######## mips_debug_ctrl ########
Figure 1. I/O nets highlighted (mips_debug_ctrl).
Scale bar: 20 um.
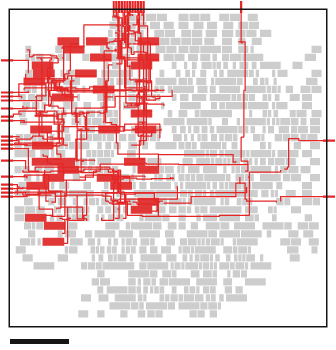

<file path="config.mk">
export PLATFORM = sky130hd
export DESIGN_NAME = mips_debug_ctrl
export DESIGN_NICKNAME = d
export VERILOG_FILES = /design/src/rtl/mips_debug_ctrl.sv
export SDC_FILE = /design/constraint.sdc
export NUM_CORES = 1
export LEC_CHECK = 0
export CORE_UTILIZATION = 46
export CTS_BUF_LIST = sky130_fd_sc_hd__clkbuf_8
export CTS_CLUSTER_DIAMETER = 40
export DETAILED_ROUTE_END_ITERATION = 16
export PLACE_DENSITY = 0.87
export SLEW_MARGIN = 10
export SYNTH_ARGS = -nofsm -noshare
export SYNTH_HDL_FRONTEND = slang
export SYNTH_SLANG_ARGS = --single-unit
</file>
<file path="constraint.sdc">
create_clock -name clk -period 2.9 [get_ports clk]
set_input_delay 0.58 -clock clk [delete_from_list [all_inputs] [get_ports clk]]
set_output_delay 0.58 -clock clk [all_outputs]
set_load 0.1 [all_outputs]
</file>
<file path="src/rtl/mips_debug_ctrl.sv">
// Execution-control sequencer for the mips pipeline: run/step/stop/CPU reset plus a
// byte-stream dump of cycle count, register file and data memory. Optional macro: DBG_AUTO_DUMP_EN.
module mips_debug_ctrl #(
  parameter int MEM_WORDS  = 32,
  parameter int MEM_AW     = 5,
  parameter int RST_CYCLES = 2
) (
  input  logic              clk,
  input  logic              reset,
  input  logic              i_cmd_valid,
  input  logic [7:0]        i_cmd,
  output logic              o_cmd_ready,
  input  logic              i_halt,
  output logic              o_cpu_en,
  output logic              o_cpu_reset,
  output logic [4:0]        o_dbg_reg_addr,
  input  logic [31:0]       i_dbg_reg_data,
  output logic [MEM_AW-1:0] o_dbg_mem_addr,
  input  logic [31:0]       i_dbg_mem_data,
  output logic [7:0]        o_tx_data,
  output logic              o_tx_valid,
  input  logic              i_tx_ready,
  output logic [31:0]       o_cycle_count,
  output logic              o_halted
);

  localparam int NWORDS = 33 + MEM_WORDS;
  localparam int WW     = $clog2(NWORDS + 1);
  localparam int RCW    = (RST_CYCLES > 1) ? $clog2(RST_CYCLES) : 1;

  localparam logic [WW-1:0]  LAST_WORD = WW'(NWORDS - 1);
  localparam logic [RCW-1:0] RST_LOAD  = RCW'(RST_CYCLES - 1);

  localparam logic [7:0] CMD_RUN   = 8'h52;
  localparam logic [7:0] CMD_STEP  = 8'h53;
  localparam logic [7:0] CMD_STOP  = 8'h48;
  localparam logic [7:0] CMD_DUMP  = 8'h44;
  localparam logic [7:0] CMD_CPURST = 8'h43;

  typedef enum logic [2:0] {
    S_IDLE,
    S_RUN,
    S_STEP,
    S_CPU_RST,
    S_DUMP_ADDR,
    S_DUMP_LOAD,
    S_DUMP_SEND
  } state_t;

  state_t           r_state;
  state_t           w_next_state;
  logic             r_cmd_ready;
  logic [31:0]      r_cycle_count;
  logic             r_halted;
  logic [RCW-1:0]   r_rst_cnt;
  logic [WW-1:0]    r_word;
  logic [1:0]       r_byte;
  logic [31:0]      r_shift;
  logic [4:0]       r_reg_addr;
  logic [MEM_AW-1:0] r_mem_addr;
  logic             r_src_mem;

  logic             w_accept;
  logic             w_cpu_en;
  logic             w_tx_hs;
  logic             w_start_dump;
  logic             w_start_rst;
  logic             w_set_halt;
  logic [31:0]      w_count_next;
  logic [WW-1:0]    w_word_inc;

  assign w_accept     = i_cmd_valid && r_cmd_ready;
  assign w_cpu_en     = (r_state == S_RUN) || (r_state == S_STEP);
  assign w_tx_hs      = (r_state == S_DUMP_SEND) && i_tx_ready;
  assign w_count_next = (w_cpu_en && (r_cycle_count != 32'hFFFF_FFFF)) ?
                        r_cycle_count + 32'd1 : r_cycle_count;
  assign w_word_inc   = r_word + WW'(1);

  // NOTE: every signal written here gets a default first, so no path can infer a latch.
  always_comb begin
    w_next_state = r_state;
    w_start_dump = 1'b0;
    w_start_rst  = 1'b0;
    w_set_halt   = 1'b0;
    case (r_state)
      S_IDLE: begin
        if (w_accept) begin
          case (i_cmd)
            CMD_RUN:    if (!r_halted) w_next_state = S_RUN;
            CMD_STEP:   if (!r_halted) w_next_state = S_STEP;
            CMD_DUMP:   w_start_dump = 1'b1;
            CMD_CPURST: begin
              w_start_rst  = 1'b1;
              w_next_state = S_CPU_RST;
            end
            default: ;
          endcase
        end
      end
      S_RUN: begin
        if (i_halt) begin
          w_set_halt = 1'b1;
`ifdef DBG_AUTO_DUMP_EN
          w_start_dump = 1'b1;
`else
          w_next_state = S_IDLE;
`endif
        end else if (w_accept && (i_cmd == CMD_STOP)) begin
          w_next_state = S_IDLE;
        end
      end
      S_STEP: begin
        w_set_halt = i_halt;
`ifdef DBG_AUTO_DUMP_EN
        w_start_dump = 1'b1;
`else
        w_next_state = S_IDLE;
`endif
      end
      S_CPU_RST: begin
        if (r_rst_cnt == '0) w_next_state = S_IDLE;
      end
      S_DUMP_ADDR: w_next_state = S_DUMP_LOAD;
      S_DUMP_LOAD: w_next_state = S_DUMP_SEND;
      S_DUMP_SEND: begin
        if (w_tx_hs && (r_byte == 2'd3)) begin
          w_next_state = (r_word == LAST_WORD) ? S_IDLE : S_DUMP_ADDR;
        end
      end
      default: w_next_state = S_IDLE;
    endcase
    // The cycle-count word is already in hand, so it goes straight to the sender.
    if (w_start_dump) w_next_state = S_DUMP_SEND;
  end

  // NOTE: state is updated with non-blocking assignments so every register samples pre-edge values.
  always_ff @(posedge clk) begin
    if (reset) begin
      r_state       <= S_IDLE;
      r_cmd_ready   <= 1'b0;
      r_cycle_count <= '0;
      r_halted      <= 1'b0;
      r_rst_cnt     <= '0;
      r_word        <= '0;
      r_byte        <= '0;
      r_shift       <= '0;
      r_reg_addr    <= '0;
      r_mem_addr    <= '0;
      r_src_mem     <= 1'b0;
    end else begin
      r_state     <= w_next_state;
      r_cmd_ready <= (w_next_state == S_IDLE) || (w_next_state == S_RUN);

      if (w_start_rst) begin
        r_cycle_count <= '0;
        r_halted      <= 1'b0;
        r_rst_cnt     <= RST_LOAD;
      end else begin
        r_cycle_count <= w_count_next;
        if (w_set_halt) r_halted <= 1'b1;
        if ((r_state == S_CPU_RST) && (r_rst_cnt != '0)) r_rst_cnt <= r_rst_cnt - RCW'(1);
      end

      if (w_start_dump) begin
        r_shift <= w_count_next;
        r_byte  <= '0;
        r_word  <= '0;
      end else if (r_state == S_DUMP_LOAD) begin
        r_shift <= r_src_mem ? i_dbg_mem_data : i_dbg_reg_data;
        r_byte  <= '0;
      end else if (w_tx_hs) begin
        r_shift <= {8'h00, r_shift[31:8]};
        r_byte  <= r_byte + 2'd1;
        if ((r_byte == 2'd3) && (r_word != LAST_WORD)) begin
          r_word <= w_word_inc;
          // Words 1..32 are registers 0..31; the rest are memory words from 0.
          if (w_word_inc <= WW'(32)) begin
            r_reg_addr <= 5'(w_word_inc - WW'(1));
            r_src_mem  <= 1'b0;
          end else begin
            r_mem_addr <= MEM_AW'(w_word_inc - WW'(33));
            r_src_mem  <= 1'b1;
          end
        end
      end
    end
  end

  assign o_cmd_ready    = r_cmd_ready;
  assign o_cpu_en       = w_cpu_en;
  assign o_cpu_reset    = (r_state == S_CPU_RST);
  assign o_tx_valid     = (r_state == S_DUMP_SEND);
  assign o_tx_data      = r_shift[7:0];
  assign o_cycle_count  = r_cycle_count;
  assign o_halted       = r_halted;
  assign o_dbg_reg_addr = r_reg_addr;
  assign o_dbg_mem_addr = r_mem_addr;

endmodule

</file>
######## ipl_sync_filter ########
### src/rtl/ipl_sync_filter.sv
`default_nettype none
// ============================================================================
// Module      : ipl_sync_filter
// Description : Synchronises and de-glitches the 68K IPL lines, freezes
//               reported level changes during Pi bus transactions and
//               latches a level-7 (NMI) entry until the Pi reads status.
// Revision    : 1.0 - initial release
// ============================================================================
module ipl_sync_filter #(
    parameter int STABLE_CYCLES = 2,
    parameter int FREEZE_ON_TXN = 1
) (
    input  logic       clk,
    input  logic       s0rst,
    input  logic       sample_en,
    input  logic [2:0] ipl_n,
    input  logic       txn_busy,
    input  logic       status_rd,
    output logic [2:0] ipl_out,
    output logic       pi_ipl1,
    output logic       pi_ipl2,
    output logic       irq_pending,
    output logic       nmi_latched,
    output logic       ipl_changed
);

    localparam logic [2:0] c_stable_cnt = 3'(STABLE_CYCLES);
    localparam logic [2:0] c_nmi_level  = 3'd7;

    typedef enum logic [1:0] {
        IDLE   = 2'd0,
        ACTIVE = 2'd1,
        LATCH7 = 2'd2
    } state_t;

    state_t     r_state;
    state_t     w_state_nxt;
    logic [2:0] r_sync1;
    logic [2:0] r_sync2;
    logic [2:0] r_cand;
    logic [2:0] r_cnt;
    logic [2:0] r_stable;
    logic [2:0] r_prev_stable;
    logic [2:0] r_ipl_out;
    logic       r_changed;
    logic [2:0] w_cand_nxt;
    logic [2:0] w_cnt_nxt;
    logic [2:0] w_ipl_nxt;
    logic       w_freeze;

    assign w_freeze = (FREEZE_ON_TXN != 0) && txn_busy;

    // Two-flop synchroniser on the inverted (active-high) IPL lines.
    always_ff @(posedge clk or posedge s0rst) begin
        if (s0rst) begin
            r_sync1 <= 3'd0;
            r_sync2 <= 3'd0;
        end else begin
            r_sync1 <= ~ipl_n;
            r_sync2 <= r_sync1;
        end
    end

    // Next candidate/run-length: restart the run on any level change, else extend it (saturating).
    always_comb begin
        w_cand_nxt = r_cand;
        w_cnt_nxt  = r_cnt;
        if (r_sync2 == r_cand) begin
            if (r_cnt != c_stable_cnt) begin
                w_cnt_nxt = r_cnt + 3'd1;
            end
        end else begin
            w_cand_nxt = r_sync2;
            w_cnt_nxt  = 3'd1;
        end
    end

    // Glitch filter advancing on sample strobes; a run of STABLE_CYCLES equal samples is accepted.
    always_ff @(posedge clk or posedge s0rst) begin
        if (s0rst) begin
            r_cand   <= 3'd0;
            r_cnt    <= 3'd0;
            r_stable <= 3'd0;
        end else if (sample_en) begin
            r_cand <= w_cand_nxt;
            r_cnt  <= w_cnt_nxt;
            if (w_cnt_nxt == c_stable_cnt) begin
                r_stable <= w_cand_nxt;
            end
        end
    end

    // Reporting state machine: next state and next reported level.
    always_comb begin
        w_state_nxt = r_state;
        w_ipl_nxt   = r_ipl_out;
        case (r_state)
            IDLE: begin
                if (r_stable == c_nmi_level) begin
                    w_state_nxt = LATCH7;
                    w_ipl_nxt   = c_nmi_level;
                end else if ((r_stable != 3'd0) && !w_freeze) begin
                    w_state_nxt = ACTIVE;
                    w_ipl_nxt   = r_stable;
                end
            end
            ACTIVE: begin
                // Only a fresh rise to 7 latches; a 7 held across an ack does not.
                if ((r_stable == c_nmi_level) && (r_prev_stable != c_nmi_level)) begin
                    w_state_nxt = LATCH7;
                    w_ipl_nxt   = c_nmi_level;
                end else if (!w_freeze && (r_stable != r_ipl_out)) begin
                    w_ipl_nxt = r_stable;
                    if (r_stable == 3'd0) begin
                        w_state_nxt = IDLE;
                    end
                end
            end
            LATCH7: begin
                if (status_rd) begin
                    w_ipl_nxt   = r_stable;
                    w_state_nxt = (r_stable == 3'd0) ? IDLE : ACTIVE;
                end
            end
            default: begin
                w_state_nxt = IDLE;
                w_ipl_nxt   = 3'd0;
            end
        endcase
    end

    // State, reported level, previous stable level and change pulse registers.
    always_ff @(posedge clk or posedge s0rst) begin
        if (s0rst) begin
            r_state       <= IDLE;
            r_ipl_out     <= 3'd0;
            r_prev_stable <= 3'd0;
            r_changed     <= 1'b0;
        end else begin
            r_state       <= w_state_nxt;
            r_ipl_out     <= w_ipl_nxt;
            r_prev_stable <= r_stable;
            r_changed     <= (w_ipl_nxt != r_ipl_out);
        end
    end

    assign ipl_out     = r_ipl_out;
    assign pi_ipl1     = r_ipl_out[1];
    assign pi_ipl2     = r_ipl_out[2];
    assign irq_pending = (r_ipl_out != 3'd0);
    assign nmi_latched = (r_state == LATCH7);
    assign ipl_changed = r_changed;

endmodule
`default_nettype wire

### config.mk
export PLATFORM = sky130hd
export DESIGN_NAME = ipl_sync_filter
export DESIGN_NICKNAME = d
export VERILOG_FILES = /design/src/rtl/ipl_sync_filter.sv
export SDC_FILE = /design/constraint.sdc
export NUM_CORES = 1
export LEC_CHECK = 0
export CORE_MARGIN = 2
export CORE_UTILIZATION = 50
export DETAILED_ROUTE_END_ITERATION = 10
export PLACE_DENSITY_LB_ADDON = 0.1
export SYNTH_ARGS = -nofsm -noshare
export SYNTH_HDL_FRONTEND = slang
export SYNTH_SLANG_ARGS = --single-unit
### constraint.sdc
create_clock -name clk -period 4.7 [get_ports clk]
set_input_delay 1.41 -clock clk [delete_from_list [all_inputs] [get_ports clk]]
set_output_delay 1.41 -clock clk [all_outputs]
set_load 0.01 [all_outputs]
######## bch_stream_encoder ########
===== config.mk =====
export PLATFORM = sky130hd
export DESIGN_NAME = bch_stream_encoder
export DESIGN_NICKNAME = d
export VERILOG_FILES = /design/src/rtl/bch_pkg.sv /design/src/rtl/bch_stream_encoder_lfsr.sv /design/src/rtl/bch_stream_encoder.sv
export SDC_FILE = /design/constraint.sdc
export NUM_CORES = 1
export LEC_CHECK = 0
export CORE_UTILIZATION = 29
export DETAILED_ROUTE_END_ITERATION = 8
export MAX_ROUTING_LAYER = met4
export PLACE_DENSITY_LB_ADDON = 0.2
export SLEW_MARGIN = 15
export SYNTH_ARGS = -nofsm -noshare
export SYNTH_HDL_FRONTEND = slang
export SYNTH_SLANG_ARGS = --single-unit
export TNS_END_PERCENT = 100

===== constraint.sdc =====
create_clock -name clk -period 1.86 [get_ports clk]
set_input_delay 0.372 -clock clk [delete_from_list [all_inputs] [get_ports clk]]
set_output_delay 0.372 -clock clk [all_outputs]
set_load 0.005 [all_outputs]

===== src/rtl/bch_pkg.sv =====
// Shared BCH definitions: FSM states, LFSR step function, default codes.
package bch_pkg;

  typedef enum logic {
    ST_MSG = 1'b0,
    ST_PAR = 1'b1
  } bch_state_e;

  // Widest remainder the shared step function handles (P must stay below this).
  localparam int BCH_PMAX = 32;

  localparam int             BCH_63_51_N    = 63;
  localparam int             BCH_63_51_K    = 51;
  localparam logic [12:0]    BCH_63_51_POLY = 13'h1539;

  localparam int             BCH_63_45_N    = 63;
  localparam int             BCH_63_45_K    = 45;
  localparam logic [18:0]    BCH_63_45_POLY = 19'h782CF;

  // One division step: feed bit_in into a p-bit remainder with generator
  // low-order coefficients poly (x^p term implicit). Bits at and above p are
  // returned as zero so callers can truncate freely.
  function automatic logic [BCH_PMAX-1:0] bch_lfsr_step(
    input logic [BCH_PMAX-1:0] rem,
    input logic                bit_in,
    input logic [BCH_PMAX-1:0] poly,
    input int                  p
  );
    logic                fb;
    logic [BCH_PMAX-1:0] nxt;
    fb  = bit_in ^ rem[p-1];
    nxt = rem << 1;
    if (fb) nxt = nxt ^ poly;
    for (int i = 0; i < BCH_PMAX; i++) begin
      if (i >= p) nxt[i] = 1'b0;
    end
    return nxt;
  endfunction

endpackage


===== src/rtl/bch_stream_encoder_lfsr.sv =====
// Parity remainder register: divides the message by the generator while
// shifting in, then shifts the remainder out MSB first.
module bch_lfsr
  import bch_pkg::*;
#(
  parameter int         P        = 12,
  parameter logic [P:0] GEN_POLY = 13'h1539
) (
  input  logic clk,
  input  logic rst_n,
  input  logic clear,
  input  logic shift_in,
  input  logic bit_in,
  input  logic shift_out,
  output logic msb
);

  localparam logic [P-1:0] POLY_LO = GEN_POLY[P-1:0];

  logic [P-1:0] rem;

  // Remainder update: clear wins, then division step, then plain shift-out.
  always_ff @(posedge clk or negedge rst_n) begin
    if (!rst_n) begin
      rem <= '0;
    end else if (clear) begin
      rem <= '0;
    end else if (shift_in) begin
      rem <= P'(bch_lfsr_step(BCH_PMAX'(rem), bit_in, BCH_PMAX'(POLY_LO), P));
    end else if (shift_out) begin
      rem <= {rem[P-2:0], 1'b0};
    end
  end

  assign msb = rem[P-1];

endmodule


===== src/rtl/bch_stream_encoder.sv =====
// Systematic serial BCH encoder: echoes Kc message bits, then appends P parity
// bits. Single-bit output buffer with valid/ready on both sides.
//
// state  | meaning
// ST_MSG | accepting message bits, dividing into the remainder
// ST_PAR | input stalled, remainder shifted out as parity
module bch_stream_encoder
  import bch_pkg::*;
#(
  parameter int             N        = 63,
  parameter int             K        = 51,
  parameter logic [N-K:0]   GEN_POLY = 13'h1539,
  parameter int             SW       = 6
) (
  input  logic          clk,
  input  logic          rst_n,
  input  logic [SW-1:0] cfg_shorten,
  input  logic          s_valid,
  output logic          s_ready,
  input  logic          s_data,
  output logic          m_valid,
  input  logic          m_ready,
  output logic          m_data,
  output logic          m_last,
  output logic          busy
);

  localparam int P  = N - K;
  localparam int CW = $clog2(N + 1);

  bch_state_e    state_q, state_d;
  logic [CW-1:0] count_q, count_d;
  logic [CW-1:0] kc_q, kc_now;
  logic          m_valid_q, m_data_q, m_last_q, busy_q;
  logic          out_free, last_msg, last_par;
  logic          load_msg, load_par, s_ready_c;
  logic          lfsr_clear, lfsr_shift_in, lfsr_shift_out, lfsr_msb;

  assign out_free = !m_valid_q || m_ready;

  // Shortened message length for a codeword starting now; oversize shortening clamps to Kc = 1.
  always_comb begin
    kc_now = CW'(K);
    if (int'(cfg_shorten) >= K - 1) kc_now = CW'(1);
    else                             kc_now = CW'(K - int'(cfg_shorten));
  end

  // At the first bit the fresh length applies; afterwards the latched one.
  assign last_msg = (count_q == '0) ? (kc_now == CW'(1)) : ((count_q + CW'(1)) == kc_q);
  assign last_par = (count_q == CW'(P - 1));

  // Next-state, counter and datapath strobes.
  always_comb begin
    state_d        = state_q;
    count_d        = count_q;
    s_ready_c      = 1'b0;
    load_msg       = 1'b0;
    load_par       = 1'b0;
    lfsr_clear     = 1'b0;
    lfsr_shift_in  = 1'b0;
    lfsr_shift_out = 1'b0;
    case (state_q)
      ST_MSG: begin
        s_ready_c = out_free;
        if (s_valid && out_free) begin
          load_msg      = 1'b1;
          lfsr_shift_in = 1'b1;
          if (last_msg) begin
            state_d = ST_PAR;
            count_d = '0;
          end else begin
            count_d = count_q + CW'(1);
          end
        end
      end
      ST_PAR: begin
        if (out_free) begin
          load_par = 1'b1;
          if (last_par) begin
            lfsr_clear = 1'b1;
            count_d    = '0;
            state_d    = ST_MSG;
          end else begin
            lfsr_shift_out = 1'b1;
            count_d        = count_q + CW'(1);
          end
        end
      end
      default: state_d = ST_MSG;
    endcase
  end

  // State register and bit counter.
  always_ff @(posedge clk or negedge rst_n) begin
    if (!rst_n) begin
      state_q <= ST_MSG;
      count_q <= '0;
    end else begin
      state_q <= state_d;
      count_q <= count_d;
    end
  end

  // Latch the shortened length at the first accepted bit of each codeword.
  always_ff @(posedge clk or negedge rst_n) begin
    if (!rst_n) kc_q <= CW'(K);
    else if (load_msg && count_q == '0) kc_q <= kc_now;
  end

  // Single-bit output buffer: message echo or parity, held while stalled.
  always_ff @(posedge clk or negedge rst_n) begin
    if (!rst_n) begin
      m_valid_q <= 1'b0;
      m_data_q  <= 1'b0;
      m_last_q  <= 1'b0;
    end else if (load_msg) begin
      m_valid_q <= 1'b1;
      m_data_q  <= s_data;
      m_last_q  <= 1'b0;
    end else if (load_par) begin
      m_valid_q <= 1'b1;
      m_data_q  <= lfsr_msb;
      m_last_q  <= last_par;
    end else if (m_ready) begin
      m_valid_q <= 1'b0;
      m_last_q  <= 1'b0;
    end
  end

  // Busy from the first accepted bit until the final parity bit leaves.
  always_ff @(posedge clk or negedge rst_n) begin
    if (!rst_n)                                  busy_q <= 1'b0;
    else if (load_msg)                           busy_q <= 1'b1;
    else if (m_valid_q && m_ready && m_last_q)   busy_q <= 1'b0;
  end

  bch_lfsr #(
    .P        (P),
    .GEN_POLY (GEN_POLY)
  ) u_lfsr (
    .clk       (clk),
    .rst_n     (rst_n),
    .clear     (lfsr_clear),
    .shift_in  (lfsr_shift_in),
    .bit_in    (s_data),
    .shift_out (lfsr_shift_out),
    .msb       (lfsr_msb)
  );

  assign s_ready = s_ready_c;
  assign m_valid = m_valid_q;
  assign m_data  = m_data_q;
  assign m_last  = m_last_q;
  assign busy    = busy_q;

endmodule


Figure 2. Cell placement (mips_debug_ctrl).
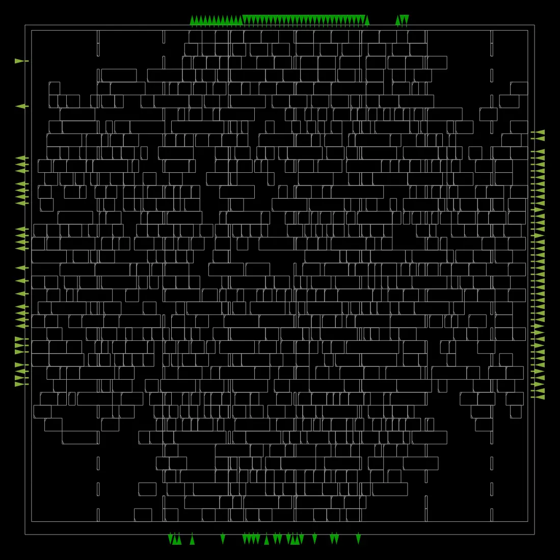
row count: 38
Non-Filler Instances: 900
core area: 10800 um^2
fillers: 935

Figure 3. Metal layers overlaid (mips_debug_ctrl).
Two of the layers only.
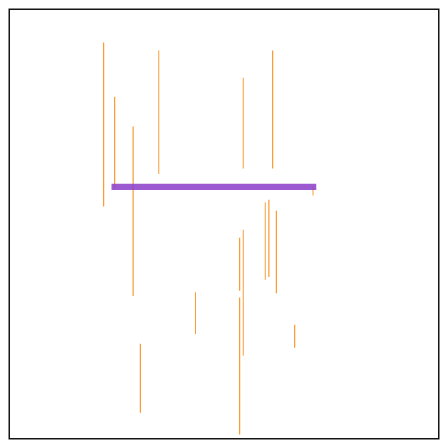
[M4] orange | wire length: 359 um
[M5] purple | wire length: 49.7 um
via count: 5444
Tot GR Track Use: 28.9%
wirelength, routed: 16600 um
post-DR wirelength/cell: 18.4 um

About Figure 1:
[o_cycle_count] red | bits: 32 | direction: output | edge: 17 left, 13 top, 2 right | end cells: 32 | buffers: 35 | wire: 2450 um
IO Pins: 132
I/O Buffers: 131

==> summary.txt, mips_debug_ctrl <==
flow finished, numbers: ant diodes 0, Setup Skew 13.4 ps, Synth top cells by count dfxtp_1, nand2_1, a21oi_1, Slew headroom 43.8%, sequential area share after synthesis 35.4%, outcome finished, final reports clean, Die Area 11500 um^2, syn nets 716, DP HPWL 12500 um, PostCTS Resize Cnt 0, pwr/cell area 387 nW/um^2, Largest logic family simple AND/OR/NAND/NOR gates, worst reg-to-reg setup slack 360 ps, reg2reg end r_shift[22], CTS root buf clkbuf_8, Worst Hold Launch o_dbg_mem_addr[0], Commonest Layout Cell dfxtp_1, Via-to-Cell Ratio 6.05, Hold WC Path Type flip-flop to flip-flop, crit path to r_shift[22], wl on met1 6950 um, fa+ha+maj area frac 0.983%
## mips_debug_ctrl: worst max-delay path: stages (launching register included)
cell and delay (ps):
dfxtp_1 490, nand4_2 240, or4_1 750, or4_1 480
xor2_1 310, o22ai_1 150
## mips_debug_ctrl: power by group
group	internal, uW	leakage (uW)	switching, uW
registers	1240	0.000725	1.29
logic	118	0.00147	70.5
clock network	687	0.000133	477
## mips_debug_ctrl: layout make-up
| cell class | instances | area share [%] |
|---|---|---|
| Sequential cell | 90 | 27.0 |
| Clock buffer | 10 | 2.06 |
| Multi-Input combinational cell | 480 | 44.6 |
| Inverter | 15 | 0.843 |
| Timing Repair Buffer | 159 | 20.9 |
| Clock inverter | 6 | 2.04 |
| Tap cell | 140 | 2.62 |
## mips_debug_ctrl: metrics by stage
stage / total power [uW] / instance area, um^2 / utilization, %
6_report: 2590 / 6680 / 61.9
5_1_grt: 2660 / 6680 / 61.9
4_1_cts: 2590 / 6680 / 61.9
3_5_place_dp: 1450 / 6410 / 59.4
3_3_place_gp: 1450 / 6410 / 59.4
2_1_floorplan: 1330 / 5090 / -
Figure 4. I/O nets highlighted (ipl_sync_filter).
Scale bar: 20 um.
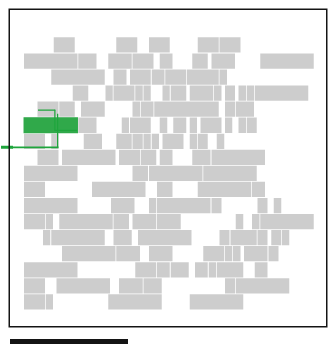
[ipl_changed] green | bits: 1 | direction: output | edge: left | end cells: 1 | buffers: 1 | wire: 23.0 um
IO Pins: 16
I/O Buffers: 15

Figure 5. Wiring heat map (ipl_sync_filter).
The die is cut into 11 by 11 equal tiles; white is low, dark blue is high, scaled to the fullest tile. Values are wire area over tile area, all layers added.
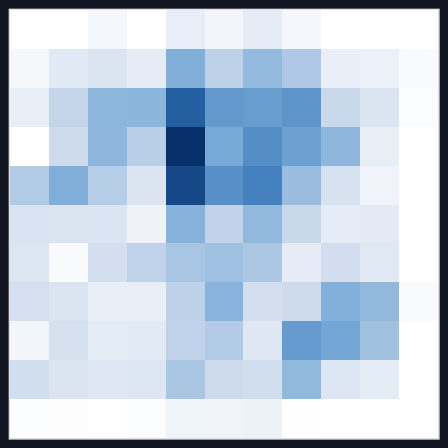
nearly empty tiles: 18%
fullest tile: 0.54
tiles over half the peak: 11%
emptiest ninth of the die: bottom left
densest ninth of the die: middle
mean over tiles: 0.12
Tot GR Track Use: 19.0%
via count: 881
wirelength, routed: 2230 um
post-DR wirelength/cell: 14.1 um

==> summary.txt, ipl_sync_filter <==
flow finished, numbers: Synth top cells by count dfrtp_1, nand2_1, inv_1, nor2_1, mux2_2, EDFF count, synth 0, RSZ-0062 raised after global routing false, Worst Setup End Kind output port, max layer used met4, Inst Count DP 154, final net count 141, outcome finished, final reports clean, buffering overhead 10.6%, Setup Skew 8.25 ps, layout cells sized above 1 13.1%, crit-path max FO 7, antenna viol nets, final 0, Via-to-Cell Ratio 5.58, sequential area share after synthesis 49.0%, Clk Latency, worst-skew pair 310 ps, setup TNS 0 ps, CP Depth 2, FF/Latch Area 601 um^2, DRC Markers 0, Yosys top cell by area dfrtp_1, fa+ha+maj area frac 2.04%, syn avg cell area 10.4 um^2, number of tapcells 28
[ipl_sync_filter: through the flow]
step / total power [uW] / instance area, um^2 / util [%]
detailed placement: 665 / 1370 / 60.2
global route: 870 / 1420 / 62.5
global placement: 660 / 1370 / 60.2
finish: 814 / 1420 / 62.5
CTS: 817 / 1420 / 62.5
floorplan: 568 / 1230 / -
[ipl_sync_filter: power groups by stage]
stage / logic [uW] / clock network [uW] / registers, uW
after global placement: 314 / 0 / 346
final: 319 / 150 / 345
after floorplan: 259 / 0 / 309
after CTS: 321 / 153 / 343
after detailed placement: 317 / 0 / 348
after global routing: 354 / 160 / 357
[ipl_sync_filter: worst min-delay path by stage]
stage / endpoint / slack, ps / cells past startpoint
detailed placement: r_sync2[1] / 340 / 0
global route: r_sync2[0] / 380 / 0
CTS: r_sync2[1] / 370 / 0
floorplan: r_sync2[0] / 330 / 0
finish: r_sync2[1] / 370 / 0
global placement: r_sync2[0] / 330 / 0
[ipl_sync_filter: metal layers]
metal | up-vias | track usage, %
li1 | 434 | -
met1 | 425 | 27.9
met2 | 20 | 29.2
met3 | 2 | 3.67
met4 | 0 | 3.85
met5 | - | 0
Figure 6. I/O nets highlighted (bch_stream_encoder).
Scale bar: 20 um.
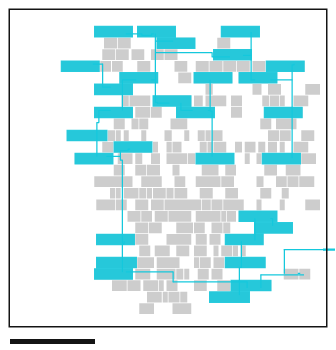
[rst_n] cyan | bits: 1 | direction: input | edge: right | end cells: 29 | buffers: 2 | wire: 266 um
I/O Buffers: 15
IO Pins: 16

Figure 7. Where the registers sit (bch_stream_encoder).
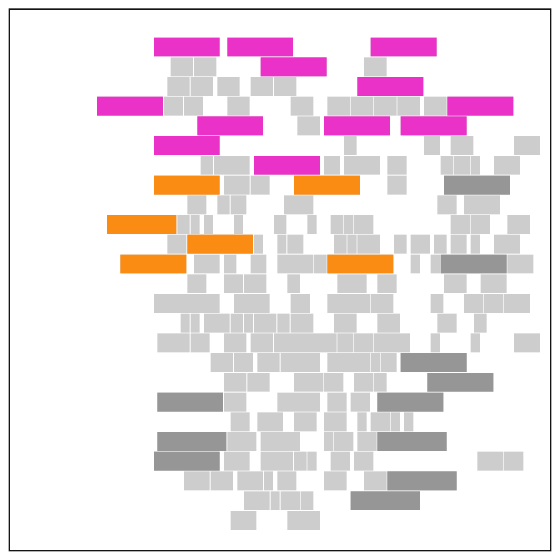
[count_q] orange | flops: 6
[u_lfsr.rem] magenta | flops: 12
Seq area share: 34.4%
P_seq: 1120 uW

==> summary.txt, bch_stream_encoder <==
flow finished, numbers: outcome finished, violations left, failing checks negative setup slack, Hold WC Path Type input pin to async pin, Synthesized registers 29, power share of the sequential group 37.8%, Largest logic family AND-OR/OR-AND gates, post-DR wirelength/cell 13.3 um, Synth Area in XOR/XNOR 10.8%, switching power 1060 uW, flop count 29, Setup Skew 3.66 ps, clk cell area share 4.06%, slowest CP cell dfrtp_2, Die W 74.5 um, GPL Wtd Cong 0.782, max_cap viols 0, critical path cell sequence inv_2 > ha_4 > xor2_1 > a311oi_1 > nor4b_4 > a32oi_2 > buf_6 > a21oi_2 > mux2i_1, DRC Markers 0, Yosys cell types 41, CP peak stage delay 430 ps, # setup viols final 6, first-pass GRT wire length 5780 um, final worst slack -143 ps
## bch_stream_encoder: per-stage QoR
step	util [%]	hold slack (ps)	power, uW	setup slack (ps)	instances
5_1_grt	41.9	504	3190	-261	263
2_1_floorplan	-	76.4	1910	-10.6	144
3_5_place_dp	38.4	471	2340	-548	250
3_3_place_gp	38.4	461	2290	-406	250
6_report	41.9	471	2980	-143	263
4_1_cts	41.2	485	2970	-191	261
## bch_stream_encoder: power by group through the flow
stage	sequential [uW]	combinational, uW	clock [uW]
after floorplan	1090	814	0
after global placement	1140	1160	0
after global routing	1150	1480	560
after detailed placement	1140	1200	0
after CTS	1130	1310	530
final	1120	1350	506
## bch_stream_encoder: registers in the layout, indices dropped and copies added, names as in the netlist
register and count:
m_valid 1, count_q 6, state_q 1, u_lfsr.rem 12, busy 1, m_last 1, kc_q 6, m_data 1
## bch_stream_encoder: per-layer routing
metal	up-vias	global-route usage [%]	wire length [um]
met4	0	5.45	38
met5	-	-	0
met2	23	23.3	1820
li1	603	-	-
met1	601	16.6	1530
met3	4	4.07	124

==> gallery <==
The metal 2 layer.
Scale bar: 20 um.
picture 1
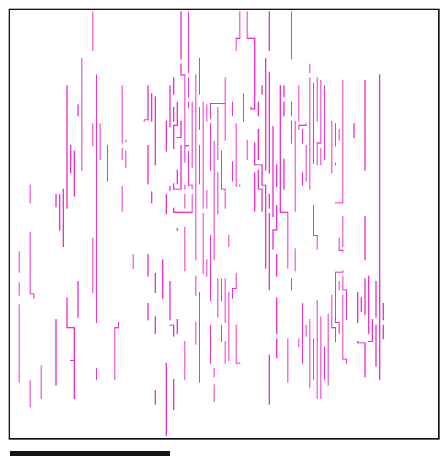
picture 2
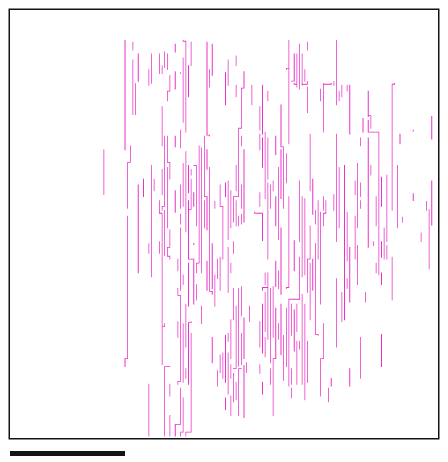
picture 3
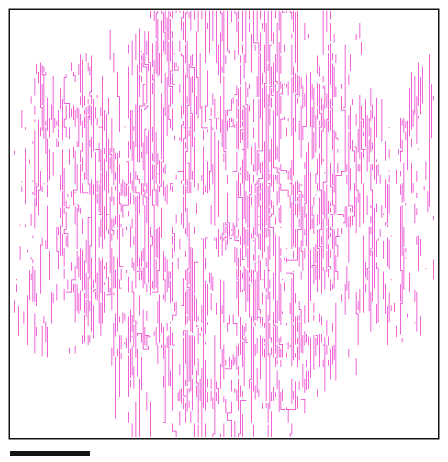
picture 1 -> ipl_sync_filter
picture 3 -> mips_debug_ctrl
picture 2 -> bch_stream_encoder

Key to picture 3:
main direction: vertical
longest straight run: 44.9 um


######## rf_writeback_flat ########
==> config.mk <==
export PLATFORM = sky130hd
export DESIGN_NAME = rf_writeback_flat
export DESIGN_NICKNAME = d
export VERILOG_FILES = /design/src/rtl/rf_wb_pkg.sv /design/src/rtl/rf_writeback_if.sv /design/src/rtl/wb_fifo.sv /design/src/rtl/rf_writeback.sv /design/src/flat_wrapper.sv
export SDC_FILE = /design/constraint.sdc
export NUM_CORES = 1
export LEC_CHECK = 0
export CORE_ASPECT_RATIO = 0.9
export CORE_MARGIN = 5
export CORE_UTILIZATION = 45
export DETAILED_ROUTE_END_ITERATION = 16
export PLACE_DENSITY = 0.74
export SLEW_MARGIN = 5
export SYNTH_ARGS = -nofsm -noshare
export SYNTH_HDL_FRONTEND = slang
export SYNTH_SLANG_ARGS = --single-unit
==> constraint.sdc <==
create_clock -name clk -period 2.2 [get_ports clk]
set_input_delay 0.44 -clock clk [delete_from_list [all_inputs] [get_ports clk]]
set_output_delay 0.44 -clock clk [all_outputs]
set_load 0.05 [all_outputs]
==> src/rtl/rf_wb_pkg.sv <==
// Shared types and sizes for the register-file write-back sequencer.
package rf_wb_pkg;

  localparam int DW   = 8;
  localparam int AW   = 2;
  localparam int NREG = 1 << AW;

  typedef struct packed {
    logic [AW-1:0] dst;
    logic [DW-1:0] data;
  } wb_req_t;

  typedef struct packed {
    logic          v;
    logic [AW-1:0] dst;
  } ld_stage_t;

endpackage

==> src/rtl/rf_writeback_if.sv <==
// Request/write-port bundle between decode, memory and rf_writeback.
// Optional forwarding signals exist only when RF_WB_FWD_EN is defined.
interface rf_writeback_if;
  import rf_wb_pkg::*;

  logic            alu_valid;
  logic [AW-1:0]   alu_dst;
  logic [DW-1:0]   alu_data;
  logic            ld_valid;
  logic [AW-1:0]   ld_dst;
  logic [DW-1:0]   mem_rdata;
  logic            stall;
  logic [NREG-1:0] busy;
  logic            rf_we;
  logic [AW-1:0]   rf_ptr_w;
  logic [DW-1:0]   rf_di;
`ifdef RF_WB_FWD_EN
  logic [AW-1:0]   fwd_ptr;
  logic            fwd_hit;
  logic [DW-1:0]   fwd_data;
`endif

  modport master (
    output alu_valid, alu_dst, alu_data,
    output ld_valid, ld_dst, mem_rdata,
`ifdef RF_WB_FWD_EN
    output fwd_ptr,
    input  fwd_hit, fwd_data,
`endif
    input  stall, busy,
    input  rf_we, rf_ptr_w, rf_di
  );

  modport slave (
    input  alu_valid, alu_dst, alu_data,
    input  ld_valid, ld_dst, mem_rdata,
`ifdef RF_WB_FWD_EN
    input  fwd_ptr,
    output fwd_hit, fwd_data,
`endif
    output stall, busy,
    output rf_we, rf_ptr_w, rf_di
  );

endinterface

==> src/rtl/wb_fifo.sv <==
// Holding FIFO for ALU results; entries are exported oldest-first.
module wb_fifo
  import rf_wb_pkg::*;
#(
  parameter int QDEPTH = 2
) (
  input  logic              clk,
  input  logic              reset,
  input  logic              push,
  input  wb_req_t           din,
  input  logic              pop,
  output logic              full,
  output logic              empty,
  output wb_req_t           ents [QDEPTH],
  output logic [QDEPTH-1:0] vld
);

  localparam int PW = (QDEPTH > 1) ? $clog2(QDEPTH) : 1;
  localparam int CW = $clog2(QDEPTH + 1);

  wb_req_t       mem [QDEPTH];
  logic [PW-1:0] rp;
  logic [PW-1:0] wp;
  logic [CW-1:0] cnt;
  logic          wr;
  logic          rd;

  function automatic logic [PW-1:0] inc(
    input logic [PW-1:0] p
  );
    return (p == PW'(QDEPTH - 1)) ? '0 : p + PW'(1);
  endfunction

  assign full  = cnt == CW'(QDEPTH);
  assign empty = cnt == '0;
  assign wr    = push & ~full;
  assign rd    = pop & ~empty;

  always_ff @(posedge clk or posedge reset) begin
    if (reset) begin
      rp  <= '0;
      wp  <= '0;
      cnt <= '0;
    end else begin
      if (wr) wp <= inc(wp);
      if (rd) rp <= inc(rp);
      cnt <= cnt + CW'(wr) - CW'(rd);
    end
  end

  always_ff @(posedge clk) begin
    if (wr) mem[wp] <= din;
  end

  // slot k holds the k-th oldest entry
  always_comb begin
    for (int k = 0; k < QDEPTH; k++) begin
      ents[k] = mem[PW'((int'(rp) + k) % QDEPTH)];
      vld[k]  = k < int'(cnt);
    end
  end

endmodule

==> src/rtl/rf_writeback.sv <==
// Register-file write sequencer: load pipe, ALU holding FIFO, hazards.
// Define RF_WB_FWD_EN to add FIFO forwarding (fwd_ptr/fwd_hit/fwd_data).
module rf_writeback
  import rf_wb_pkg::*;
#(
  parameter int LD_LAT = 2,
  parameter int QDEPTH = 2
) (
  input logic           clk,
  input logic           reset,
  rf_writeback_if.slave bus
);

  ld_stage_t         pipe [LD_LAT];
  ld_stage_t         ret;
  wb_req_t           q_ents [QDEPTH];
  logic [QDEPTH-1:0] q_vld;
  logic              q_full;
  logic              q_empty;
  logic              q_push;
  logic              q_pop;
  logic              acc_alu;
  logic              acc_ld;
  logic              ld_hit_q;
  logic              alu_hit_ld;
  logic [NREG-1:0]   busy_ld;
  logic [NREG-1:0]   busy_q;

  wb_fifo #(
    .QDEPTH(QDEPTH)
  ) u_fifo (
    .clk  (clk),
    .reset(reset),
    .push (q_push),
    .din  ({bus.alu_dst, bus.alu_data}),
    .pop  (q_pop),
    .full (q_full),
    .empty(q_empty),
    .ents (q_ents),
    .vld  (q_vld)
  );

  assign ret = pipe[LD_LAT-1];

  always_comb begin
    alu_hit_ld = 1'b0;
    busy_ld    = '0;
    for (int k = 0; k < LD_LAT; k++) begin
      if (pipe[k].v) begin
        busy_ld[pipe[k].dst] = 1'b1;
        if (pipe[k].dst == bus.alu_dst) alu_hit_ld = 1'b1;
      end
    end
  end

  always_comb begin
    ld_hit_q = 1'b0;
    busy_q   = '0;
    for (int k = 0; k < QDEPTH; k++) begin
      if (q_vld[k]) begin
        busy_q[q_ents[k].dst] = 1'b1;
        if (q_ents[k].dst == bus.ld_dst) ld_hit_q = 1'b1;
      end
    end
  end

  // keeps an older result from landing after a younger one
  assign bus.stall = q_full
                   | (bus.ld_valid & ld_hit_q)
                   | (bus.alu_valid & alu_hit_ld);
  assign acc_alu   = bus.alu_valid & ~bus.stall;
  assign acc_ld    = bus.ld_valid & ~bus.stall;

  always_comb begin
    bus.rf_we    = 1'b0;
    bus.rf_ptr_w = '0;
    bus.rf_di    = '0;
    q_pop        = 1'b0;
    q_push       = acc_alu;
    if (ret.v) begin
      bus.rf_we    = 1'b1;
      bus.rf_ptr_w = ret.dst;
      bus.rf_di    = bus.mem_rdata;
    end else if (!q_empty) begin
      bus.rf_we    = 1'b1;
      bus.rf_ptr_w = q_ents[0].dst;
      bus.rf_di    = q_ents[0].data;
      q_pop        = 1'b1;
    end else if (acc_alu) begin
      bus.rf_we    = 1'b1;
      bus.rf_ptr_w = bus.alu_dst;
      bus.rf_di    = bus.alu_data;
      q_push       = 1'b0;
    end
  end

  always_ff @(posedge clk or posedge reset) begin
    if (reset) begin
      for (int k = 0; k < LD_LAT; k++) pipe[k] <= '0;
    end else begin
      pipe[0] <= '{v: acc_ld, dst: bus.ld_dst};
      for (int k = 1; k < LD_LAT; k++) pipe[k] <= pipe[k-1];
    end
  end

`ifdef RF_WB_FWD_EN
  always_comb begin
    bus.fwd_hit  = 1'b0;
    bus.fwd_data = '0;
    for (int k = 0; k < QDEPTH; k++) begin
      if (q_vld[k] && q_ents[k].dst == bus.fwd_ptr) begin
        bus.fwd_hit  = 1'b1;
        bus.fwd_data = q_ents[k].data;
      end
    end
  end

  // forwarded registers need not block decode
  assign bus.busy = busy_ld;
  wire unused_busy_q = ^busy_q;
`else
  assign bus.busy = busy_ld | busy_q;
`endif

endmodule

==> src/flat_wrapper.sv <==
// flat-port wrapper written by rule: the top's interface ports become plain ports
module rf_writeback_flat import rf_wb_pkg::*;
#(
  parameter int LD_LAT = 2,
  parameter int QDEPTH = 2
)
  (clk, reset, bus_alu_valid, bus_alu_dst, bus_alu_data, bus_ld_valid, bus_ld_dst, bus_mem_rdata, bus_stall, bus_busy, bus_rf_we, bus_rf_ptr_w, bus_rf_di);
  rf_writeback_if bus_i ();
  input logic clk;
  input logic reset;
  input wire logic [$bits(bus_i.alu_valid)-1:0] bus_alu_valid;
  input wire logic [$bits(bus_i.alu_dst)-1:0] bus_alu_dst;
  input wire logic [$bits(bus_i.alu_data)-1:0] bus_alu_data;
  input wire logic [$bits(bus_i.ld_valid)-1:0] bus_ld_valid;
  input wire logic [$bits(bus_i.ld_dst)-1:0] bus_ld_dst;
  input wire logic [$bits(bus_i.mem_rdata)-1:0] bus_mem_rdata;
  output wire logic [$bits(bus_i.stall)-1:0] bus_stall;
  output wire logic [$bits(bus_i.busy)-1:0] bus_busy;
  output wire logic [$bits(bus_i.rf_we)-1:0] bus_rf_we;
  output wire logic [$bits(bus_i.rf_ptr_w)-1:0] bus_rf_ptr_w;
  output wire logic [$bits(bus_i.rf_di)-1:0] bus_rf_di;
  assign bus_i.alu_valid = bus_alu_valid;
  assign bus_i.alu_dst = bus_alu_dst;
  assign bus_i.alu_data = bus_alu_data;
  assign bus_i.ld_valid = bus_ld_valid;
  assign bus_i.ld_dst = bus_ld_dst;
  assign bus_i.mem_rdata = bus_mem_rdata;
  assign bus_stall = bus_i.stall;
  assign bus_busy = bus_i.busy;
  assign bus_rf_we = bus_i.rf_we;
  assign bus_rf_ptr_w = bus_i.rf_ptr_w;
  assign bus_rf_di = bus_i.rf_di;
  rf_writeback #(.LD_LAT(LD_LAT), .QDEPTH(QDEPTH)) u_core (.clk(clk), .reset(reset), .bus(bus_i));
endmodule
######## seq_eq_ctrl ########
File: src/rtl/seq_eq_pkg.sv
// Shared types and sizing helpers for the sequential equality checker.
package seq_eq_pkg;

  typedef enum logic [1:0] {
    IDLE = 2'd0,
    RUN  = 2'd1,
    DONE = 2'd2
  } state_t;

  // Number of SLICE-bit chunks in a WIDTH-bit operand.
  function automatic int calc_nslices(input int width, input int slice);
    return width / slice;
  endfunction

  // Width of a slice index / counter; NSLICES >= 2 keeps this >= 1.
  function automatic int calc_idx_w(input int width, input int slice);
    return $clog2(width / slice);
  endfunction

endpackage

File: src/rtl/seq_eq_slice.sv
// Combinational SLICE-bit equality: XNOR per bit, AND-reduced.
module seq_eq_slice #(
  parameter int SLICE = 2
) (
  input  logic [SLICE-1:0] x,
  input  logic [SLICE-1:0] y,
  output logic             eq
);

  // All bits must agree for the slice to match.
  always_comb eq = &(~(x ^ y));

endmodule

File: src/rtl/seq_eq_ctrl.sv
// Multi-cycle equality checker: compares two WIDTH-bit words SLICE bits
// per cycle, LSB slice first, exiting early on the first mismatch.
// Optional macro SEQ_EQ_CTRL_ABORT_EN adds an abort input that cancels a
// running compare without a done pulse.
module seq_eq_ctrl
  import seq_eq_pkg::*;
#(
  parameter  int WIDTH   = 16,
  parameter  int SLICE   = 2,
  localparam int NSLICES = calc_nslices(WIDTH, SLICE),
  localparam int IDX_W   = calc_idx_w(WIDTH, SLICE)
) (
  input  logic             clk,
  input  logic             reset_n,
  input  logic             start,
`ifdef SEQ_EQ_CTRL_ABORT_EN
  input  logic             abort,
`endif
  input  logic [WIDTH-1:0] a,
  input  logic [WIDTH-1:0] b,
  output logic             busy,
  output logic             done,
  output logic             equal,
  output logic [IDX_W-1:0] mismatch_idx
);

  localparam logic [IDX_W-1:0] LAST = IDX_W'(NSLICES - 1);

  state_t           state, state_nxt;
  logic [WIDTH-1:0] sa, sb;
  logic [IDX_W-1:0] cnt;
  logic             slice_eq;
  logic             abort_run;

`ifdef SEQ_EQ_CTRL_ABORT_EN
  assign abort_run = abort;
`else
  assign abort_run = 1'b0;
`endif

  seq_eq_slice #(.SLICE(SLICE)) u_slice (
    .x  (sa[SLICE-1:0]),
    .y  (sb[SLICE-1:0]),
    .eq (slice_eq)
  );

  // State register.
  always_ff @(posedge clk or negedge reset_n) begin
    if (!reset_n) state <= IDLE;
    else          state <= state_nxt;
  end

  // Next state: abort beats a result; last slice or a mismatch ends RUN.
  always_comb begin
    state_nxt = state;
    case (state)
      IDLE: if (start) state_nxt = RUN;
      RUN: begin
        if (abort_run)                     state_nxt = IDLE;
        else if (!slice_eq || cnt == LAST) state_nxt = DONE;
      end
      DONE:    state_nxt = IDLE;
      default: state_nxt = IDLE;
    endcase
  end

  // Datapath and registered outputs; busy/done follow the next state so
  // they line up with the state they describe.
  always_ff @(posedge clk or negedge reset_n) begin
    if (!reset_n) begin
      sa           <= '0;
      sb           <= '0;
      cnt          <= '0;
      busy         <= 1'b0;
      done         <= 1'b0;
      equal        <= 1'b0;
      mismatch_idx <= '0;
    end else begin
      busy <= (state_nxt == RUN);
      done <= (state_nxt == DONE);
      case (state)
        IDLE: begin
          if (start) begin
            sa           <= a;
            sb           <= b;
            cnt          <= '0;
            equal        <= 1'b0;
            mismatch_idx <= '0;
          end
        end
        RUN: begin
          if (!abort_run) begin
            if (!slice_eq) begin
              equal        <= 1'b0;
              mismatch_idx <= cnt;
            end else if (cnt == LAST) begin
              equal        <= 1'b1;
              mismatch_idx <= '0;
            end else begin
              sa  <= sa >> SLICE;
              sb  <= sb >> SLICE;
              cnt <= cnt + 1'b1;
            end
          end
        end
        default: ;
      endcase
    end
  end

endmodule

File: config.mk
export PLATFORM = sky130hd
export DESIGN_NAME = seq_eq_ctrl
export DESIGN_NICKNAME = d
export VERILOG_FILES = /design/src/rtl/seq_eq_pkg.sv /design/src/rtl/seq_eq_slice.sv /design/src/rtl/seq_eq_ctrl.sv
export SDC_FILE = /design/constraint.sdc
export NUM_CORES = 1
export LEC_CHECK = 0
export ABC_AREA = 1
export CORE_UTILIZATION = 45
export CTS_BUF_LIST = sky130_fd_sc_hd__clkbuf_2 sky130_fd_sc_hd__clkbuf_4 sky130_fd_sc_hd__clkbuf_8
export DETAILED_ROUTE_END_ITERATION = 8
export HOLD_SLACK_MARGIN = 0.12
export PLACE_DENSITY = 0.68
export SETUP_SLACK_MARGIN = 0.05
export SYNTH_ARGS = -nofsm -noshare
export SYNTH_HDL_FRONTEND = slang
export SYNTH_SLANG_ARGS = --single-unit
File: constraint.sdc
create_clock -name clk -period 1.6 [get_ports clk]
set_input_delay 0.4 -clock clk [delete_from_list [all_inputs] [get_ports clk]]
set_output_delay 0.4 -clock clk [all_outputs]
set_load 0.05 [all_outputs]
######## gshare_tagged_branch_predictor_flat ########
$ cat config.mk
export PLATFORM = sky130hd
export DESIGN_NAME = gshare_tagged_branch_predictor_flat
export DESIGN_NICKNAME = d
export VERILOG_FILES = /design/src/rtl/bp_pkg.sv /design/src/rtl/gshare_tagged_branch_predictor_if.sv /design/src/rtl/bp_perf_counter.sv /design/src/rtl/gshare_tagged_branch_predictor.sv /design/src/flat_wrapper.sv
export SDC_FILE = /design/constraint.sdc
export NUM_CORES = 1
export LEC_CHECK = 0
export CAP_MARGIN = 20
export CORE_MARGIN = 2
export CORE_UTILIZATION = 30
export DETAILED_ROUTE_END_ITERATION = 10
export PLACE_DENSITY = 0.53
export SLEW_MARGIN = 0
export SYNTH_ARGS = -nofsm -noshare
export SYNTH_HDL_FRONTEND = slang
export SYNTH_SLANG_ARGS = --single-unit
$ cat constraint.sdc
create_clock -name clk -period 11 [get_ports clk]
set_clock_uncertainty 0.2 [all_clocks]
set_input_delay 2.75 -clock clk [delete_from_list [all_inputs] [get_ports clk]]
set_output_delay 2.75 -clock clk [all_outputs]
set_load 0.02 [all_outputs]
$ cat src/rtl/bp_pkg.sv
// Shared helpers for the branch predictor: PC slicing into table index / BTB tag
// and the saturating direction-counter step.
package bp_pkg;

  // Instructions are at least 2-byte aligned, so PC bit 0 carries no information.
  localparam int unsigned PC_ALIGN_LSB = 1;

  function automatic logic [31:0] b_idx_of(input logic [31:0] pc, input int unsigned idx_w);
    return (pc >> PC_ALIGN_LSB) & ((32'd1 << idx_w) - 32'd1);
  endfunction

  function automatic logic [31:0] tag_of(input logic [31:0] pc, input int unsigned idx_w,
                                         input int unsigned tag_w);
    return (pc >> (idx_w + PC_ALIGN_LSB)) & ((32'd1 << tag_w) - 32'd1);
  endfunction

  function automatic logic [31:0] sat_ctr_next(input logic [31:0] ctr, input logic taken,
                                               input int unsigned ctr_w);
    logic [31:0] max_v;
    max_v = (32'd1 << ctr_w) - 32'd1;
    if (taken) return (ctr == max_v) ? ctr : ctr + 32'd1;
    return (ctr == 32'd0) ? ctr : ctr - 32'd1;
  endfunction

endpackage

$ cat src/rtl/gshare_tagged_branch_predictor_if.sv
// Fetch lookup, decode resolution and performance-counter signals of the predictor.
interface gshare_tagged_branch_predictor_if #(
  parameter int ADDR_W = 16,
  parameter int GHR_W  = 4,
  parameter int PERF_W = 16
);
  logic [ADDR_W-1:0] fetch_pc;
  logic              pred_taken;
  logic [ADDR_W-1:0] pred_target;
  logic              pred_btb_hit;
  logic [GHR_W-1:0]  pred_ghr;
  logic              upd_valid;
  logic [ADDR_W-1:0] upd_pc;
  logic [GHR_W-1:0]  upd_ghr;
  logic              upd_taken;
  logic [ADDR_W-1:0] upd_target;
  logic              upd_mispredict;
  logic [PERF_W-1:0] perf_branches;
  logic [PERF_W-1:0] perf_mispred;

  modport master (
    output fetch_pc, upd_valid, upd_pc, upd_ghr, upd_taken, upd_target, upd_mispredict,
    input  pred_taken, pred_target, pred_btb_hit, pred_ghr, perf_branches, perf_mispred
  );

  modport slave (
    input  fetch_pc, upd_valid, upd_pc, upd_ghr, upd_taken, upd_target, upd_mispredict,
    output pred_taken, pred_target, pred_btb_hit, pred_ghr, perf_branches, perf_mispred
  );
endinterface

$ cat src/rtl/bp_perf_counter.sv
// Saturating event counter; sticks at all-ones instead of wrapping.
module bp_perf_counter #(
  parameter int PERF_W = 16
) (
  input  logic              clk,
  input  logic              rst,
  input  logic              inc,
  output logic [PERF_W-1:0] count
);
  always_ff @(posedge clk) begin
    if (rst) begin
      count <= '0;
    end else if (inc && (count != '1)) begin
      count <= count + PERF_W'(1);
    end
  end
endmodule

$ cat src/rtl/gshare_tagged_branch_predictor.sv
// IF-stage branch predictor: bimodal/gshare saturating-counter direction table,
// tagged BTB for targets, non-speculative global history and perf counters.
module gshare_tagged_branch_predictor
  import bp_pkg::*;
#(
  parameter int ENTRIES = 16,
  parameter int ADDR_W  = 16,
  parameter int CTR_W   = 2,
  parameter int GHR_W   = 4,
  parameter int GSHARE  = 1,
  parameter int TAG_W   = 4,
  parameter int PERF_W  = 16
) (
  input logic clk,
  input logic rst,
  input logic enable,
  gshare_tagged_branch_predictor_if.slave bp
);
  localparam int IDX_W = $clog2(ENTRIES);
  localparam logic [CTR_W-1:0] CTR_WNT = CTR_W'((1 << (CTR_W - 1)) - 1);

  typedef struct packed {
    logic              valid;
    logic [TAG_W-1:0]  tag;
    logic [ADDR_W-1:0] target;
  } btb_entry_t;

  logic [CTR_W-1:0] ctr_q [ENTRIES];
  btb_entry_t       btb_q [ENTRIES];
  logic [GHR_W-1:0] ghr_q;
  logic [GHR_W-1:0] ghr_next;

  logic [IDX_W-1:0] b_idx, l_idx, ub_idx, u_idx;
  logic [TAG_W-1:0] f_tag, u_tag;
  logic             live, upd_en, btb_hit;

  assign live   = enable & ~rst;
  assign upd_en = enable & bp.upd_valid;

  assign b_idx  = IDX_W'(b_idx_of(32'(bp.fetch_pc), IDX_W));
  assign ub_idx = IDX_W'(b_idx_of(32'(bp.upd_pc), IDX_W));
  assign f_tag  = TAG_W'(tag_of(32'(bp.fetch_pc), IDX_W, TAG_W));
  assign u_tag  = TAG_W'(tag_of(32'(bp.upd_pc), IDX_W, TAG_W));

  // The BTB is always indexed by PC alone; only the direction table is hashed.
  assign l_idx = (GSHARE != 0) ? (b_idx ^ IDX_W'(ghr_q)) : b_idx;
  assign u_idx = (GSHARE != 0) ? (ub_idx ^ IDX_W'(bp.upd_ghr)) : ub_idx;

  assign btb_hit         = live & btb_q[b_idx].valid & (btb_q[b_idx].tag == f_tag);
  assign bp.pred_btb_hit = btb_hit;
  assign bp.pred_taken   = btb_hit & ctr_q[l_idx][CTR_W-1];
  assign bp.pred_target  = bp.pred_taken ? btb_q[b_idx].target : '0;
  assign bp.pred_ghr     = live ? ghr_q : '0;

  generate
    if (GHR_W == 1) begin : g_ghr1
      assign ghr_next = bp.upd_taken;
    end else begin : g_ghrn
      assign ghr_next = {ghr_q[GHR_W-2:0], bp.upd_taken};
    end
  endgenerate

  always_ff @(posedge clk) begin
    if (rst) begin
      for (int i = 0; i < ENTRIES; i++) begin
        ctr_q[i] <= CTR_WNT;
        btb_q[i] <= '0;
      end
      ghr_q <= '0;
    end else if (upd_en) begin
      ctr_q[u_idx] <= CTR_W'(sat_ctr_next(32'(ctr_q[u_idx]), bp.upd_taken, CTR_W));
      if (bp.upd_taken) begin
        btb_q[ub_idx] <= '{valid: 1'b1, tag: u_tag, target: bp.upd_target};
      end
      ghr_q <= ghr_next;
    end
  end

  bp_perf_counter #(.PERF_W(PERF_W)) u_perf_branches (
    .clk   (clk),
    .rst   (rst),
    .inc   (upd_en),
    .count (bp.perf_branches)
  );

  bp_perf_counter #(.PERF_W(PERF_W)) u_perf_mispred (
    .clk   (clk),
    .rst   (rst),
    .inc   (upd_en & bp.upd_mispredict),
    .count (bp.perf_mispred)
  );
endmodule

$ cat src/flat_wrapper.sv
// flat-port wrapper written by rule: the top's interface ports become plain ports
module gshare_tagged_branch_predictor_flat import bp_pkg::*;
#(
  parameter int ENTRIES = 16,
  parameter int ADDR_W  = 16,
  parameter int CTR_W   = 2,
  parameter int GHR_W   = 4,
  parameter int GSHARE  = 1,
  parameter int TAG_W   = 4,
  parameter int PERF_W  = 16
)
  (clk, rst, enable, bp_fetch_pc, bp_upd_valid, bp_upd_pc, bp_upd_ghr, bp_upd_taken, bp_upd_target, bp_upd_mispredict, bp_pred_taken, bp_pred_target, bp_pred_btb_hit, bp_pred_ghr, bp_perf_branches, bp_perf_mispred);
  gshare_tagged_branch_predictor_if #(.ADDR_W(ADDR_W), .GHR_W(GHR_W), .PERF_W(PERF_W)) bp_i ();
  input logic clk;
  input logic rst;
  input logic enable;
  input wire logic [$bits(bp_i.fetch_pc)-1:0] bp_fetch_pc;
  input wire logic [$bits(bp_i.upd_valid)-1:0] bp_upd_valid;
  input wire logic [$bits(bp_i.upd_pc)-1:0] bp_upd_pc;
  input wire logic [$bits(bp_i.upd_ghr)-1:0] bp_upd_ghr;
  input wire logic [$bits(bp_i.upd_taken)-1:0] bp_upd_taken;
  input wire logic [$bits(bp_i.upd_target)-1:0] bp_upd_target;
  input wire logic [$bits(bp_i.upd_mispredict)-1:0] bp_upd_mispredict;
  output wire logic [$bits(bp_i.pred_taken)-1:0] bp_pred_taken;
  output wire logic [$bits(bp_i.pred_target)-1:0] bp_pred_target;
  output wire logic [$bits(bp_i.pred_btb_hit)-1:0] bp_pred_btb_hit;
  output wire logic [$bits(bp_i.pred_ghr)-1:0] bp_pred_ghr;
  output wire logic [$bits(bp_i.perf_branches)-1:0] bp_perf_branches;
  output wire logic [$bits(bp_i.perf_mispred)-1:0] bp_perf_mispred;
  assign bp_i.fetch_pc = bp_fetch_pc;
  assign bp_i.upd_valid = bp_upd_valid;
  assign bp_i.upd_pc = bp_upd_pc;
  assign bp_i.upd_ghr = bp_upd_ghr;
  assign bp_i.upd_taken = bp_upd_taken;
  assign bp_i.upd_target = bp_upd_target;
  assign bp_i.upd_mispredict = bp_upd_mispredict;
  assign bp_pred_taken = bp_i.pred_taken;
  assign bp_pred_target = bp_i.pred_target;
  assign bp_pred_btb_hit = bp_i.pred_btb_hit;
  assign bp_pred_ghr = bp_i.pred_ghr;
  assign bp_perf_branches = bp_i.perf_branches;
  assign bp_perf_mispred = bp_i.perf_mispred;
  gshare_tagged_branch_predictor #(.ENTRIES(ENTRIES), .ADDR_W(ADDR_W), .CTR_W(CTR_W), .GHR_W(GHR_W), .GSHARE(GSHARE), .TAG_W(TAG_W), .PERF_W(PERF_W)) u_core (.clk(clk), .rst(rst), .enable(enable), .bp(bp_i));
endmodule
######## mips_control_register_scoreboard ########
$ cat config.mk
export PLATFORM = sky130hd
export DESIGN_NAME = mips_control_register_scoreboard
export DESIGN_NICKNAME = d
export VERILOG_FILES = /design/src/rtl/mips_control_register_scoreboard_pkg.sv /design/src/rtl/mips_control_register_scoreboard_counter.sv /design/src/rtl/mips_control_register_scoreboard.sv
export SDC_FILE = /design/constraint.sdc
export NUM_CORES = 1
export LEC_CHECK = 0
export CELL_PAD_IN_SITES_DETAIL_PLACEMENT = 1
export CELL_PAD_IN_SITES_GLOBAL_PLACEMENT = 1
export CORE_ASPECT_RATIO = 1.2
export CORE_UTILIZATION = 45
export CTS_CLUSTER_SIZE = 16
export DETAILED_ROUTE_END_ITERATION = 6
export PLACE_DENSITY = 0.87
export SETUP_SLACK_MARGIN = 0.1
export SYNTH_ARGS = -nofsm -noshare
export SYNTH_HDL_FRONTEND = slang
export SYNTH_SLANG_ARGS = --single-unit
$ cat constraint.sdc
create_clock -name clock -period 5.6 [get_ports clock]
set_input_delay 0.84 -clock clock [delete_from_list [all_inputs] [get_ports clock]]
set_output_delay 0.84 -clock clock [all_outputs]
set_load 0.02 [all_outputs]
$ cat src/rtl/mips_control_register_scoreboard_pkg.sv
// Shared definitions for the register scoreboard.
// Holds the register-file geometry (5-bit addresses, 32 registers), the
// address and writeback-decrement types used on the block's ports, and the
// helper that sizes a per-register pending counter from MAX_PENDING.
package mips_control_register_scoreboard_pkg;

    localparam int REG_ADDR_W = 5;
    localparam int REG_COUNT  = 32;

    typedef logic [REG_ADDR_W-1:0] reg_addr_t;

    // Number of writebacks retiring one register in a cycle (0..2).
    typedef logic [1:0] wb_dec_t;

    // Counter width able to hold 0..max_pending.
    function automatic int cnt_width(input int max_pending);
        return $clog2(max_pending + 1);
    endfunction

endpackage

$ cat src/rtl/mips_control_register_scoreboard_counter.sv
// Pending-write counter for one architectural register.
// Ports:
//   clock, reset_n : clock and asynchronous active-low reset
//   clear_i        : synchronous clear (flush); overrides inc_i/dec_i
//   inc_i          : one write issued to this register this cycle
//   dec_i          : number of writebacks retiring this register (0..2)
//   count_o        : registered pending count
//   underflow_o    : this cycle retires more writes than are pending
//                    (count saturates at zero instead of wrapping)
module mips_control_register_scoreboard_counter
    import mips_control_register_scoreboard_pkg::*;
#(
    parameter int CNT_W = 2
) (
    input  logic             clock,
    input  logic             reset_n,
    input  logic             clear_i,
    input  logic             inc_i,
    input  wb_dec_t          dec_i,
    output logic [CNT_W-1:0] count_o,
    output logic             underflow_o
);

    logic [CNT_W-1:0] count_d;
    logic [CNT_W-1:0] count_q;
    // One extra bit so count+inc and the underflow compare never wrap.
    logic [CNT_W:0]   sum_s;
    logic [CNT_W:0]   dec_ext_s;
    logic [CNT_W:0]   diff_s;

    // Next count: net of issue and writebacks, floored at zero.
    always_comb begin
        sum_s          = {1'b0, count_q} + {{CNT_W{1'b0}}, inc_i};
        dec_ext_s      = {(CNT_W+1){1'b0}};
        dec_ext_s[1:0] = dec_i;
        diff_s         = sum_s - dec_ext_s;
        count_d        = count_q;
        underflow_o    = 1'b0;
        if (clear_i) begin
            count_d = {CNT_W{1'b0}};
        end else if (dec_ext_s > sum_s) begin
            count_d     = {CNT_W{1'b0}};
            underflow_o = 1'b1;
        end else begin
            count_d = diff_s[CNT_W-1:0];
        end
    end

    // Counter state register.
    always_ff @(posedge clock or negedge reset_n) begin
        if (!reset_n) begin
            count_q <= {CNT_W{1'b0}};
        end else begin
            count_q <= count_d;
        end
    end

    assign count_o = count_q;

endmodule

$ cat src/rtl/mips_control_register_scoreboard.sv
// Register scoreboard for an in-order MIPS pipeline.
// Tracks, per architectural register 1..31, how many issued writes have not
// yet written back, and blocks issue of an instruction that reads a register
// with a pending write or would overflow the destination's pending count.
// Ports:
//   clock, reset_n                    : clock, asynchronous active-low reset
//   issueValid / issueReady           : decode handshake (fire = both high)
//   issuePort{1,2}Addr/Used           : source registers actually read
//   issueWriteEnable / issueWriteAddr : destination register of the issue
//   wbAluValid/Addr, wbMemValid/Addr  : writebacks, each retires one write
//   flush                             : discard every in-flight write
//   pendingMask                       : bit r set while register r pending
//   stall                             : issueValid & ~issueReady
//   errUnderflow                      : sticky, a writeback found nothing pending
module mips_control_register_scoreboard
    import mips_control_register_scoreboard_pkg::*;
#(
    parameter int MAX_PENDING = 3
) (
    input  logic                 clock,
    input  logic                 reset_n,
    input  logic                 issueValid,
    output logic                 issueReady,
    input  logic [REG_ADDR_W-1:0] issuePort1Addr,
    input  logic [REG_ADDR_W-1:0] issuePort2Addr,
    input  logic                 issuePort1Used,
    input  logic                 issuePort2Used,
    input  logic                 issueWriteEnable,
    input  logic [REG_ADDR_W-1:0] issueWriteAddr,
    input  logic                 wbAluValid,
    input  logic [REG_ADDR_W-1:0] wbAluAddr,
    input  logic                 wbMemValid,
    input  logic [REG_ADDR_W-1:0] wbMemAddr,
    input  logic                 flush,
    output logic [REG_COUNT-1:0] pendingMask,
    output logic                 stall,
    output logic                 errUnderflow
);

    localparam int               CNT_W    = cnt_width(MAX_PENDING);
    localparam logic [CNT_W-1:0] CNT_ZERO = {CNT_W{1'b0}};
    localparam logic [CNT_W-1:0] CNT_MAX  = CNT_W'(MAX_PENDING);

    logic [CNT_W-1:0]     count_s [REG_COUNT];
    logic [REG_COUNT-1:1] underflow_s;
    logic [REG_COUNT-1:0] pending_mask_s;
    logic                 hazard_s;
    logic                 ready_s;
    logic                 fire_s;
    logic                 err_underflow_d;
    logic                 err_underflow_q;

    // r0 is hardwired zero and never has a pending write.
    assign count_s[0]        = CNT_ZERO;
    assign pending_mask_s[0] = 1'b0;

    // Hazard looks only at registered counts, so a writeback in this cycle
    // unblocks issue one cycle later.
    always_comb begin
        hazard_s = (issuePort1Used & (count_s[issuePort1Addr] != CNT_ZERO))
                 | (issuePort2Used & (count_s[issuePort2Addr] != CNT_ZERO))
                 | (issueWriteEnable & (issueWriteAddr != 5'd0)
                    & (count_s[issueWriteAddr] == CNT_MAX));
        ready_s  = ~hazard_s & ~flush;
        fire_s   = issueValid & ready_s;
    end

    for (genvar r = 1; r < REG_COUNT; r++) begin : g_reg
        localparam reg_addr_t R_ADDR = reg_addr_t'(r);

        logic    inc_s;
        logic    alu_hit_s;
        logic    mem_hit_s;
        wb_dec_t dec_s;

        assign inc_s     = fire_s & issueWriteEnable & (issueWriteAddr == R_ADDR);
        assign alu_hit_s = wbAluValid & (wbAluAddr == R_ADDR);
        assign mem_hit_s = wbMemValid & (wbMemAddr == R_ADDR);
        assign dec_s     = {1'b0, alu_hit_s} + {1'b0, mem_hit_s};

        mips_control_register_scoreboard_counter #(
            .CNT_W (CNT_W)
        ) u_counter (
            .clock       (clock),
            .reset_n     (reset_n),
            .clear_i     (flush),
            .inc_i       (inc_s),
            .dec_i       (dec_s),
            .count_o     (count_s[r]),
            .underflow_o (underflow_s[r])
        );

        assign pending_mask_s[r] = (count_s[r] != CNT_ZERO);
    end

    // Underflow is sticky until reset; a flush clears counters only.
    always_comb begin
        err_underflow_d = err_underflow_q | (|underflow_s);
    end

    // Sticky underflow flag register.
    always_ff @(posedge clock or negedge reset_n) begin
        if (!reset_n) begin
            err_underflow_q <= 1'b0;
        end else begin
            err_underflow_q <= err_underflow_d;
        end
    end

    assign issueReady   = ready_s;
    assign stall        = issueValid & ~ready_s;
    assign pendingMask  = pending_mask_s;
    assign errUnderflow = err_underflow_q;

endmodule

Figure 8. Metal layers overlaid (seq_eq_ctrl).
Two of the layers only.
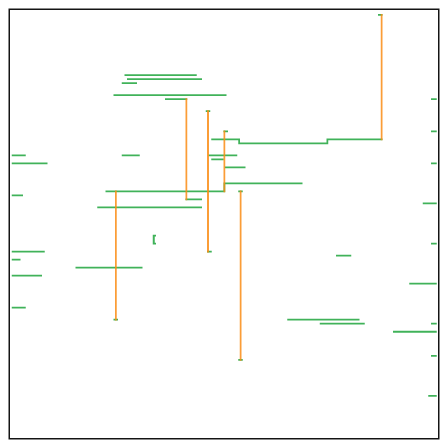
[M3] green | wire length: 224 um
[M4] orange | wire length: 122 um
via count: 2164
wirelength, routed: 5610 um
Tot GR Track Use: 21.9%
post-DR wirelength/cell: 13.5 um

Figure 9. I/O nets highlighted (seq_eq_ctrl).
Scale bar: 20 um.
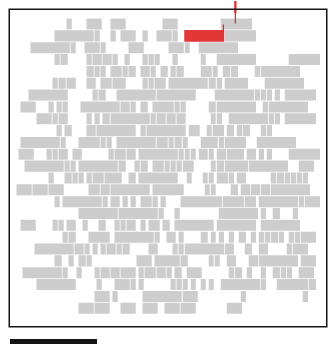
[done] red | bits: 1 | direction: output | edge: top | end cells: 1 | buffers: 1 | wire: 4.60 um
I/O Buffers: 40
IO Pins: 41

==> summary.txt, seq_eq_ctrl <==
flow finished, numbers: outcome finished, final reports clean, Seq area share 35.6%, Clock Pin Slew Worst Setup and Hold Paths 80 ps, max_cap viols 0, die height 72.6 um, met2 Use GR 33.5%, Clock Sinks 43, Fin. Hold Viols 0, setup TNS 0 ps, DP HPWL 3550 um, synth warn 0, GR Overflow Total 0, Tot Pwr 5520 uW, Top FF cell, synth dfrtp_1, post-layout min period 1500 ps, antenna viol nets, final 0, syn avg cell area 7.52 um^2
==> seq_eq_ctrl: state kept, by name, summed over array words and instances (netlist names) <==
name,flops
sa,16
sb,16
cnt,3
mismatch_idx,3
state,2
busy,1
done,1
equal,1
==> seq_eq_ctrl: per-layer routing <==
metal / part of all wire [%] / vias up
met5: 0 / -
met4: 2.2 / 0
met3: 4.0 / 12
met2: 48 / 65
met1: 46 / 1010
li1: - / 1077
==> seq_eq_ctrl: cells in the final DEF (no fill, tap or decap), drive strengths merged <==
cell           count
clkinv             1
o21ai              1
dlygate4sd3        1
clkbuf             8
nand2            146
nand3             38
inv                9
dfrtp             43
nor2               2
ha                 2
nand3b             1
clkdlybuf4s50     33
buf               29
nand4             33
==> seq_eq_ctrl: power groups by stage <==
stage | clock network (uW) | registers, uW | logic [uW]
floorplan | 0 | 1980 | 1780
global placement | 0 | 1890 | 2700
detailed placement | 0 | 1910 | 2750
CTS | 660 | 1890 | 2750
global route | 714 | 1960 | 3290
finish | 652 | 1910 | 2960
==> seq_eq_ctrl: critical path: stages (launching register included) <==
cell and delay [ps]:
dfrtp_1 420, ha_2 200, ha_4 160, inv_1 50
nand4_1 110, buf_6 160, clkbuf_16 160, nand3_1 70
nand2_1 70
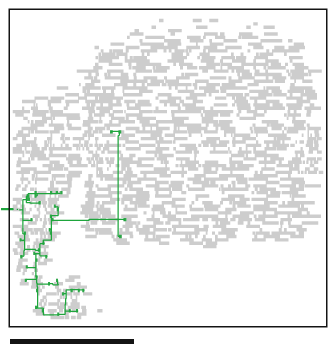
Figure 10: gshare_tagged_branch_predictor_flat, I/O nets highlighted.
Scale bar: 100 um.
[rst] green | bits: 1 | direction: input | edge: left | end cells: 42 | buffers: 2 | wire: 521 um
IO Pins: 112
I/O Buffers: 95

==> summary.txt, gshare_tagged_branch_predictor_flat <==
flow finished, numbers: post-DR wirelength/cell 21.2 um, CTS max path bufs 3, total CTS buffers 46, Tot GR Track Use 15.4%, Top-area cell share 56.1%, Worst Setup End Kind output port, Clock Pin Slew Worst Setup and Hold Paths 50 ps, Synth-to-Final Area Change 17.5%, type of the worst setup path input pin to output port, CP startpoint kind input pin, outcome finished, final reports clean, Top FF cell, synth edfxtp_1, Yosys Chip Area 18900 um^2, fp util 30.4%, met3 wire length 3290 um, Netlist Area Pre-Place 18900 um^2, peak supply drop 0.000111 V, row count 91, crit-path max FO 29, crit path to bp_pred_target[0], power share of the sequential group 50.4%, setup TNS 0 ps, Commonest Layout Cell edfxtp_1, cells on worst reg2reg path 7, Tot Pwr 3470 uW, first-pass GRT wire length 73700 um, hold path depth 1, Die W 255 um
gshare_tagged_branch_predictor_flat: cells by family after synthesis:
logic type      Yosys count  synth area share (%)
mux                     141                  14.2
buf+inv                 110                  2.50
flops                   404                  61.6
simple gates            585                  17.5
fa+ha+maj                 4                 0.252
compound gates           59                  1.84
xor+xnor                 43                  2.14
gshare_tagged_branch_predictor_flat: registers in the layout (all words and copies together) (netlist names):
signal	count
u_core.btb_q	336
u_core.ctr_q	32
u_core.u_perf_branches.count	16
u_core.u_perf_mispred.count	16
u_core.ghr_q	4
gshare_tagged_branch_predictor_flat: power groups by stage:
stage               registers, uW  logic [uW]  clock network, uW
global route                 1750         297               1540
floorplan                    1770         177                  0
CTS                          1750         279               1490
global placement             1780         276                  0
detailed placement           1780         278                  0
finish                       1750         273               1450
gshare_tagged_branch_predictor_flat: layer usage:
layer  vias up  global-route usage [%]
li1       5039                       -
met1      5547                    21.0
met2       326                    24.6
met3        72                    3.62
met4        14                    4.26
met5         -                       0
gshare_tagged_branch_predictor_flat: worst reg2reg max path: cells and delay by family (launching register included):
family	cells	cell delay, ps
XOR/XNOR	1	120
adder cells (fa/ha/maj)	1	250
AND/OR/NAND/NOR	5	1580
flip-flops	1	350
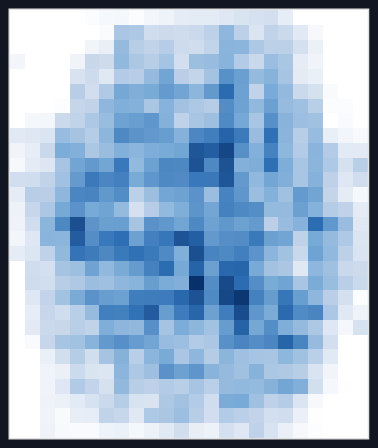
Figure 11: mips_control_register_scoreboard, wiring heat map.
The die is cut into 24 by 29 equal tiles; white is low, dark blue is high, scaled to the fullest tile. Values are wire area over tile area, all layers added.
densest ninth of the die: middle
fullest tile: 0.88
mean over tiles: 0.30
post-DR wirelength/cell: 24.7 um
Tot GR Track Use: 35.1%
wirelength, routed: 31100 um

==> summary.txt, mips_control_register_scoreboard <==
flow finished, numbers: outcome finished, violations left, failing checks design-rule violations, total CTS buffers 9, Hold WC Path Type flip-flop to flip-flop, CTS root buf clkbuf_16, Tot Pwr 1380 uW, Non-Filler Instances 1258, crit path from issueWriteAddr[0], logic share of the area 59.1%, Worst Setup End Kind flip-flop, Clock Sinks 63, buffering overhead 11.7%, Setup WS pre-CTS -339 ps, DRC Markers 15, setup TNS 0 ps, fillers 1993, IO Pins 69, max_cap viols 0, vias in the first global route 8406, type of the worst setup path input pin to flip-flop, switching power 436 uW
[mips_control_register_scoreboard: routing by layer]
layer,wire length (um),track usage [%]
met1,11200,39.4
met2,15100,58.6
met3,2420,6.74
met4,2370,25.9
met5,0,0
[mips_control_register_scoreboard: worst max-delay path: stages]
cell	delay, ps
clkdlybuf4s50_1	560
buf_4	180
buf_4	190
mux4_2	550
nand2b_1	120
a311o_1	270
o2111ai_4	240
buf_12	240
nor4_1	480
ha_1	280
ha_1	230
inv_1	50
ha_1	260
a21oi_1	200
a211oi_1	120
nor4_1	400
a41oi_1	170
or2_2	310
[mips_control_register_scoreboard: cells in the mapped netlist, types with 3 or more instances]
master    instances
ha_1            186
inv_1           151
nor2_1          100
nor3_1           64
dfrtp_1          63
nand2_1          58
a21oi_1          39
a211oi_1         38
nor4_1           32
xor2_1           31
clkbuf_1         26
nand2b_1         22
or2_2            17
nand3_1          12
mux4_2           11
o21ai_0          10
a22oi_1           9
o211ai_1          8
nor3b_1           6
buf_2             5
buf_6             4
nor2b_1           4
or3_1             4
and3_1            3
nand3b_1          3
nand4_1           3
[mips_control_register_scoreboard: state kept, by name (all words and copies together), names as in the netlist]
signal / count
g.u_counter.count_o: 62
errUnderflow: 1
Figure 12. I/O nets highlighted (rf_writeback_flat).
Scale bar: 20 um.
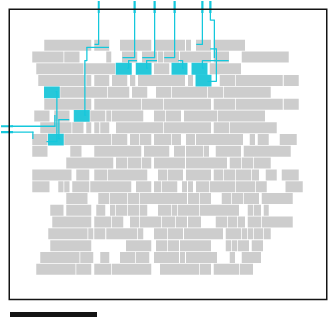
[bus_mem_rdata] cyan | bits: 8 | direction: input | edge: 6 top, 2 left | end cells: 8 | buffers: 8 | wire: 159 um
I/O Buffers: 39
IO Pins: 40

==> summary.txt, rf_writeback_flat <==
flow finished, numbers: fp util 47.1%, failing checks negative setup slack, outcome finished, violations left, layout cells sized above 1 40.1%, # setup viols final 15, Pint 2670 uW, CTS max path bufs 2, Fin Hold WS 459 ps, CP Buf/Inv Count 1, Max Clock Freq 396 MHz, flop count 30, Clk Latency, worst-skew pair 290 ps, Commonest Layout Cell buf_4, PostCTS Resize Cnt 38, EDFF count, synth 20, GR Overflow Total 0, final worst slack -326 ps
-- rf_writeback_flat: sequential cells by signal (all words and copies together) (netlist names) --
| name | cells |
|---|---|
| u_core.pipe | 6 |
| u_core.u_fifo.cnt | 2 |
| u_core.u_fifo.mem | 20 |
| u_core.u_fifo.rp | 1 |
| u_core.u_fifo.wp | 1 |
-- rf_writeback_flat: cells by family (layout without fill, tap and decap cells) --
group,after synthesis,after routing,share of synthesized area [%]
and+or+nand+nor,46,46,14.7
DFF,30,30,53.1
AOI/OAI and AO/OA,24,24,12.3
buffers and inverters,14,81,4.22
muxes,13,13,8.12
xor gates and xnor gates,11,11,6.02
adders and majority gates,2,2,1.56
-- rf_writeback_flat: worst paths after layout --
check                                      start              endpoint  slack, ps  depth (start not counted)
worst min-delay path                       reset        u_core.pipe[5]        460                          2
worst max-delay path            u_core.u_fifo.rp             bus_rf_we       -330                          6
worst min register to register  u_core.u_fifo.wp      u_core.u_fifo.wp        520                          1
worst max register to register  u_core.u_fifo.rp  u_core.u_fifo.cnt[1]         20                         10
min in group clk                   bus_ld_dst[1]        u_core.pipe[4]        470                          1
max in group asynchronous                  reset      u_core.u_fifo.rp       1410                          2


==> screenshots <==
Where the registers sit.
shot_01.png
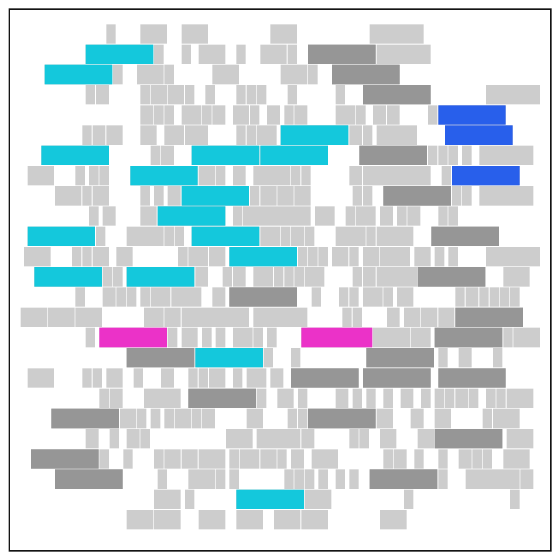
shot_02.png
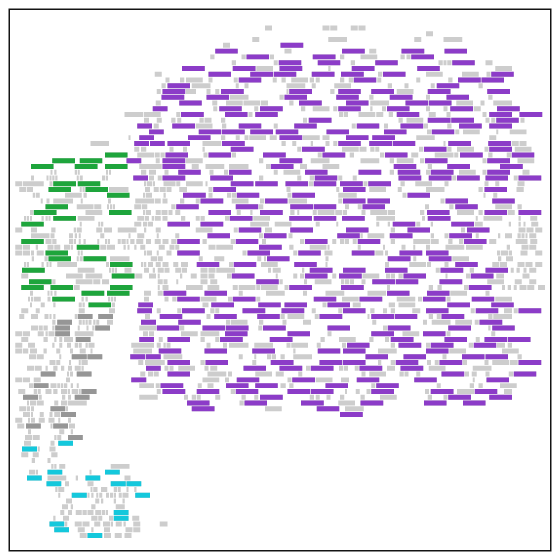
shot_03.png
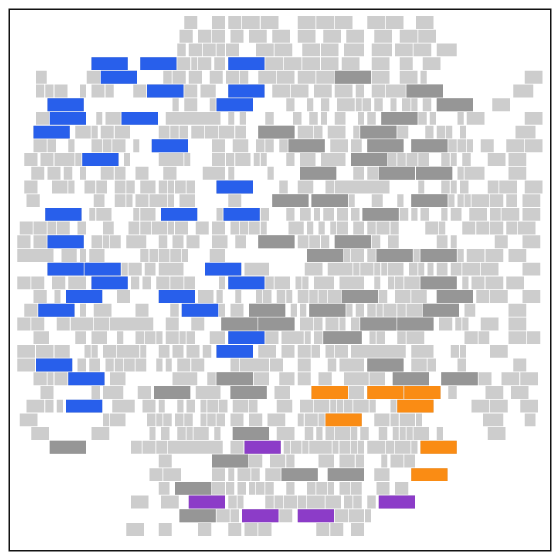
shot_04.png
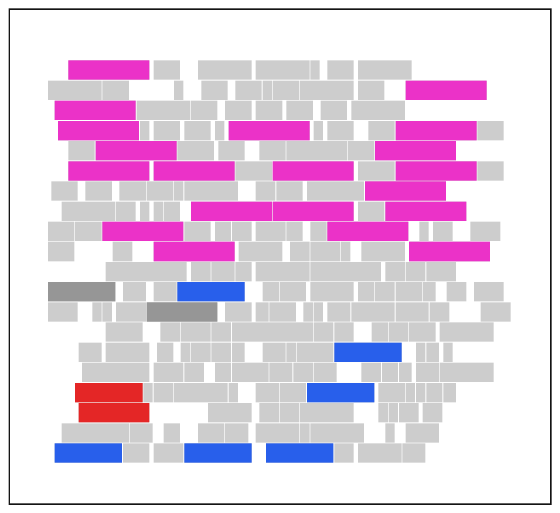
The one with the most sequential cells is shot_02.png.
shot_02.png comes from gshare_tagged_branch_predictor_flat.
shot_04.png comes from rf_writeback_flat.
shot_01.png comes from seq_eq_ctrl.
shot_03.png comes from mips_debug_ctrl.


==> layout pictures side by side <==
Cell placement.
image #1
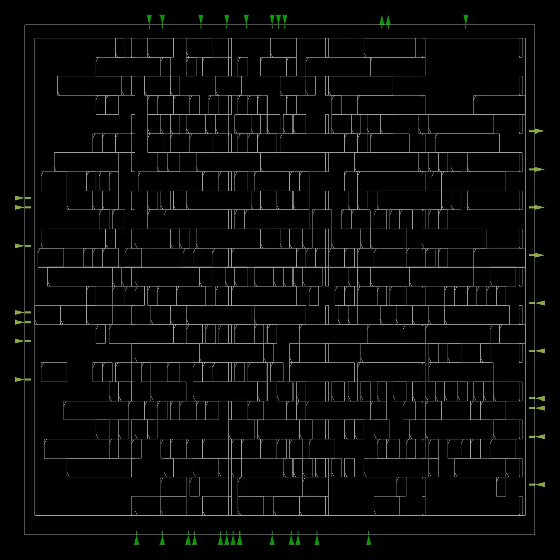
image #2
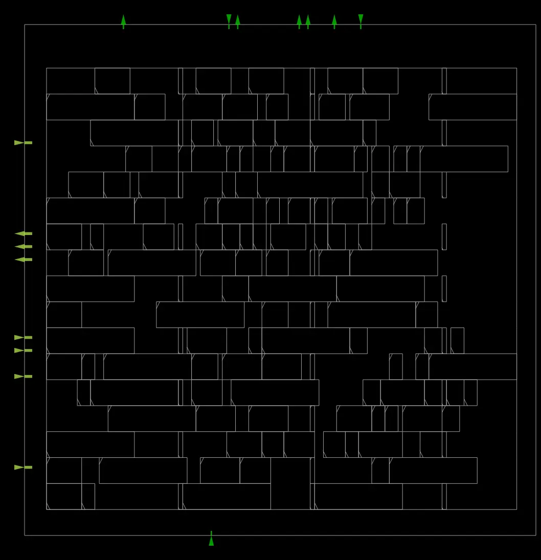
image #3
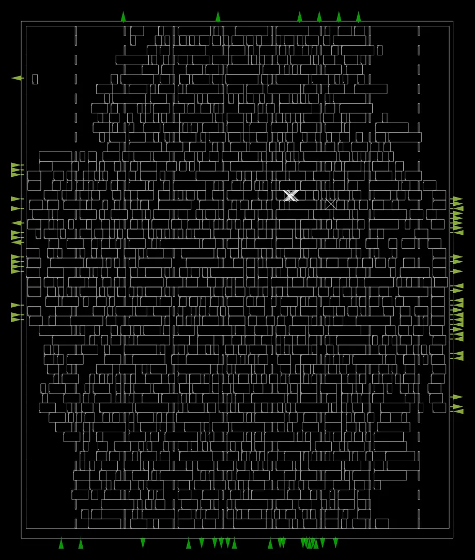
image #4
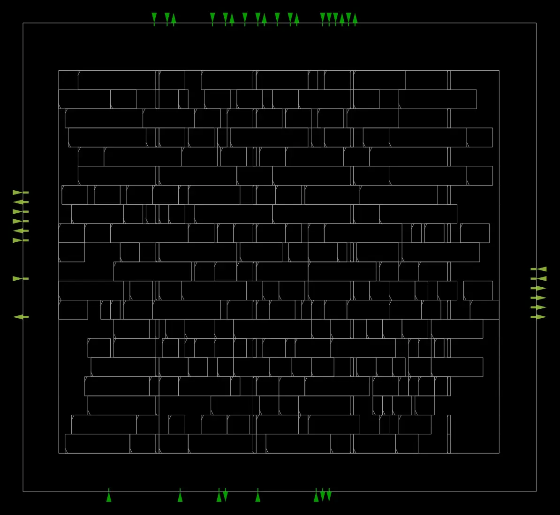
image #5
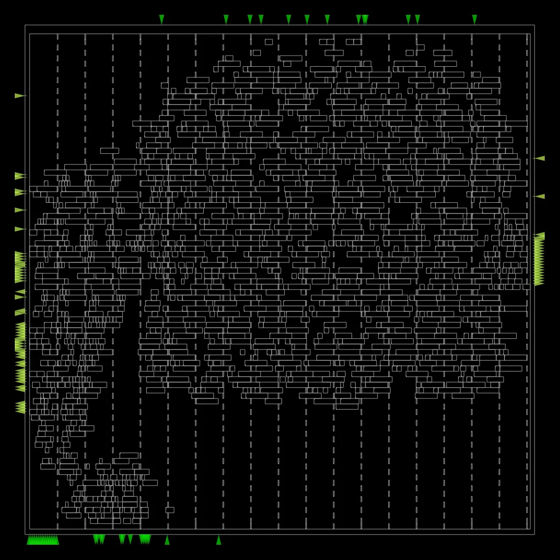
image #6
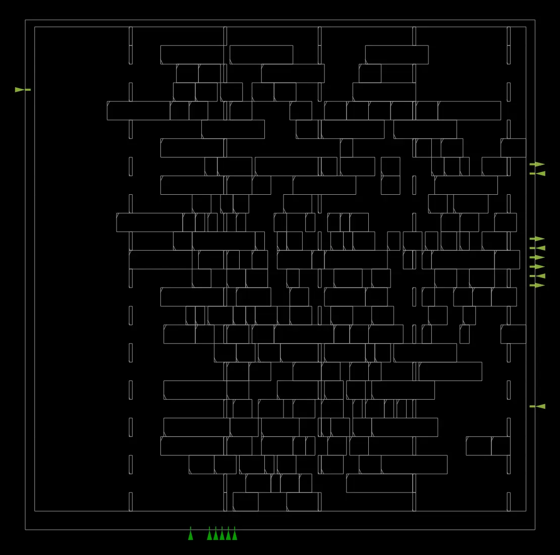
seq_eq_ctrl: image #1
ipl_sync_filter: image #2
mips_control_register_scoreboard: image #3
rf_writeback_flat: image #4
bch_stream_encoder: image #6
gshare_tagged_branch_predictor_flat: image #5

Power and IR drop assume default switching activity.
